==================== block 1
**Block 1: drive-strength map**

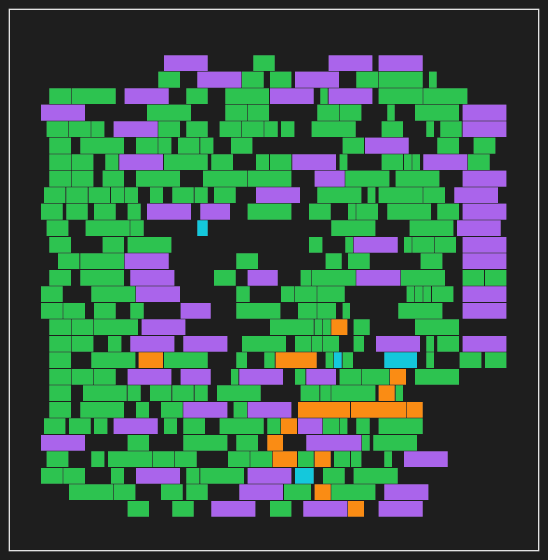

==> src/rtl/mem_arbiter.sv <==
`default_nettype none
`timescale 1ns/1ps
// +-----------------------------------------------------------------------------+
// | mem_arbiter : round-robin two-port arbiter/sequencer for a single-port BRAM |
// | Rev 1.0                                                                     |
// +-----------------------------------------------------------------------------+
module mem_arbiter #(
    parameter int DATA_WIDTH = 8,
    parameter int ADDR_WIDTH = 16,
    parameter int RD_LATENCY = 1
) (
    input  logic                  clk,
    input  logic                  reset,
    input  logic                  p0_req,
    input  logic                  p0_we,
    input  logic [ADDR_WIDTH-1:0] p0_addr,
    input  logic [DATA_WIDTH-1:0] p0_wr_data,
    output logic                  p0_ack,
    output logic [DATA_WIDTH-1:0] p0_rd_data,
    input  logic                  p1_req,
    input  logic                  p1_we,
    input  logic [ADDR_WIDTH-1:0] p1_addr,
    input  logic [DATA_WIDTH-1:0] p1_wr_data,
    output logic                  p1_ack,
    output logic [DATA_WIDTH-1:0] p1_rd_data,
    output logic                  mem_rd_enable,
    output logic                  mem_wr_enable,
    output logic [ADDR_WIDTH-1:0] mem_addr,
    output logic [DATA_WIDTH-1:0] mem_wr_data,
    input  logic [DATA_WIDTH-1:0] mem_rd_data,
    output logic                  busy,
    output logic                  grant_id
);

    typedef enum logic [1:0] {
        S_IDLE  = 2'd0,
        S_ISSUE = 2'd1,
        S_WAIT  = 2'd2,
        S_DONE  = 2'd3
    } state_t;

    // RD_LATENCY is 1 or 2, so the counter never exceeds 1
    localparam logic [1:0] c_LAST_CNT = 2'(RD_LATENCY - 1);

    state_t                r_state, w_nxt_state;
    logic [1:0]            r_cnt, w_nxt_cnt;
    logic                  r_we, w_nxt_we;
    logic                  r_grant_id, w_nxt_grant_id;
    logic                  r_rd_en, w_nxt_rd_en;
    logic                  r_wr_en, w_nxt_wr_en;
    logic [ADDR_WIDTH-1:0] r_addr, w_nxt_addr;
    logic [DATA_WIDTH-1:0] r_wdata, w_nxt_wdata;
    logic                  r_p0_ack, w_nxt_p0_ack;
    logic                  r_p1_ack, w_nxt_p1_ack;
    logic [DATA_WIDTH-1:0] r_p0_rd, w_nxt_p0_rd;
    logic [DATA_WIDTH-1:0] r_p1_rd, w_nxt_p1_rd;
    logic                  r_busy, w_nxt_busy;

    logic                  w_win;
    logic                  w_sel_we;
    logic [ADDR_WIDTH-1:0] w_sel_addr;
    logic [DATA_WIDTH-1:0] w_sel_wdata;

    always_ff @(posedge clk) begin
        if (!reset) begin
            r_state    <= S_IDLE;
            r_cnt      <= '0;
            r_we       <= 1'b0;
            r_grant_id <= 1'b1;
            r_rd_en    <= 1'b0;
            r_wr_en    <= 1'b0;
            r_addr     <= '0;
            r_wdata    <= '0;
            r_p0_ack   <= 1'b0;
            r_p1_ack   <= 1'b0;
            r_p0_rd    <= '0;
            r_p1_rd    <= '0;
            r_busy     <= 1'b0;
        end else begin
            r_state    <= w_nxt_state;
            r_cnt      <= w_nxt_cnt;
            r_we       <= w_nxt_we;
            r_grant_id <= w_nxt_grant_id;
            r_rd_en    <= w_nxt_rd_en;
            r_wr_en    <= w_nxt_wr_en;
            r_addr     <= w_nxt_addr;
            r_wdata    <= w_nxt_wdata;
            r_p0_ack   <= w_nxt_p0_ack;
            r_p1_ack   <= w_nxt_p1_ack;
            r_p0_rd    <= w_nxt_p0_rd;
            r_p1_rd    <= w_nxt_p1_rd;
            r_busy     <= w_nxt_busy;
        end
    end

    // On a tie the port that did not win last time goes next
    always_comb begin
        w_win       = (p0_req && p1_req) ? ~r_grant_id : p1_req;
        w_sel_we    = w_win ? p1_we      : p0_we;
        w_sel_addr  = w_win ? p1_addr    : p0_addr;
        w_sel_wdata = w_win ? p1_wr_data : p0_wr_data;
    end

    always_comb begin
        w_nxt_state    = r_state;
        w_nxt_cnt      = r_cnt;
        w_nxt_we       = r_we;
        w_nxt_grant_id = r_grant_id;
        w_nxt_rd_en    = 1'b0;
        w_nxt_wr_en    = 1'b0;
        w_nxt_addr     = r_addr;
        w_nxt_wdata    = r_wdata;
        w_nxt_p0_ack   = 1'b0;
        w_nxt_p1_ack   = 1'b0;
        w_nxt_p0_rd    = r_p0_rd;
        w_nxt_p1_rd    = r_p1_rd;
        case (r_state)
            S_IDLE: begin
                if (p0_req || p1_req) begin
                    w_nxt_state    = S_ISSUE;
                    w_nxt_grant_id = w_win;
                    w_nxt_we       = w_sel_we;
                    w_nxt_addr     = w_sel_addr;
                    w_nxt_wdata    = w_sel_wdata;
                    w_nxt_wr_en    = w_sel_we;
                    w_nxt_rd_en    = ~w_sel_we;
                end
            end
            S_ISSUE: begin
                if (r_we) begin
                    w_nxt_state  = S_DONE;
                    w_nxt_p0_ack = ~r_grant_id;
                    w_nxt_p1_ack = r_grant_id;
                end else begin
                    w_nxt_state = S_WAIT;
                    w_nxt_cnt   = '0;
                end
            end
            S_WAIT: begin
                if (r_cnt == c_LAST_CNT) begin
                    w_nxt_state  = S_DONE;
                    w_nxt_p0_ack = ~r_grant_id;
                    w_nxt_p1_ack = r_grant_id;
                    if (r_grant_id) begin
                        w_nxt_p1_rd = mem_rd_data;
                    end else begin
                        w_nxt_p0_rd = mem_rd_data;
                    end
                end else begin
                    w_nxt_cnt = r_cnt + 2'd1;
                end
            end
            S_DONE: begin
                w_nxt_state = S_IDLE;
            end
            default: begin
                w_nxt_state = S_IDLE;
            end
        endcase
        w_nxt_busy = (w_nxt_state != S_IDLE);
    end

    assign p0_ack        = r_p0_ack;
    assign p1_ack        = r_p1_ack;
    assign p0_rd_data    = r_p0_rd;
    assign p1_rd_data    = r_p1_rd;
    assign mem_rd_enable = r_rd_en;
    assign mem_wr_enable = r_wr_en;
    assign mem_addr      = r_addr;
    assign mem_wr_data   = r_wdata;
    assign busy          = r_busy;
    assign grant_id      = r_grant_id;

endmodule
`default_nettype wire

==> config.mk <==
export PLATFORM = sky130hd
export DESIGN_NAME = mem_arbiter
export DESIGN_NICKNAME = d
export VERILOG_FILES = /design/src/rtl/mem_arbiter.sv
export SDC_FILE = /design/constraint.sdc
export NUM_CORES = 1
export LEC_CHECK = 0
export CAP_MARGIN = 20
export CORE_AREA = 5 5 82 84
export CTS_CLUSTER_DIAMETER = 60
export DETAILED_ROUTE_END_ITERATION = 16
export DIE_AREA = 0 0 87 89
export PLACE_DENSITY = 0.72
export SLEW_MARGIN = 20
export SYNTH_ARGS = -nofsm -noshare
export SYNTH_HDL_FRONTEND = slang
export SYNTH_SLANG_ARGS = --single-unit
==> constraint.sdc <==
create_clock -name clk -period 1.63 [get_ports clk]
set_clock_uncertainty 0.05 [all_clocks]
set_input_delay 0.326 -clock clk [delete_from_list [all_inputs] [get_ports clk]]
set_output_delay 0.326 -clock clk [all_outputs]
set_load 0.1 [all_outputs]
==================== block 2
## src/rtl/mips_pkg.sv

```systemverilog
// Shared encodings for the multi-cycle MIPS control path: ALU codes, opcodes,
// funct values, FSM state encoding and status-register bit positions.
package mips_pkg;

   localparam logic [4:0] ALU_AND = 5'b00000;
   localparam logic [4:0] ALU_OR  = 5'b00001;
   localparam logic [4:0] ALU_ADD = 5'b00010;
   localparam logic [4:0] ALU_SUB = 5'b01010;
   localparam logic [4:0] ALU_SLT = 5'b01011;
   localparam logic [4:0] ALU_NOR = 5'b11000;
   localparam logic [4:0] ALU_SLL = 5'b00100;
   localparam logic [4:0] ALU_SRL = 5'b00101;

   localparam logic [5:0] OP_RTYPE = 6'h00;
   localparam logic [5:0] OP_LW    = 6'h23;
   localparam logic [5:0] OP_SW    = 6'h2B;
   localparam logic [5:0] OP_BEQ   = 6'h04;
   localparam logic [5:0] OP_J     = 6'h02;
   localparam logic [5:0] OP_ADDI  = 6'h08;

   localparam logic [5:0] FN_ADD = 6'h20;
   localparam logic [5:0] FN_SUB = 6'h22;
   localparam logic [5:0] FN_AND = 6'h24;
   localparam logic [5:0] FN_OR  = 6'h25;
   localparam logic [5:0] FN_NOR = 6'h27;
   localparam logic [5:0] FN_SLT = 6'h2A;
   localparam logic [5:0] FN_SLL = 6'h00;
   localparam logic [5:0] FN_SRL = 6'h02;

   typedef enum logic [3:0] {
      S_FETCH     = 4'd0,
      S_DECODE    = 4'd1,
      S_EXEC_R    = 4'd2,
      S_R_WB      = 4'd3,
      S_MEM_ADDR  = 4'd4,
      S_MEM_READ  = 4'd5,
      S_MEM_WB    = 4'd6,
      S_MEM_WRITE = 4'd7,
      S_BRANCH    = 4'd8,
      S_JUMP      = 4'd9,
      S_EXEC_I    = 4'd10,
      S_I_WB      = 4'd11,
      S_ILLEGAL   = 4'd12
   } state_t;

   localparam int STATUS_V = 3;
   localparam int STATUS_N = 2;
   localparam int STATUS_Z = 1;
   localparam int STATUS_C = 0;

endpackage

```

## src/rtl/mips_alu_decoder.sv

```systemverilog
// R-type funct to ALU control decode; valid flags functs the ALU supports.
module mips_alu_decoder
   import mips_pkg::*;
(
   input  logic [5:0] funct,
   output logic [4:0] alu_control,
   output logic       valid
);

   always_comb begin
      alu_control = ALU_ADD;
      valid       = 1'b1;
      case (funct)
         FN_ADD:  alu_control = ALU_ADD;
         FN_SUB:  alu_control = ALU_SUB;
         FN_AND:  alu_control = ALU_AND;
         FN_OR:   alu_control = ALU_OR;
         FN_NOR:  alu_control = ALU_NOR;
         FN_SLT:  alu_control = ALU_SLT;
         FN_SLL:  alu_control = ALU_SLL;
         FN_SRL:  alu_control = ALU_SRL;
         default: valid       = 1'b0;
      endcase
   end

endmodule

```

## src/rtl/mips_multicycle_control.sv

```systemverilog
// Multi-cycle MIPS main control FSM driving the ALU, register file, memory
// port and status register. One state per clock, Moore outputs except BRANCH.
//
// state       | meaning
// ------------+-------------------------------------------------
// FETCH       | read instruction, load IR, PC <= PC + 4
// DECODE      | branch target into ALUOut, dispatch on opcode
// EXEC_R      | R-type ALU operation, latch status
// R_WB        | write ALUOut to rd
// MEM_ADDR    | base + imm address calculation
// MEM_READ    | read data memory at ALUOut
// MEM_WB      | write MDR to rt
// MEM_WRITE   | write regB to memory at ALUOut
// BRANCH      | compare regA/regB, load PC from ALUOut if equal
// JUMP        | load PC with jump target
// EXEC_I      | regA + imm, latch status
// I_WB        | write ALUOut to rt
// ILLEGAL     | one-cycle illegal pulse, no writes
module mips_multicycle_control
   import mips_pkg::*;
#(
   parameter int ALU_CTRL_WIDTH = 5,
   parameter int STATE_WIDTH    = 4
) (
   input  logic                      clock,
   input  logic                      reset,
   input  logic [5:0]                opcode,
   input  logic [5:0]                funct,
   input  logic                      zero,
   output logic                      pcWrite,
   output logic                      iorD,
   output logic                      memRead,
   output logic                      memWrite,
   output logic                      irWrite,
   output logic                      memToReg,
   output logic                      regDst,
   output logic                      regWrite,
   output logic                      aluSrcA,
   output logic [1:0]                aluSrcB,
   output logic [1:0]                pcSource,
   output logic [ALU_CTRL_WIDTH-1:0] aluControl,
   output logic                      statusWrite,
   output logic                      illegal,
   output logic [STATE_WIDTH-1:0]    state
);

   state_t     state_q;
   state_t     state_d;

   logic [4:0] funct_alu;
   logic       funct_valid;

   logic       pc_write_c;
   logic       mem_write_c;
   logic       ir_write_c;
   logic       reg_write_c;
   logic       status_write_c;
   logic       illegal_c;
   logic [4:0] alu_control_c;

   mips_alu_decoder u_alu_decoder (
      .funct       (funct),
      .alu_control (funct_alu),
      .valid       (funct_valid)
   );

   always_ff @(posedge clock or posedge reset) begin
      if (reset) state_q <= S_FETCH;
      else       state_q <= state_d;
   end

   always_comb begin
      state_d        = S_FETCH;
      pc_write_c     = 1'b0;
      iorD           = 1'b0;
      memRead        = 1'b0;
      mem_write_c    = 1'b0;
      ir_write_c     = 1'b0;
      memToReg       = 1'b0;
      regDst         = 1'b0;
      reg_write_c    = 1'b0;
      aluSrcA        = 1'b0;
      aluSrcB        = 2'd0;
      pcSource       = 2'd0;
      alu_control_c  = ALU_AND;
      status_write_c = 1'b0;
      illegal_c      = 1'b0;
      case (state_q)
         S_FETCH: begin
            memRead       = 1'b1;
            ir_write_c    = 1'b1;
            aluSrcB       = 2'd1;
            alu_control_c = ALU_ADD;
            pc_write_c    = 1'b1;
            state_d       = S_DECODE;
         end
         S_DECODE: begin
            aluSrcB       = 2'd3;
            alu_control_c = ALU_ADD;
            case (opcode)
               OP_RTYPE:     state_d = funct_valid ? S_EXEC_R : S_ILLEGAL;
               OP_LW, OP_SW: state_d = S_MEM_ADDR;
               OP_BEQ:       state_d = S_BRANCH;
               OP_J:         state_d = S_JUMP;
               OP_ADDI:      state_d = S_EXEC_I;
               default:      state_d = S_ILLEGAL;
            endcase
         end
         S_EXEC_R: begin
            aluSrcA        = 1'b1;
            alu_control_c  = funct_alu;
            status_write_c = 1'b1;
            state_d        = S_R_WB;
         end
         S_R_WB: begin
            regDst      = 1'b1;
            reg_write_c = 1'b1;
         end
         S_MEM_ADDR: begin
            aluSrcA       = 1'b1;
            aluSrcB       = 2'd2;
            alu_control_c = ALU_ADD;
            // IR cannot change here, so anything but lw/sw is not reachable
            if (opcode == OP_LW)      state_d = S_MEM_READ;
            else if (opcode == OP_SW) state_d = S_MEM_WRITE;
         end
         S_MEM_READ: begin
            iorD    = 1'b1;
            memRead = 1'b1;
            state_d = S_MEM_WB;
         end
         S_MEM_WB: begin
            memToReg    = 1'b1;
            reg_write_c = 1'b1;
         end
         S_MEM_WRITE: begin
            iorD        = 1'b1;
            mem_write_c = 1'b1;
         end
         S_BRANCH: begin
            aluSrcA       = 1'b1;
            alu_control_c = ALU_SUB;
            pcSource      = 2'd1;
            pc_write_c    = zero;
         end
         S_JUMP: begin
            pcSource   = 2'd2;
            pc_write_c = 1'b1;
         end
         S_EXEC_I: begin
            aluSrcA        = 1'b1;
            aluSrcB        = 2'd2;
            alu_control_c  = ALU_ADD;
            status_write_c = 1'b1;
            state_d        = S_I_WB;
         end
         S_I_WB: begin
            reg_write_c = 1'b1;
         end
         S_ILLEGAL: begin
            illegal_c = 1'b1;
         end
         default: state_d = S_FETCH;
      endcase
   end

   // Write enables are gated by reset directly so an abort takes effect
   // without waiting for the state register to settle.
   assign pcWrite     = pc_write_c & ~reset;
   assign memWrite    = mem_write_c & ~reset;
   assign irWrite     = ir_write_c & ~reset;
   assign regWrite    = reg_write_c & ~reset;
   assign statusWrite = status_write_c & ~reset;
   assign illegal     = illegal_c & ~reset;
   assign aluControl  = ALU_CTRL_WIDTH'(alu_control_c);
   assign state       = STATE_WIDTH'(state_q);

endmodule

```

## config.mk

```make
export PLATFORM = sky130hd
export DESIGN_NAME = mips_multicycle_control
export DESIGN_NICKNAME = d
export VERILOG_FILES = /design/src/rtl/mips_pkg.sv /design/src/rtl/mips_alu_decoder.sv /design/src/rtl/mips_multicycle_control.sv
export SDC_FILE = /design/constraint.sdc
export NUM_CORES = 1
export LEC_CHECK = 0
export ABC_CLOCK_PERIOD_IN_PS = 1700
export CAP_MARGIN = 20
export CORE_UTILIZATION = 39
export CTS_BUF_LIST = sky130_fd_sc_hd__clkbuf_4
export DETAILED_ROUTE_END_ITERATION = 7
export PLACE_DENSITY = 0.9
export SLEW_MARGIN = 15
export SYNTH_ARGS = -nofsm -noshare
export SYNTH_HDL_FRONTEND = slang
export SYNTH_SLANG_ARGS = --single-unit
```

## constraint.sdc

```tcl
create_clock -name clock -period 1.7 [get_ports clock]
set_input_delay 0.255 -clock clock [delete_from_list [all_inputs] [get_ports clock]]
set_output_delay 0.255 -clock clock [all_outputs]
set_load 0.01 [all_outputs]
```


==> gallery <==
Routing congestion map.
(a)
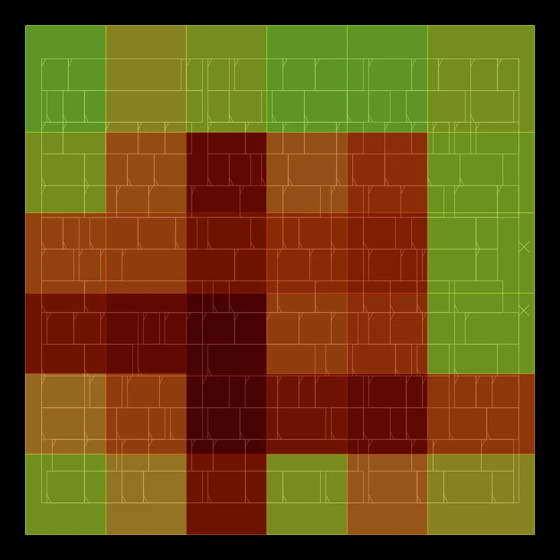
(b)
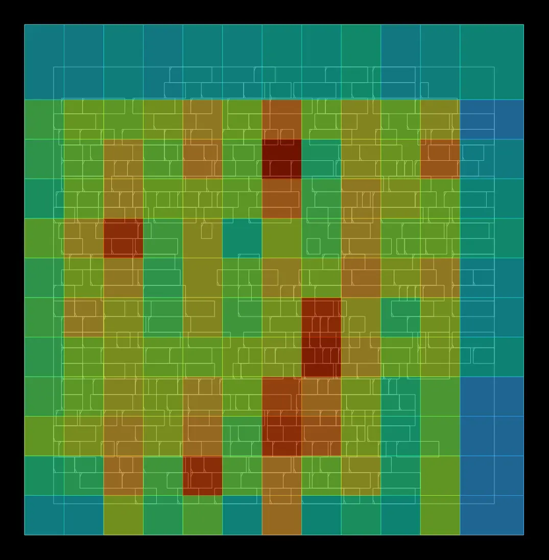
The one with the most wire per cell is (a).
The one with the highest track usage is (a).
block 2: (a)
block 1: (b)

**Block 1: placement density heat map**

Scale bar: 20 um. 9 x 9 tiles, from dark blue (low) to red (high), 0 to 100% covered.
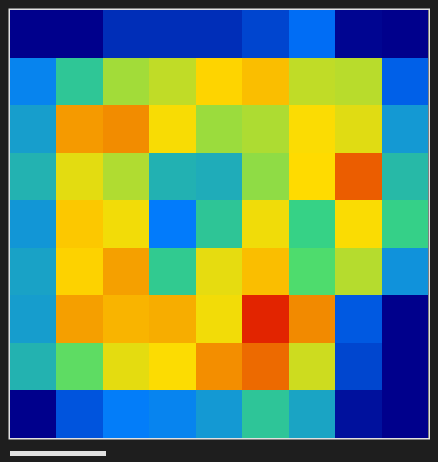
- fullest tile: 96%
- emptiest ninth of the die: south-east
- densest ninth of the die: south
- mean over tiles: 49%
- tiles over 75% full: 21%
- nearly empty tiles: 9.9%
fp_density: 0.340
total core area: 0.00585 mm^2
Core Util, Final: 0.660

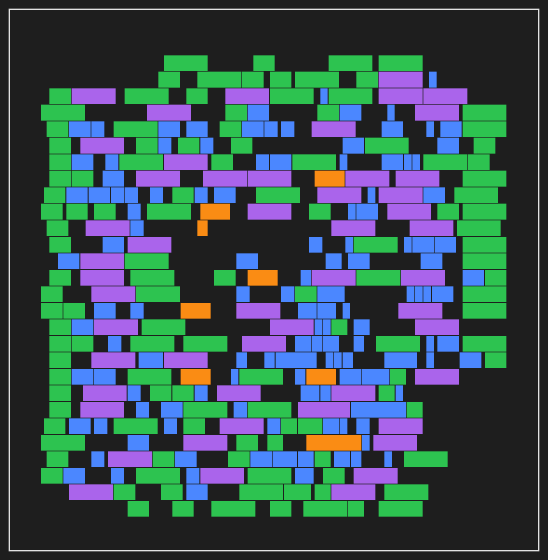
**Above:** block 1 (cells colored by class).
- purple: flip-flops (cells 51; share of their area 27%)
- blue: all other logic (cells 124; share of their area 25%)
- orange: clock drivers and dummy loads (cells 8; share of their area 3.0%)
- green: other buffers and delay cells (cells 121; share of their area 45%)
cell area after layout: 0.00386 mm^2
flop share of the area: 0.265
row cnt: 28

Notes on 'drive-strength map' of block 1 above:
- orange: drive 3 to 4 (cells 14; most used buf_4)
- purple: drive 6 and up (cells 58; most used buf_12)
- cyan: drive 2 (cells 4)
- green: drive 1 or less (cells 228; most used clkdlybuf4s50_1)

==> GITHUB_STEP_SUMMARY, block 1 <==
### Metrics collected by this job

| Metric | Value |
|---|---|
| Fraction of layout cells with a size suffix above 1 | `0.250` |
| Vias in the first global route | `between 2,000 and 2,500` |
| RSZ-0062 raised after global routing | `no` |
| # setup viols final | `0` |
| Clock Sink Count | `between 50 and 60` |
| Final min period | `roughly 1.6 ns` |
| FMAX | `639 MHz` |
| Status | `complete, no violations` |
| DP Cell Count | `about 370` |
| Final period util | `0.961` |
| WL met2 | `2890 um` |
| Total track usage | `0.153` |
| Setup TNS Final | `0 ns` |
| Syn_nets | `between 200 and 300` |
| Gr busiest metal | `met2` |
| Diodes inserted | `0` |
| Peak fanout along the critical path | `24` |
| OpenROAD warning count | `28` |
| Final Total Pwr | `7330 uW` |
| Yosys reg bits | `51` |
| Hold_buf cts | `0` |
| Die W | `87 um` |
| CTS tree | `built` |
==> block 1: worst max-delay path: stages <==
cell	delay, ns
clkdlybuf4s50_1	0.53
a21boi_4	0.31
and3_1	0.25
buf_12	0.17
a221o_1	0.16
==> block 1: state kept, by name (all words and copies together), names as in the netlist <==
| name | count |
|---|---|
| mem_addr | 16 |
| busy | 1 |
| r_we | 1 |
| mem_wr_data | 8 |
| mem_wr_enable | 1 |
| p0_ack | 1 |
| p0_rd_data | 8 |
| p1_ack | 1 |
| grant_id | 1 |
| r_cnt | 2 |
| mem_rd_enable | 1 |
| r_state | 2 |
| p1_rd_data | 8 |
==> block 1: layout make-up <==
| cell class | count | area (um^2) | area share |
|---|---|---|---|
| timing repair buffer | 121 | 1690 | 0.438 |
| sequential | 51 | 1020 | 0.265 |
| multi-input combinational | 118 | 916 | 0.237 |
| clock buffer | 7 | 108 | 0.0279 |
| tap | 75 | 93.8 | 0.0243 |
| inverter | 6 | 22.5 | 0.00583 |
| clock inverter | 1 | 5.00 | 0.00130 |
==> block 1: where the power goes <==
part	switching, uW	total (uW)	leakage (uW)	internal [uW]
clock	403	838	0.0000594	435
sequential	319	1890	0.000418	1570
combinational	2800	4600	0.00124	1800
total	3520	7330	0.00171	3810
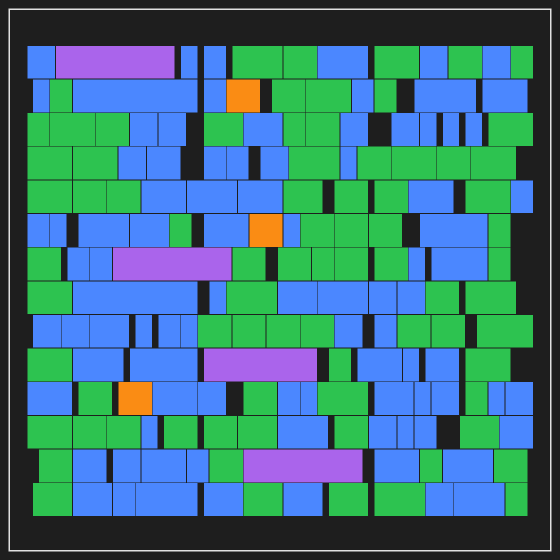
**Above:** block 2 (cells colored by class).
- orange: cells driving clock nets (cells 3; share of their area 1.6%)
- blue: all other logic (cells 90; share of their area 48%)
- green: other buffers and delay cells (cells 77; share of their area 43%)
- purple: flip-flops (cells 4; share of their area 7.3%)

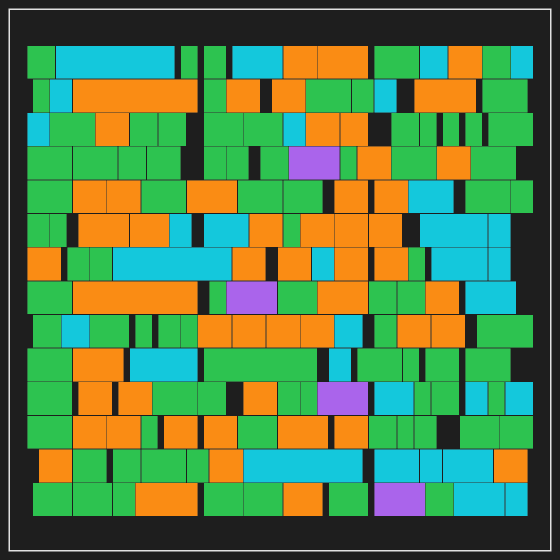
**Above:** block 2 (drive-strength map).
- purple: drive 6 and up (cells 4; most used buf_6)
- orange: drive 3 to 4 (cells 52; most used buf_4)
- cyan: drive 2 (cells 31; most used buf_2)
- green: drive 1 or less (cells 87; most used clkdlybuf4s50_1)
Final WS setup: -0.0833 ns
Non-clock buffers: 77
cell area after layout: 0.00145 mm^2
area delta synth->final: 114%

==> GITHUB_STEP_SUMMARY, block 2 <==
### Metrics collected by this job

| Metric | Value |
|---|---|
| Port bufs | `38` |
| Final WS setup | `-0.0833 ns` |
| Core Util, Final | `0.928` |
| First-pass GRT wire length | `about 5500 um` |
| Mux share | `0.0628` |
| Status | `finished, violations left` |
| Final WL | `around 4200 um` |
| OpenROAD warning count | `28` |
| Flop share of the area | `0.0718` |
| DR vias | `1,246` |
| Area fraction in xor and xnor cells | `0.0259` |
| Fill cells | `roughly 61` |
| Diodes inserted | `0` |
| DRC Markers | `2` |
| Cell Type Count | `a little over 40` |
| DP Wirelength | `~2200 um` |
| # setup viols final | `10` |
| Reg clk slew, reported paths | `approximately 0.050 ns` |
| VDD IR max | `approximately 0.32 mV` |
| Critical Path RT | `1.44 ns` |
| Final-stage net count | `between 150 and 200` |
| Die W | `43.7 um` |
| Violated checks | `DRC, setup timing` |
| Fp_density | `0.434` |
| Yosys synthesis chip area | `677 um^2` |
| MaxCap Viol Count | `0` |
| Simple-Gate Area Share | `0.447` |
| Pwr dens | `283 mW/mm^2` |
## block 2: timing repair
item                       in CTS  in global routing
setup endpoints to repair      21                 15
pin swaps                       3                  5
buffers inserted                6                  3
gates resized                  90                 25
## block 2: synth_stat cells, drive strengths merged (3+ instances only)
cell,number
and3,3
and2,4
clkbuf,5
a21oi,3
nand2,8
nand3,4
dfrtp,4
nor3,8
o21ai,4
nand2b,4
nor2b,4
nor2,13
inv,5
## block 2: power by group
group	total, uW	internal [uW]	leakage (uW)	switching (uW)
Combinational	164	81.6	0.000625	82.4
Clock	148	80.9	0.0000138	67.3
Sequential	97.4	96.3	0.0000515	1.10
## block 2: worst max-delay path by stage
| stage | to | slack, ns | depth (start not counted) |
|---|---|---|---|
| 2_1_floorplan | pcWrite | 0.02 | 3 |
| 3_3_place_gp | aluControl[3] | -0.54 | 6 |
| 3_5_place_dp | aluControl[0] | -0.58 | 7 |
| 4_1_cts | regDst | -0.19 | 4 |
| 5_1_grt | illegal | -0.11 | 4 |
| 6_report | aluControl[3] | -0.08 | 5 |
## block 2: per-layer routing
metal	track usage	part of all wire	vias up
met2	0.636	0.47	128
met3	0.0750	0.12	38
li1	-	-	514
met1	0.458	0.35	566
met5	0	0	-
met4	0.269	0.070	0

==================== block 3
**Block 3: routing congestion map**

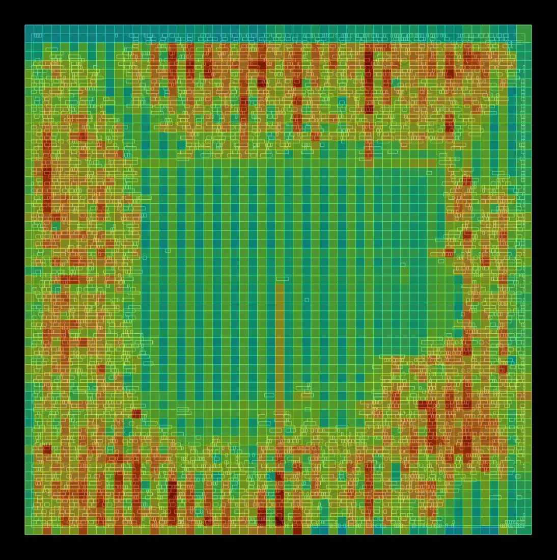

`src/rtl/qea_host_sequencer.sv`:
```
// qea_host_sequencer: drives one complete QEA run.
// It loads the context, seeds |0..0>, starts, times the run and streams out the state.
module qea_host_sequencer #(
  parameter int PE_NUM_WIDTH            = 2,
  parameter int PE_NUM                  = 4,
  parameter int DATA_WIDTH              = 32,
  parameter int STATE_DATA_WIDTH        = 64,
  parameter int STATE_ADDR_WIDTH        = 16,
  parameter int GATE_CONTEXT_DATA_WIDTH = 64,
  parameter int GATE_CONTEXT_ADDR_WIDTH = 16,
  parameter int MAX_QBIT_WIDTH          = 6,
  parameter int NUM_FRAC_BIT            = 30,
  parameter int RD_LATENCY              = 1
) (
  input  logic                                 clk,
  input  logic                                 rst_n,
  input  logic                                 i_go,
  input  logic [MAX_QBIT_WIDTH-1:0]            i_qbit_num,
  input  logic [GATE_CONTEXT_ADDR_WIDTH:0]     i_ins_num,
  input  logic                                 s_ctx_valid,
  output logic                                 s_ctx_ready,
  input  logic [GATE_CONTEXT_DATA_WIDTH-1:0]   s_ctx_data,
  output logic                                 m_state_valid,
  input  logic                                 m_state_ready,
  output logic [PE_NUM*STATE_DATA_WIDTH-1:0]   m_state_data,
  output logic                                 m_state_last,
  output logic                                 o_busy,
  output logic                                 o_done,
  output logic                                 o_err,
  output logic [31:0]                          o_cycle_count,
  output logic                                 o_start,
  output logic [MAX_QBIT_WIDTH-1:0]            o_qbit_num,
  output logic                                 o_ctx_en,
  output logic                                 o_ctx_wea,
  output logic [GATE_CONTEXT_ADDR_WIDTH-1:0]   o_ctx_addr,
  output logic [GATE_CONTEXT_DATA_WIDTH-1:0]   o_ctx_data,
  output logic                                 o_state_ena,
  output logic                                 o_state_wea,
  output logic [STATE_ADDR_WIDTH-1:0]          o_state_addra,
  output logic [PE_NUM*STATE_DATA_WIDTH-1:0]   o_state_dina,
  input  logic                                 i_complete,
  input  logic [PE_NUM*STATE_DATA_WIDTH-1:0]   i_state_dout
);

  localparam int SW  = PE_NUM * STATE_DATA_WIDTH;
  localparam int SAW = STATE_ADDR_WIDTH;
  localparam int CAW = GATE_CONTEXT_ADDR_WIDTH;
  localparam int QW  = MAX_QBIT_WIDTH;

  localparam logic [QW-1:0] QMIN = QW'(PE_NUM_WIDTH);
  localparam logic [QW-1:0] QMAX = QW'(SAW + PE_NUM_WIDTH);

  localparam logic [STATE_DATA_WIDTH-1:0] AMP_ONE =
    {DATA_WIDTH'(1 << NUM_FRAC_BIT), DATA_WIDTH'(0)};
  localparam logic [SW-1:0] WORD0 =
    {AMP_ONE, {(SW - STATE_DATA_WIDTH){1'b0}}};

  typedef enum logic [2:0] {
    S_IDLE,
    S_LOAD_CTX,
    S_INIT,
    S_START,
    S_RUN,
    S_READ,
    S_DONE
  } state_t;

  state_t state;

  logic [CAW:0]          ins_num;
  logic [CAW:0]          ctx_cnt;
  logic [SAW-1:0]        last_addr;
  logic [SAW:0]          rd_cnt;
  logic [SAW:0]          ret_cnt;
  logic                  run_first;

  logic [RD_LATENCY-1:0] rv;
  logic [1:0]            pend;
  logic [1:0]            buf_cnt;
  logic [SW-1:0]         buf0;
  logic [SW-1:0]         buf1;
  logic                  last0;
  logic                  last1;

  logic                  go_bad;
  logic [SAW:0]          cmd_words;
  logic                  ctx_hs;
  logic                  ret;
  logic                  ret_last;
  logic                  has_buf;
  logic                  pop;
  logic                  pop_buf;
  logic                  push;
  logic [1:0]            cnt_n;
  logic [1:0]            tgt;
  logic [2:0]            occ;
  logic                  issue;

  // Command decode, handshakes and read-credit accounting.
  always_comb begin
    go_bad    = (i_qbit_num < QMIN) || (i_qbit_num > QMAX);
    cmd_words = (SAW+1)'(1) << (i_qbit_num - QMIN);
    s_ctx_ready = (state == S_LOAD_CTX);
    o_busy    = (state != S_IDLE);
    ctx_hs    = s_ctx_valid & s_ctx_ready;
    ret       = rv[RD_LATENCY-1];
    ret_last  = (ret_cnt == {1'b0, last_addr});
    has_buf   = (buf_cnt != 2'd0);
    m_state_valid = has_buf | ret;
    m_state_data  = has_buf ? buf0 : i_state_dout;
    m_state_last  = has_buf ? last0 : ret_last;
    pop       = m_state_valid & m_state_ready;
    pop_buf   = pop & has_buf;
    push      = ret & (has_buf | ~m_state_ready);
    cnt_n     = buf_cnt + {1'b0, push} - {1'b0, pop_buf};
    tgt       = pop_buf ? buf_cnt - 2'd1 : buf_cnt;
    occ       = {1'b0, cnt_n} + {1'b0, pend} - {2'b0, ret};
    issue     = (state == S_READ) &&
                (rd_cnt <= {1'b0, last_addr}) &&
                (occ < 3'd2);
  end

  // Read return pipe and 2-entry output buffer; data bypasses it when ready.
  always_ff @(posedge clk or negedge rst_n) begin
    if (!rst_n) begin
      rv      <= '0;
      pend    <= '0;
      buf_cnt <= '0;
      buf0    <= '0;
      buf1    <= '0;
      last0   <= 1'b0;
      last1   <= 1'b0;
      ret_cnt <= '0;
    end else begin
      rv[0] <= o_state_ena & ~o_state_wea;
      for (int i = 1; i < RD_LATENCY; i++) rv[i] <= rv[i-1];
      pend    <= pend - {1'b0, ret} + {1'b0, issue};
      buf_cnt <= cnt_n;
      if (state == S_IDLE) ret_cnt <= '0;
      else if (ret) ret_cnt <= ret_cnt + 1'b1;
      if (pop_buf) begin
        buf0  <= buf1;
        last0 <= last1;
      end
      if (push) begin
        if (tgt == 2'd0) begin
          buf0  <= i_state_dout;
          last0 <= ret_last;
        end else begin
          buf1  <= i_state_dout;
          last1 <= ret_last;
        end
      end
    end
  end

  // Main sequencer; every QEA-facing output is a register.
  always_ff @(posedge clk or negedge rst_n) begin
    if (!rst_n) begin
      state         <= S_IDLE;
      ins_num       <= '0;
      ctx_cnt       <= '0;
      last_addr     <= '0;
      rd_cnt        <= '0;
      run_first     <= 1'b0;
      o_done        <= 1'b0;
      o_err         <= 1'b0;
      o_cycle_count <= '0;
      o_start       <= 1'b0;
      o_qbit_num    <= '0;
      o_ctx_en      <= 1'b0;
      o_ctx_wea     <= 1'b0;
      o_ctx_addr    <= '0;
      o_ctx_data    <= '0;
      o_state_ena   <= 1'b0;
      o_state_wea   <= 1'b0;
      o_state_addra <= '0;
      o_state_dina  <= '0;
    end else begin
      o_ctx_en    <= 1'b0;
      o_ctx_wea   <= 1'b0;
      o_err       <= 1'b0;
      o_done      <= 1'b0;
      o_start     <= 1'b0;
      o_state_ena <= 1'b0;
      o_state_wea <= 1'b0;
      unique case (state)
        S_IDLE: begin
          if (i_go) begin
            if (go_bad) begin
              o_err <= 1'b1;
            end else begin
              o_qbit_num <= i_qbit_num;
              ins_num    <= i_ins_num;
              last_addr  <= SAW'(cmd_words - 1'b1);
              ctx_cnt    <= '0;
              if (i_ins_num == '0) begin
                state         <= S_INIT;
                o_state_ena   <= 1'b1;
                o_state_wea   <= 1'b1;
                o_state_addra <= '0;
                o_state_dina  <= WORD0;
              end else begin
                state <= S_LOAD_CTX;
              end
            end
          end
        end
        S_LOAD_CTX: begin
          if (ctx_hs) begin
            o_ctx_en   <= 1'b1;
            o_ctx_wea  <= 1'b1;
            o_ctx_addr <= ctx_cnt[CAW-1:0];
            o_ctx_data <= s_ctx_data;
            ctx_cnt    <= ctx_cnt + 1'b1;
            if (ctx_cnt == ins_num - 1'b1) begin
              state         <= S_INIT;
              o_state_ena   <= 1'b1;
              o_state_wea   <= 1'b1;
              o_state_addra <= '0;
              o_state_dina  <= WORD0;
            end
          end
        end
        S_INIT: begin
          if (o_state_addra == last_addr) begin
            state         <= S_START;
            o_start       <= 1'b1;
            o_cycle_count <= 32'd1;
          end else begin
            o_state_ena   <= 1'b1;
            o_state_wea   <= 1'b1;
            o_state_addra <= o_state_addra + 1'b1;
            o_state_dina  <= '0;
          end
        end
        S_START: begin
          state     <= S_RUN;
          run_first <= 1'b1;
        end
        S_RUN: begin
          if (run_first) begin
            run_first <= 1'b0;
          end else if (i_complete) begin
            state  <= S_READ;
            rd_cnt <= '0;
          end else begin
            o_cycle_count <= o_cycle_count + 32'd1;
          end
        end
        S_READ: begin
          if (issue) begin
            o_state_ena   <= 1'b1;
            o_state_addra <= rd_cnt[SAW-1:0];
            rd_cnt        <= rd_cnt + 1'b1;
          end
          if (pop && m_state_last) begin
            state  <= S_DONE;
            o_done <= 1'b1;
          end
        end
        S_DONE: begin
          state <= S_IDLE;
        end
        default: begin
          state <= S_IDLE;
        end
      endcase
    end
  end

endmodule

```
`config.mk`:
```
export PLATFORM = sky130hd
export DESIGN_NAME = qea_host_sequencer
export DESIGN_NICKNAME = d
export VERILOG_FILES = /design/src/rtl/qea_host_sequencer.sv
export SDC_FILE = /design/constraint.sdc
export NUM_CORES = 2
export LEC_CHECK = 0
export CORE_AREA = 5 5 386 388
export DETAILED_ROUTE_END_ITERATION = 10
export DIE_AREA = 0 0 391 393
export PLACE_DENSITY = 0.52
export SLEW_MARGIN = 20
export SYNTH_ARGS = -nofsm -noshare
export SYNTH_HDL_FRONTEND = slang
export SYNTH_SLANG_ARGS = --single-unit
```
`constraint.sdc`:
```
create_clock -name clk -period 5.8 [get_ports clk]
set_clock_uncertainty 0.1 [all_clocks]
set_input_delay 0.58 -clock clk [delete_from_list [all_inputs] [get_ports clk]]
set_output_delay 0.58 -clock clk [all_outputs]
set_load 0.01 [all_outputs]
```
==================== block 4
===== src/rtl/ntt_seq.sv =====
// Stage sequencer and address generator for a single-BFU NTT/INTT/pointwise engine.
// Issues operand/twiddle reads one per cycle and replays the read addresses as write addresses after the BFU latency.
module ntt_seq #(
  parameter int unsigned LOGN    = 8,
  parameter int unsigned RD_LAT  = 1,
  parameter int unsigned BFU_LAT = 8
) (
  input  logic            clk,
  input  logic            rst,
  input  logic            start,
  input  logic [1:0]      mode,
  output logic            busy,
  output logic            done,
  output logic            rd_en,
  output logic [LOGN-1:0] rd_addr1,
  output logic [LOGN-1:0] rd_addr2,
  output logic            rd_bsel,
  output logic [LOGN-1:0] tw_addr,
  output logic            tw_inv,
  output logic [1:0]      op,
  output logic            op_vld,
  output logic            wr_en1,
  output logic            wr_en2,
  output logic [LOGN-1:0] wr_addr1,
  output logic [LOGN-1:0] wr_addr2
);

  localparam int unsigned N   = 1 << LOGN;
  localparam int unsigned AW  = LOGN;
  localparam int unsigned SW  = $clog2(LOGN + 1);
  localparam int unsigned DLY = RD_LAT + BFU_LAT;
  localparam int unsigned DW  = $clog2(DLY + 1);
  // One delay stage lives in the output registers, the rest in the pipe.
  localparam int unsigned WP  = DLY - 1;

  localparam logic [1:0] MODE_NTT  = 2'd0;
  localparam logic [1:0] MODE_INTT = 2'd1;
  localparam logic [1:0] MODE_PW   = 2'd2;
  localparam logic [1:0] MODE_RSV  = 2'd3;

  typedef enum logic [1:0] {
    IDLE  = 2'd0,
    RUN   = 2'd1,
    DRAIN = 2'd2,
    DONE  = 2'd3
  } state_t;

  typedef struct packed {
    logic          en;
    logic          pw;
    logic [AW-1:0] a1;
    logic [AW-1:0] a2;
  } wb_t;

  typedef struct packed {
    logic       vld;
    logic [1:0] op;
  } opp_t;

  state_t        state_q, state_nxt;
  logic [AW-1:0] j_q, j_nxt;
  logic [SW-1:0] stage_q, stage_nxt;
  logic [DW-1:0] dcnt_q, dcnt_nxt;
  logic [1:0]    mode_q, mode_nxt;
  logic [AW-1:0] j_last;
  logic [SW-1:0] last_stage;

  logic [SW-1:0] sh, tsh;
  logic [AW-1:0] len, g, k, a1, a2, tw;
  logic          iss_inv, iss_bsel, issue;
  logic [1:0]    iss_op;
  logic [1:0]    op_iss_q;

  wb_t  wr_pipe_q [WP];
  opp_t op_pipe_q [RD_LAT];

  assign j_last     = (mode_q == MODE_PW) ? AW'(N - 1) : AW'(N / 2 - 1);
  assign last_stage = (mode_q == MODE_PW) ? SW'(0) : SW'(LOGN - 1);

  // Next-state: RUN walks j, DRAIN waits out the read+BFU pipeline before the next stage.
  always_comb begin
    state_nxt = state_q;
    j_nxt     = j_q;
    stage_nxt = stage_q;
    dcnt_nxt  = dcnt_q;
    mode_nxt  = mode_q;
    case (state_q)
      IDLE: begin
        if (start && (mode != MODE_RSV)) begin
          state_nxt = RUN;
          j_nxt     = '0;
          stage_nxt = '0;
          mode_nxt  = mode;
        end
      end
      RUN: begin
        if (j_q == j_last) begin
          state_nxt = DRAIN;
          dcnt_nxt  = '0;
        end else begin
          j_nxt = j_q + AW'(1);
        end
      end
      DRAIN: begin
        if (dcnt_q == DW'(DLY - 1)) begin
          if (stage_q == last_stage) begin
            state_nxt = DONE;
          end else begin
            state_nxt = RUN;
            stage_nxt = stage_q + SW'(1);
            j_nxt     = '0;
          end
        end else begin
          dcnt_nxt = dcnt_q + DW'(1);
        end
      end
      DONE:    state_nxt = IDLE;
      default: state_nxt = IDLE;
    endcase
  end

  // Address generation for the op about to issue; NTT and INTT swap the roles of the two shift amounts.
  always_comb begin
    sh       = '0;
    tsh      = '0;
    len      = '0;
    g        = '0;
    k        = '0;
    a1       = '0;
    a2       = '0;
    tw       = '0;
    iss_inv  = 1'b0;
    iss_bsel = 1'b0;
    iss_op   = 2'b00;
    issue    = (state_nxt == RUN);
    case (mode_nxt)
      MODE_NTT: begin
        sh  = SW'(LOGN - 1) - stage_nxt;
        tsh = stage_nxt;
      end
      MODE_INTT: begin
        sh      = stage_nxt;
        tsh     = SW'(LOGN - 1) - stage_nxt;
        iss_inv = 1'b1;
        iss_op  = 2'b01;
      end
      default: begin
        iss_bsel = 1'b1;
        iss_op   = 2'b10;
      end
    endcase
    if (mode_nxt == MODE_PW) begin
      a1 = j_nxt;
      a2 = j_nxt;
    end else begin
      len = AW'(1) << sh;
      g   = j_nxt >> sh;
      k   = j_nxt & (len - AW'(1));
      a1  = (g << (sh + SW'(1))) | k;
      a2  = a1 + len;
      tw  = (AW'(1) << tsh) + g;
    end
  end

  // State, counters and issue-side outputs.
  always_ff @(posedge clk) begin
    if (rst) begin
      state_q  <= IDLE;
      j_q      <= '0;
      stage_q  <= '0;
      dcnt_q   <= '0;
      mode_q   <= '0;
      busy     <= 1'b0;
      done     <= 1'b0;
      rd_en    <= 1'b0;
      rd_addr1 <= '0;
      rd_addr2 <= '0;
      rd_bsel  <= 1'b0;
      tw_addr  <= '0;
      tw_inv   <= 1'b0;
      op_iss_q <= 2'b00;
    end else begin
      state_q  <= state_nxt;
      j_q      <= j_nxt;
      stage_q  <= stage_nxt;
      dcnt_q   <= dcnt_nxt;
      mode_q   <= mode_nxt;
      busy     <= (state_nxt != IDLE);
      done     <= (state_nxt == DONE);
      rd_en    <= issue;
      rd_addr1 <= issue ? a1 : '0;
      rd_addr2 <= issue ? a2 : '0;
      rd_bsel  <= issue & iss_bsel;
      tw_addr  <= issue ? tw : '0;
      tw_inv   <= issue & iss_inv;
      op_iss_q <= issue ? iss_op : 2'b00;
    end
  end

  // Op code follows the RAM read data by RD_LAT cycles.
  always_ff @(posedge clk) begin
    if (rst) begin
      for (int i = 0; i < int'(RD_LAT); i++) op_pipe_q[i] <= '0;
    end else begin
      op_pipe_q[0] <= '{vld: rd_en, op: op_iss_q};
      for (int i = 1; i < int'(RD_LAT); i++) op_pipe_q[i] <= op_pipe_q[i-1];
    end
  end

  assign op_vld = op_pipe_q[RD_LAT-1].vld;
  assign op     = op_pipe_q[RD_LAT-1].op;

  // Write-back delay line; the pointwise tag suppresses the second write.
  always_ff @(posedge clk) begin
    if (rst) begin
      for (int i = 0; i < int'(WP); i++) wr_pipe_q[i] <= '0;
      wr_en1   <= 1'b0;
      wr_en2   <= 1'b0;
      wr_addr1 <= '0;
      wr_addr2 <= '0;
    end else begin
      wr_pipe_q[0] <= '{en: rd_en, pw: rd_bsel, a1: rd_addr1, a2: rd_addr2};
      for (int i = 1; i < int'(WP); i++) wr_pipe_q[i] <= wr_pipe_q[i-1];
      wr_en1   <= wr_pipe_q[WP-1].en;
      wr_en2   <= wr_pipe_q[WP-1].en & ~wr_pipe_q[WP-1].pw;
      wr_addr1 <= wr_pipe_q[WP-1].a1;
      wr_addr2 <= wr_pipe_q[WP-1].a2;
    end
  end

endmodule


===== config.mk =====
export PLATFORM = sky130hd
export DESIGN_NAME = ntt_seq
export DESIGN_NICKNAME = d
export VERILOG_FILES = /design/src/rtl/ntt_seq.sv
export SDC_FILE = /design/constraint.sdc
export NUM_CORES = 1
export LEC_CHECK = 0
export CAP_MARGIN = 5
export CELL_PAD_IN_SITES_DETAIL_PLACEMENT = 1
export CELL_PAD_IN_SITES_GLOBAL_PLACEMENT = 2
export CORE_ASPECT_RATIO = 0.75
export CORE_UTILIZATION = 34
export CTS_BUF_LIST = sky130_fd_sc_hd__clkbuf_4 sky130_fd_sc_hd__clkbuf_8 sky130_fd_sc_hd__clkbuf_16
export CTS_CLUSTER_SIZE = 40
export DETAILED_ROUTE_END_ITERATION = 7
export PLACE_DENSITY = 0.78
export SETUP_SLACK_MARGIN = 0.1
export SYNTH_ARGS = -nofsm -noshare
export SYNTH_HDL_FRONTEND = slang
export SYNTH_SLANG_ARGS = --single-unit

===== constraint.sdc =====
create_clock -name clk -period 5.35 [get_ports clk]
set_input_delay 0.8025 -clock clk [delete_from_list [all_inputs] [get_ports clk]]
set_output_delay 0.8025 -clock clk [all_outputs]
set_load 0.1 [all_outputs]

==================== block 5
<file path="src/rtl/cpu_trace_monitor_pkg.sv">
// Shared types for the retire-trace monitor: FSM states and entry layout.
package cpu_trace_monitor_pkg;

    typedef enum logic [1:0] {
        ARMED   = 2'd0,
        RUN     = 2'd1,
        HALTED  = 2'd2,
        TIMEOUT = 2'd3
    } state_e;

    localparam int INST_W = 32;
    localparam int RD_W   = 5;

    // Entry packing, LSB first: rd data, rd index, instruction word, pc.
    function automatic int entry_w(input int xlen);
        return 2 * xlen + INST_W + RD_W;
    endfunction

endpackage

</file>
<file path="src/rtl/cpu_trace_monitor_trace_ram.sv">
// Trace storage: one synchronous write port, one registered read port.
module cpu_trace_monitor_trace_ram #(
    parameter int W     = 101,
    parameter int DEPTH = 16,
    parameter int AW    = 4
) (
    input  logic          clk,
    input  logic          we,
    input  logic [AW-1:0] waddr,
    input  logic [W-1:0]  wdata,
    input  logic [AW-1:0] raddr,
    output logic [W-1:0]  rdata
);

    logic [W-1:0] mem [DEPTH];

    always_ff @(posedge clk) begin
        if (we) mem[waddr] <= wdata;
        rdata <= mem[raddr];
    end

endmodule

</file>
<file path="src/rtl/cpu_trace_monitor.sv">
// Retire-trace recorder and halt/stall watchdog sitting beside the core.
module cpu_trace_monitor
    import cpu_trace_monitor_pkg::*;
#(
    parameter int XLEN  = 32,
    parameter int DEPTH = 16,
    parameter int CYC_W = 32
) (
    input  logic                     clk,
    input  logic                     rst,
    input  logic                     commit_valid,
    input  logic [XLEN-1:0]          commit_pc,
    input  logic [INST_W-1:0]        commit_inst,
    input  logic [RD_W-1:0]          commit_rd,
    input  logic                     commit_rd_we,
    input  logic [XLEN-1:0]          commit_rd_data,
    input  logic                     cpu_halt,
    input  logic [CYC_W-1:0]         timeout_limit,
    input  logic [$clog2(DEPTH)-1:0] rd_idx,
    output logic [XLEN-1:0]          rd_pc,
    output logic [INST_W-1:0]        rd_inst,
    output logic [RD_W-1:0]          rd_rd,
    output logic [XLEN-1:0]          rd_data,
    output logic [$clog2(DEPTH):0]   entries,
    output logic [CYC_W-1:0]         cycle_count,
    output logic [CYC_W-1:0]         retired_count,
    output logic                     done,
    output logic                     timeout
);

    localparam int AW      = $clog2(DEPTH);
    localparam int EW      = entry_w(XLEN);
    localparam int RD_LO   = XLEN;
    localparam int INST_LO = XLEN + RD_W;
    localparam int PC_LO   = XLEN + RD_W + INST_W;

    state_e          state;
    logic [AW-1:0]   wptr;
    logic [CYC_W-1:0] idle_cnt;
    logic [CYC_W-1:0] idle_nxt;
    logic            rd_ok;
    logic            live;
    logic            rec;
    logic            start;
    logic            in_run;
    logic            to_hit;
    logic [AW-1:0]   phys;
    logic [EW-1:0]   wdata;
    logic [EW-1:0]   rdata;

    assign live   = (state == ARMED) || (state == RUN);
    assign rec    = commit_valid && live;
    assign start  = (state == ARMED) && (commit_valid || cpu_halt);
    assign in_run = (state == RUN) || start;
    assign phys   = wptr - entries[AW-1:0] + rd_idx;

    assign wdata = {commit_pc, commit_inst,
                    commit_rd_we ? commit_rd : '0,
                    commit_rd_data};

    always_comb begin
        idle_nxt = idle_cnt;
        if (commit_valid)
            idle_nxt = '0;
        else if (state == RUN && idle_cnt != '1)
            idle_nxt = idle_cnt + CYC_W'(1);
    end

    // Fires on the cycle the idle count reaches the limit; halt has priority.
    assign to_hit = (state == RUN) && !cpu_halt &&
                    (timeout_limit != '0) && (idle_nxt == timeout_limit);

    always_ff @(posedge clk or negedge rst) begin
        if (!rst) begin
            state         <= ARMED;
            wptr          <= '0;
            entries       <= '0;
            idle_cnt      <= '0;
            cycle_count   <= '0;
            retired_count <= '0;
            rd_ok         <= 1'b0;
        end else begin
            unique case (state)
                ARMED: if (commit_valid || cpu_halt) state <= RUN;
                RUN: begin
                    if (cpu_halt)    state <= HALTED;
                    else if (to_hit) state <= TIMEOUT;
                end
                default: ;
            endcase
            if (live)
                idle_cnt <= idle_nxt;
            if (in_run && cycle_count != '1)
                cycle_count <= cycle_count + CYC_W'(1);
            if (rec) begin
                wptr <= wptr + AW'(1);
                if (entries != (AW+1)'(DEPTH))
                    entries <= entries + (AW+1)'(1);
                if (retired_count != '1)
                    retired_count <= retired_count + CYC_W'(1);
            end
            rd_ok <= {1'b0, rd_idx} < entries;
        end
    end

    assign done    = (state == HALTED) || (state == TIMEOUT);
    assign timeout = (state == TIMEOUT);

    cpu_trace_monitor_trace_ram #(
        .W     (EW),
        .DEPTH (DEPTH),
        .AW    (AW)
    ) u_ram (
        .clk   (clk),
        .we    (rec),
        .waddr (wptr),
        .wdata (wdata),
        .raddr (phys),
        .rdata (rdata)
    );

    assign rd_pc   = rd_ok ? rdata[PC_LO +: XLEN]     : '0;
    assign rd_inst = rd_ok ? rdata[INST_LO +: INST_W] : '0;
    assign rd_rd   = rd_ok ? rdata[RD_LO +: RD_W]     : '0;
    assign rd_data = rd_ok ? rdata[0 +: XLEN]         : '0;

endmodule

</file>
<file path="config.mk">
export PLATFORM = sky130hd
export DESIGN_NAME = cpu_trace_monitor
export DESIGN_NICKNAME = d
export VERILOG_FILES = /design/src/rtl/cpu_trace_monitor_pkg.sv /design/src/rtl/cpu_trace_monitor_trace_ram.sv /design/src/rtl/cpu_trace_monitor.sv
export SDC_FILE = /design/constraint.sdc
export NUM_CORES = 2
export LEC_CHECK = 0
export CAP_MARGIN = 40
export CORE_MARGIN = 2
export CORE_UTILIZATION = 54
export DETAILED_ROUTE_END_ITERATION = 7
export GPL_TIMING_DRIVEN = 0
export PLACE_DENSITY = 0.86
export RECOVER_POWER = 50
export SLEW_MARGIN = 20
export SYNTH_ARGS = -nofsm -noshare
export SYNTH_HDL_FRONTEND = slang
export SYNTH_HIERARCHICAL = 1
export SYNTH_SLANG_ARGS = --single-unit
</file>
<file path="constraint.sdc">
create_clock -name clk -period 9 [get_ports clk]
set_clock_uncertainty 0.2 [all_clocks]
set_input_delay 1.8 -clock clk [delete_from_list [all_inputs] [get_ports clk]]
set_output_delay 1.8 -clock clk [all_outputs]
set_load 0.03 [all_outputs]
</file>
==================== block 6
==> src/rtl/mem_program_loader.sv <==
// Serial program loader: length-prefixed, checksummed byte stream in,
// little-endian 32-bit word writes out; holds the core while loading or after a failed load.
module mem_program_loader #(
    parameter int unsigned DEPTH     = 513,
    parameter logic [31:0] ADDR_BASE = 32'h0000_0000
) (
    input  logic        clk,
    input  logic        rst,
    input  logic        start,
    input  logic [7:0]  in_data,
    input  logic        in_valid,
    output logic        in_ready,
    output logic        wr_en,
    output logic [31:0] wr_addr,
    output logic [31:0] wr_data,
    output logic        cpu_hold,
    output logic        done,
    output logic        error,
    output logic [15:0] words_written
);

    typedef enum logic [2:0] {
        IDLE,
        LEN_LO,
        LEN_HI,
        DATA,
        CSUM,
        DONE,
        ERROR
    } state_t;

    localparam logic [16:0] DEPTH_W = 17'(DEPTH);

    state_t      state, state_nx;
    logic [7:0]  len_lo;
    logic [15:0] len;
    logic [17:0] byte_cnt;
    logic [23:0] word_buf;
    logic [7:0]  csum;

    logic        accept;
    logic        start_load;
    logic [15:0] len_in;
    logic        word_end;
    logic        last_byte;

    assign accept     = in_valid && in_ready;
    assign start_load = start && (state == IDLE || state == DONE || state == ERROR);
    assign len_in     = {in_data, len_lo};
    assign word_end   = (byte_cnt[1:0] == 2'b11);
    assign last_byte  = word_end && ((byte_cnt + 18'd1) == {len, 2'b00});

    always_ff @(posedge clk or posedge rst) begin
        if (rst) begin
            state <= IDLE;
        end else begin
            state <= state_nx;
        end
    end

    always_comb begin
        state_nx = state;
        in_ready = 1'b0;
        cpu_hold = 1'b0;
        done     = 1'b0;
        error    = 1'b0;
        case (state)
            IDLE: begin
                if (start) state_nx = LEN_LO;
            end
            LEN_LO: begin
                in_ready = 1'b1;
                cpu_hold = 1'b1;
                if (accept) state_nx = LEN_HI;
            end
            LEN_HI: begin
                in_ready = 1'b1;
                cpu_hold = 1'b1;
                if (accept) begin
                    if ({1'b0, len_in} > DEPTH_W) state_nx = ERROR;
                    else if (len_in == 16'd0)     state_nx = CSUM;
                    else                          state_nx = DATA;
                end
            end
            DATA: begin
                in_ready = 1'b1;
                cpu_hold = 1'b1;
                if (accept && last_byte) state_nx = CSUM;
            end
            CSUM: begin
                in_ready = 1'b1;
                cpu_hold = 1'b1;
                if (accept) state_nx = (in_data == csum) ? DONE : ERROR;
            end
            DONE: begin
                done = 1'b1;
                if (start) state_nx = LEN_LO;
            end
            ERROR: begin
                error    = 1'b1;
                cpu_hold = 1'b1;
                if (start) state_nx = LEN_LO;
            end
            default: state_nx = IDLE;
        endcase
    end

    always_ff @(posedge clk or posedge rst) begin
        if (rst) begin
            len_lo        <= '0;
            len           <= '0;
            byte_cnt      <= '0;
            word_buf      <= '0;
            csum          <= '0;
            wr_en         <= 1'b0;
            wr_addr       <= '0;
            wr_data       <= '0;
            words_written <= '0;
        end else begin
            wr_en <= 1'b0;
            if (start_load) begin
                byte_cnt      <= '0;
                csum          <= '0;
                words_written <= '0;
            end
            if (accept && state == LEN_LO) len_lo <= in_data;
            if (accept && state == LEN_HI) len    <= len_in;
            if (accept && state == DATA) begin
                byte_cnt <= byte_cnt + 18'd1;
                csum     <= csum + in_data;
                case (byte_cnt[1:0])
                    2'd0:    word_buf[7:0]   <= in_data;
                    2'd1:    word_buf[15:8]  <= in_data;
                    2'd2:    word_buf[23:16] <= in_data;
                    default: ;
                endcase
                // Top lane goes straight into wr_data; lanes 0..2 come from the buffer.
                if (word_end) begin
                    wr_data       <= {in_data, word_buf};
                    wr_addr       <= ADDR_BASE + {14'd0, words_written, 2'b00};
                    wr_en         <= 1'b1;
                    words_written <= words_written + 16'd1;
                end
            end
        end
    end

endmodule

==> config.mk <==
export PLATFORM = sky130hd
export DESIGN_NAME = mem_program_loader
export DESIGN_NICKNAME = d
export VERILOG_FILES = /design/src/rtl/mem_program_loader.sv
export SDC_FILE = /design/constraint.sdc
export NUM_CORES = 1
export LEC_CHECK = 0
export ABC_CLOCK_PERIOD_IN_PS = 9200
export CAP_MARGIN = 10
export CELL_PAD_IN_SITES_DETAIL_PLACEMENT = 1
export CELL_PAD_IN_SITES_GLOBAL_PLACEMENT = 1
export CORE_AREA = 2 2 134 136
export CTS_BUF_LIST = sky130_fd_sc_hd__clkbuf_16
export DETAILED_ROUTE_END_ITERATION = 16
export DIE_AREA = 0 0 136 138
export PLACE_DENSITY_LB_ADDON = 0.1
export SETUP_SLACK_MARGIN = 0.2
export SYNTH_ARGS = -nofsm -noshare
export SYNTH_HDL_FRONTEND = slang
export SYNTH_SLANG_ARGS = --single-unit
==> constraint.sdc <==
create_clock -name clk -period 9.2 [get_ports clk]
set_clock_uncertainty 0.05 [all_clocks]
set_input_delay 1.84 -clock clk [delete_from_list [all_inputs] [get_ports clk]]
set_output_delay 1.84 -clock clk [all_outputs]
set_load 0.02 [all_outputs]

==> notes/layouts.md <==
Pictures saved along the way, in no particular order.

Wiring heat map.
panel A
Scale bar: 50 um. 27 x 28 tiles, from dark blue (low) to red (high), scaled to the fullest tile. Values are wire area over tile area, all layers added.
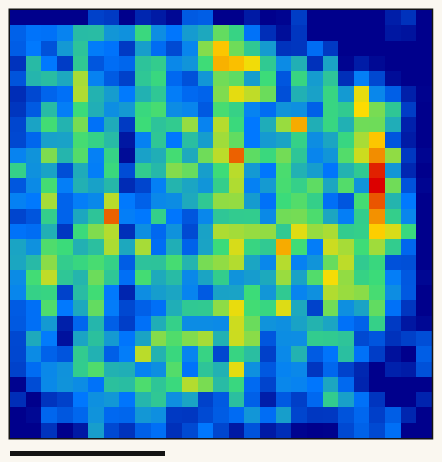
panel B
Scale bar: 100 um. 36 x 36 tiles, from dark blue (low) to red (high), scaled to the fullest tile. Values are wire area over tile area, all layers added.
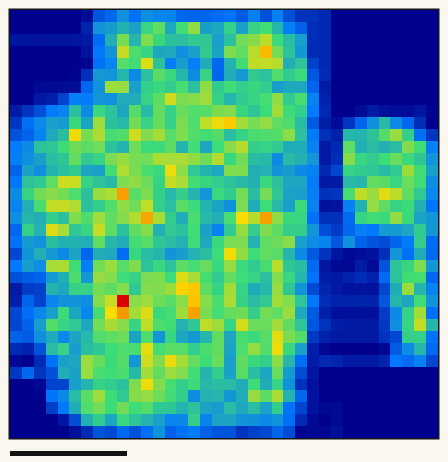
panel C
Scale bar: 50 um. 36 x 27 tiles, from dark blue (low) to red (high), scaled to the fullest tile. Values are wire area over tile area, all layers added.
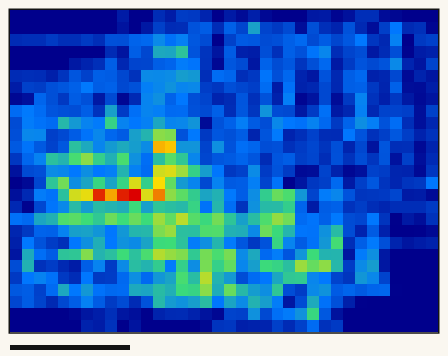
panel D
Scale bar: 100 um. 39 x 39 tiles, from dark blue (low) to red (high), scaled to the fullest tile. Values are wire area over tile area, all layers added.
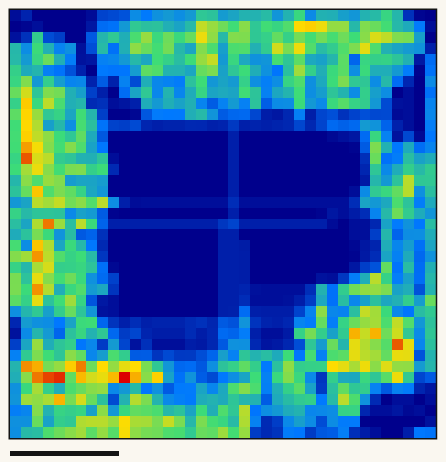
Panel B comes from block 5.
Panel A comes from block 6.
Panel D comes from block 3.
Panel C comes from block 4.
- smallest die: panel A
- largest die: panel D

Key to panel A:
- nearly empty tiles: 9.7%
- tiles over half the peak: 18%
- mean over tiles: 0.16
- fullest tile: 0.49

**Block 5: cells colored by class**

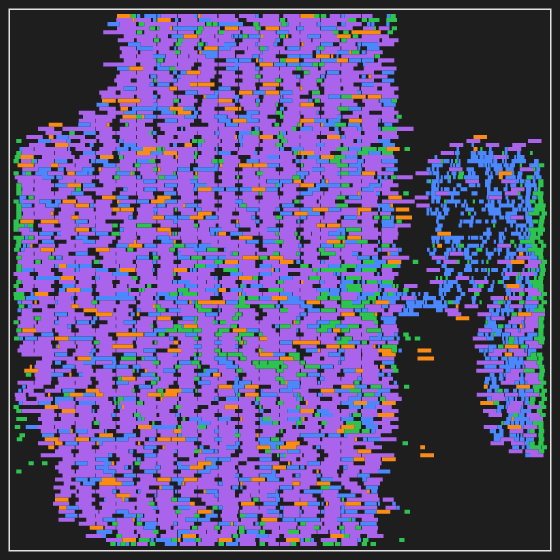
- orange: clock drivers and dummy loads (cells 321; share of their area 6.8%)
- green: other buffers and delay cells (cells 622; share of their area 8.1%)
- blue: all other logic (cells 1,487; share of their area 20%)
- purple: flip-flops (cells 1,825; share of their area 65%)

==> GITHUB_STEP_SUMMARY, block 5 <==
### Metrics collected by this job

| Metric | Value |
|---|---|
| Num CTS Buffers | `about 170` |
| Critical Path RT | `roughly 9.3 ns` |
| DRC Markers | `0` |
| CTS tree | `built` |
| Max stage delay on crit path | `0.85 ns` |
| Final period util | `0.689` |
| Synth top area cells | `edfxtp_1, mux4_2, dfrtp_1, dfxtp_1, a22oi_1` |
| DR vias | `40,726` |
| Max-slew violations | `34` |
| Gr busiest metal | `met2` |
| Top cell type by total area after synthesis | `edfxtp_1` |
| Setup TNS Final | `0 ns` |
| Most frequent cells in the layout | `edfxtp_1, mux4_2, a22oi_1, nand2_1, clkbuf_16` |
| # IOs | `314` |
| Cell Type Count | `roughly 74` |
| Commonest cells in the netlist | `edfxtp_1, mux4_2, a22oi_1, nand2_1, and2_1` |
| WL per Instance | `approximately 34 um` |
| Status | `finished, violations left` |
| Worst-case clock buffer depth | `3` |
| FMAX | `roughly 160 MHz` |
| Total core area | `approximately 0.13 mm^2` |
| MaxCap Viol Count | `1` |
| Top-count cell post-synth | `edfxtp_1` |
| CP startpoint | `commit_valid` |
| Syn. warnings | `6` |
| Violated checks | `capacitance limit, slew limit` |
| Largest net degree at the start of global routing | `76` |
==> block 5: final cells by class <==
cell class / count / area [um^2]
buffer: 181 / 985
clock inverter: 69 / 636
sequential: 1825 / 53300
fill: 7708 / 45700
multi-input combinational: 1456 / 16000
tap: 1742 / 2180
antenna: 18 / 45.0
inverter: 31 / 116
timing repair buffer: 441 / 5570
clock buffer: 252 / 4900
==> block 5: per-stage QoR <==
stage | hold slack (ns) | cell area (um^2)
detailed placement | 0.287 | 78000
floorplan | 0.300 | 70200
CTS | 0.298 | 83500
global route | 0.318 | 83600
global placement | 0.277 | 75500
finish | 0.286 | 83600
==> block 5: kinds of logic (layout without fill, tap and decap cells) <==
| kind of cell | Yosys count | after routing |
|---|---|---|
| DFF | 1825 | 1825 |
| other | 0 | 18 |
| muxes | 416 | 416 |
| buffers and inverters | 212 | 974 |
| xor gates and xnor gates | 100 | 100 |
| adders and majority gates | 16 | 16 |
| and+or+nand+nor | 577 | 577 |
| AOI/OAI and AO/OA | 347 | 347 |
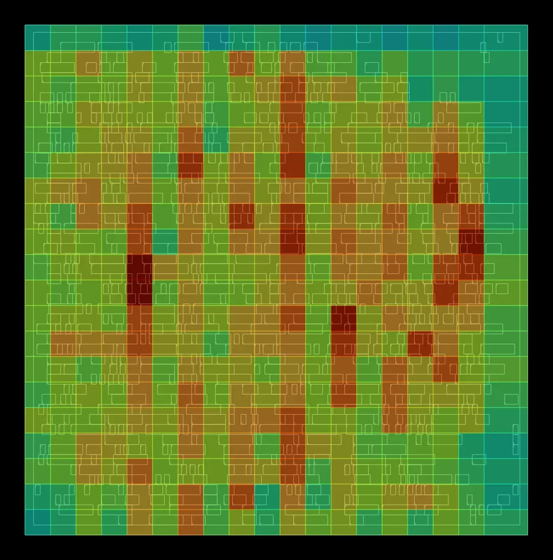
**Above:** block 6 (routing congestion map).
met1 Use GR: 0.281
gr busiest metal: met2
Core Util, Final: 0.491
total track usage: 0.218
met3 GRT Util: 0.0488

==> GITHUB_STEP_SUMMARY, block 6 <==
### Metrics collected by this job

| Metric | Value |
|---|---|
| Status | `complete, no violations` |
| DR vias/cell | `~5.4` |
| Critical path buffers and inverters | `4` |
| CTS tree | `built` |
| Cell count of the worst reg-to-reg path | `9` |
| Root buf cell | `clkbuf_16` |
| Met2 Use GR | `0.368` |
| Hold path startpoint | `word_buf[6]$_DFFE_PP0P_` |
| Mean Syn Cell Area | `between 9 and 10 um^2` |
| Row cnt | `just under 50` |
| Final-stage net count | `~820` |
| Synth top area cells | `dfrtp_1, nand2_1, mux2_2, o21ai_0, ha_1` |
| Initial antenna violation count | `0` |
| Fraction of layout cells with a size suffix above 1 | `0.124` |
| FMAX | `221 MHz` |
| Placed Instance Area | `0.00802 mm^2` |
| Postcts setup bufs | `0` |
| Top-count cell post-synth | `nand2_1` |
| Worst setup EP type | `flip-flop` |
| Worst Hold Path EP | `wr_data[6]$_DFFE_PP0P_` |
==> block 6: metal layers <==
layer	routed length, um	share of wire
met5	0	0
met4	278	0.014
met3	550	0.028
met1	8730	0.45
met2	9820	0.51
==> block 6: layout by cell type (no fill, tap or decap), types with 9 or more instances in the layout <==
cell / n
o31ai_1: 12
nand2_1: 178
and3_1: 9
nand3_1: 20
nor2_1: 34
clkbuf_16: 17
ha_1: 12
a21oi_1: 22
dfrtp_1: 142
mux2_2: 48
xor2_1: 12
conb_1: 16
o21ai_1: 10
o21ai_0: 34
nand4_1: 15
clkdlybuf4s50_1: 80
xnor2_1: 14
==> block 6: final cells by class <==
type                            count  area [um^2]
Tap cell                          229          287
Clock buffer                       17          425
Inverter                            9         38.8
Timing Repair Buffer               84          831
Clock inverter                     15          163
Multi-Input combinational cell    537         3310
Sequential cell                   142         3550
Fill cell                        1990         8920
==> block 6: metrics by stage <==
step / util / hold slack, ns
2_1_floorplan: - / 0.383
4_1_cts: 0.491 / 0.418
5_1_grt: 0.491 / 0.456
3_3_place_gp: 0.458 / 0.396
6_report: 0.491 / 0.415
3_5_place_dp: 0.458 / 0.405
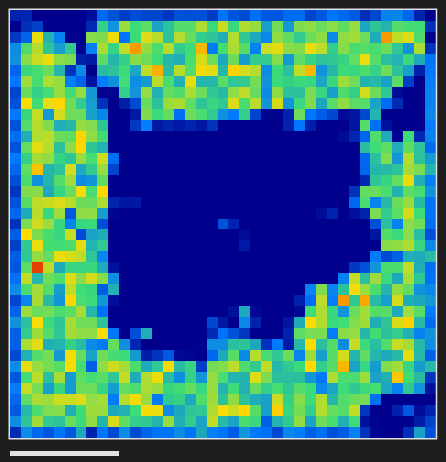
**Above:** block 3 (placement density heat map).
Scale bar: 100 um. 39 x 39 tiles, from dark blue (low) to red (high), 0 to 100% covered.
- mean over tiles: 31%
- emptiest ninth of the die: center
- tiles over 75% full: 1.4%

About 'routing congestion map' of block 3:
met3 GRT Util: 0.0395
met2 Use GR: 0.254
Core Util, Final: 0.343

==> GITHUB_STEP_SUMMARY, block 3 <==
### Metrics collected by this job

| Metric | Value |
|---|---|
| Placed Instance Area | `roughly 0.047 mm^2` |
| Status | `complete, no violations` |
| DR vias | `29,549` |
| Peak fanout along the critical path | `17` |
| First-pass detailed-route iteration total | `6` |
| Largest class | `sequential cells` |
| Port bufs | `around 750` |
| Non-clock buffer area fraction after layout | `0.161` |
| Top-count cell post-synth | `nand2_1` |
| Worst hold path depth | `3` |
| Diodes inserted | `10` |
| Logic area | `about 0.017 mm^2` |
| OpenROAD warning count | `44` |
| Area delta synth->final | `30.9%` |
| Comb area share | `0.347` |
| Tapcells | `between 1,500 and 2,000` |
| Post-place setup slack | `around 0.46 ns` |
| WS Path Type | `reg -> reg` |
| Die W | `between 300 and 400 um` |
| Final WL | `between 100,000 and 150,000 um` |
| Cell area after layout | `between 0.04 and 0.05 mm^2` |
| Clock Latency Late Sink | `0.69 ns` |
block 3: kinds of logic (layout without fill, tap and decap cells):
kind of cell	count (synthesis)	count (layout)	share of synthesized area
buffers and inverters	539	1010	0.0800
AND-OR/OR-AND	440	440	0.0741
multiplexers	537	537	0.159
adder cells (fa/ha/maj)	31	31	0.0104
AND/OR/NAND/NOR	1420	1420	0.156
other	1	265	0.0000987
XOR/XNOR	119	119	0.0278
flip-flops	748	748	0.492
block 3: layer usage:
| metal | vias up | share of wire | GRT usage |
|---|---|---|---|
| li1 | 13858 | - | - |
| met1 | 14607 | 0.43 | 0.203 |
| met2 | 882 | 0.48 | 0.254 |
| met3 | 186 | 0.065 | 0.0395 |
| met4 | 16 | 0.030 | 0.0503 |
| met5 | - | 0.00092 | 0 |
block 3: placed cells by master, fill, tap and decap left out, types with 35 or more instances in the layout:
cell type / instances
clkdlybuf4s50_1: 749
clkbuf_16: 92
xnor2_1: 56
a21oi_1: 53
xor2_1: 62
inv_1: 47
conb_1: 255
mux2_2: 533
nor2_1: 361
o21ai_0: 52
nand3_1: 39
nor3_1: 35
dfrtp_1: 748
nand2_1: 826
a31oi_1: 265
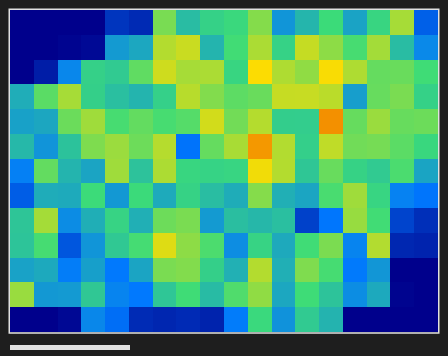
**Above:** block 4 (placement density heat map).
Scale bar: 50 um. 18 x 13 tiles, from dark blue (low) to red (high), 0 to 100% covered.
- mean over tiles: 42%
- nearly empty tiles: 8.5%
- fullest tile: 84%
- tiles over 75% full: 0.90%
Core Util, Final: 0.458
fp_density: 0.346
total core area: 0.0230 mm^2

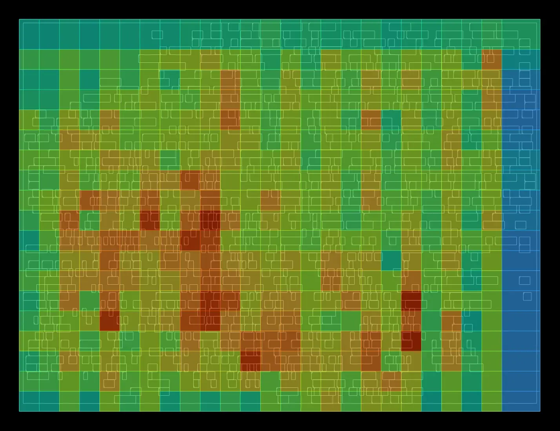
**Above:** block 4 (routing congestion map).
total track usage: 0.167
met1 Use GR: 0.250
gr busiest metal: met1
met3 GRT Util: 0.0315

==> GITHUB_STEP_SUMMARY, block 4 <==
### Metrics collected by this job

| Metric | Value |
|---|---|
| Worst-margin pin slew | `1.01 ns` |
| CTS tree | `built` |
| Reg2reg start | `dcnt_q[0]$_SDFFE_PP0P_` |
| Ys async rst share | `0` |
| Final-layout clock buffer total | `32` |
| H-tree depth | `1` |
| # setup viols final | `0` |
| Status | `complete, no violations` |
| CP startpoint | `start` |
| Root buf cell | `clkbuf_16` |
| Comb area share | `0.348` |
| Synth top area cells | `dfxtp_1, nor2b_1, nor2_1, ha_1, a21oi_1` |
| Num CTS Buffers | `23` |
| Cell Type Count | `between 70 and 80` |
| Die height | `~130 um` |
| Area delta synth->final | `32.2%` |
| Top cell area share | `0.540` |
| Crit path launch type | `primary input` |
| Syn_nets | `about 800` |
| Fraction of layout cells with a size suffix above 1 | `0.215` |
| Most frequent cells in the layout | `dfxtp_1, nor2b_1, buf_4, nor2_1, clkdlybuf4s50_1` |
| Top cell type by total area after synthesis | `dfxtp_1` |
| Grt total ovfl | `0` |
| Yosys synthesis chip area | `around 0.008 mm^2` |
| Hold Fails Final Rpt | `0` |
| Cell mode on critical path | `a21o_1` |
| Largest class | `sequential cells` |
| DR vias/cell | `around 4.6` |
==> block 4: through the flow <==
| step | instances | setup slack [ns] | setup TNS [ns] | hold WS, ns |
|---|---|---|---|---|
| floorplan | 796 | 0.112 | 0 | 0.367 |
| global placement | 1223 | -0.471 | -1.51 | 0.373 |
| detailed placement | 1223 | -0.563 | -2.02 | 0.377 |
| CTS | 1267 | 0.108 | 0 | 0.387 |
| global route | 1269 | -0.0164 | -0.0164 | 0.421 |
| finish | 1269 | 0.304 | 0 | 0.385 |
==> block 4: repair_timing <==
action | CTS | global route
hold buffers | 0 | 0
pin swaps | 3 | 11
gates resized | 9 | 26
setup buffers | 3 | 2
endpoints found under the setup margin | 2 | 6
==> block 4: per-layer routing <==
layer / up-vias / global-route usage / wire length [um]
met1: 2751 / 0.250 / 10400
li1: 2998 / - / -
met2: 107 / 0.247 / 8220
met5: - / 0 / 0
met4: 0 / 0.0367 / 363
met3: 25 / 0.0315 / 997
==> block 4: registers in the layout, summed over array words and instances (netlist names), 4 cells and up <==
register	cells
dcnt_q	4
rd_addr1	8
rd_addr2	8
wr_pipe_q	144
tw_addr	8
j_q	8
stage_q	4
wr_addr2	8
wr_addr1	8


==> gallery <==
Drive-strength map.
picture 1
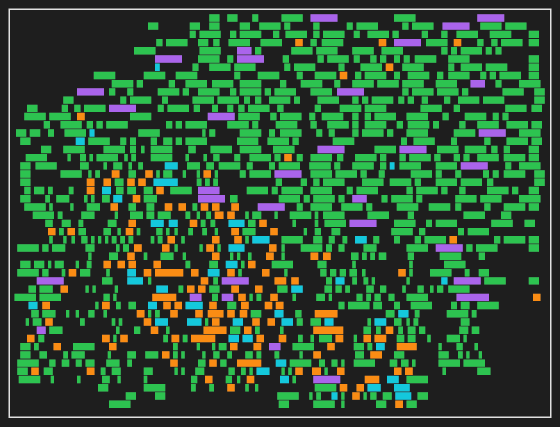
picture 2
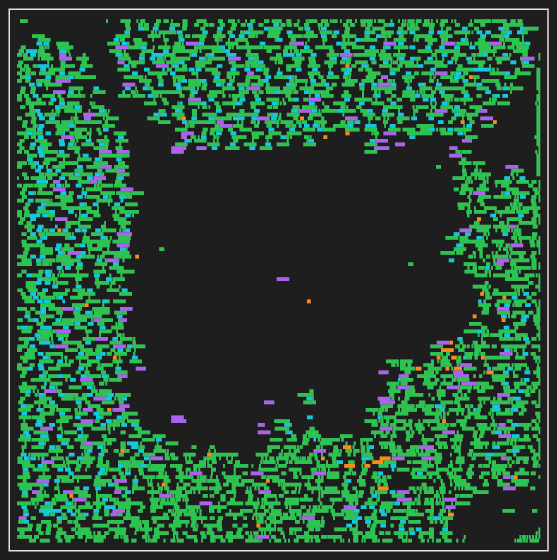
picture 3
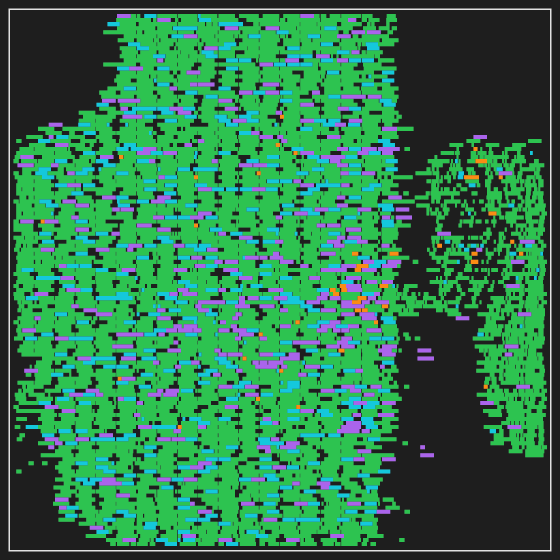
picture 4
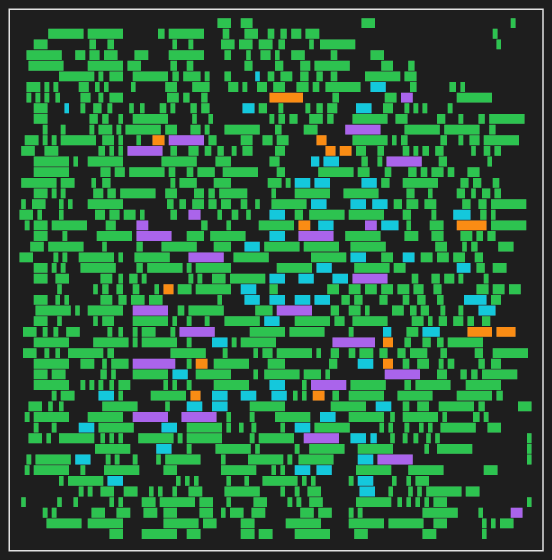
block 4: picture 1
block 5: picture 3
block 3: picture 2
block 6: picture 4
The one with the fewest cells is picture 4.

Key to picture 3:
- orange: drive 3 to 4 (cells 44; most used buf_4)
- purple: drive 6 and up (cells 367; most used clkbuf_16)
- green: drive 1 or less (cells 3,369; most used edfxtp_1)
- cyan: drive 2 (cells 475; most used mux4_2)


## Gallery

Placement density heat map.
image #1
Scale bar: 100 um. 36 x 36 tiles, from dark blue (low) to red (high), 0 to 100% covered.
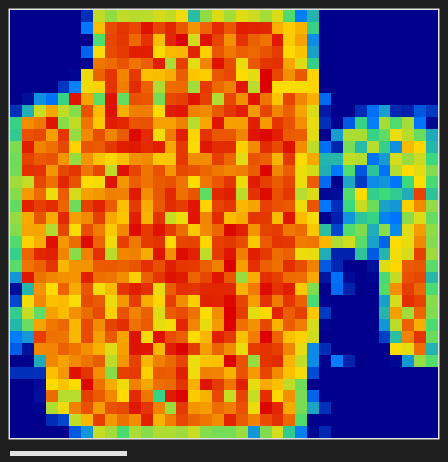
image #2
Scale bar: 50 um. 14 x 14 tiles, from dark blue (low) to red (high), 0 to 100% covered.
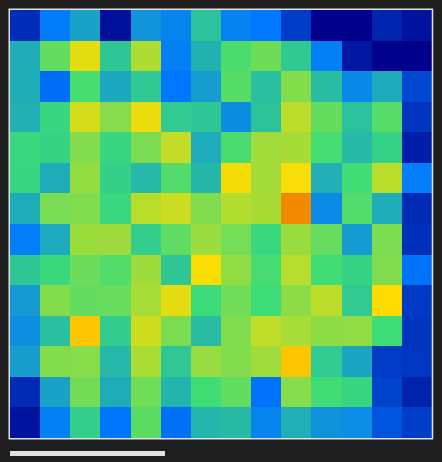
image #3
Scale bar: 10 um. 9 x 9 tiles, from dark blue (low) to red (high), 0 to 100% covered.
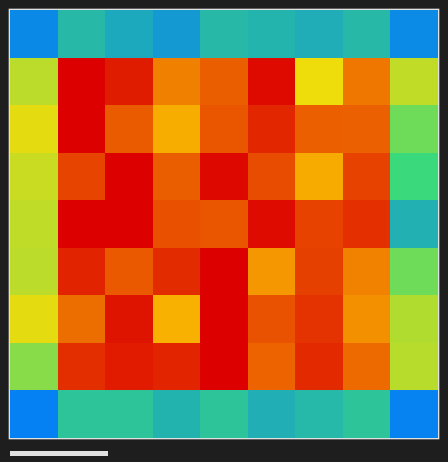
Image #2 is block 6.
Image #3 is block 2.
Image #1 is block 5.
Of these, largest die: image #1
Of these, smallest die: image #3

Key to image #3:
- mean over tiles: 75%
- fullest tile: 100%
- tiles over 75% full: 59%

Power figures rest on the tool's default switching activity, not on a simulated workload.
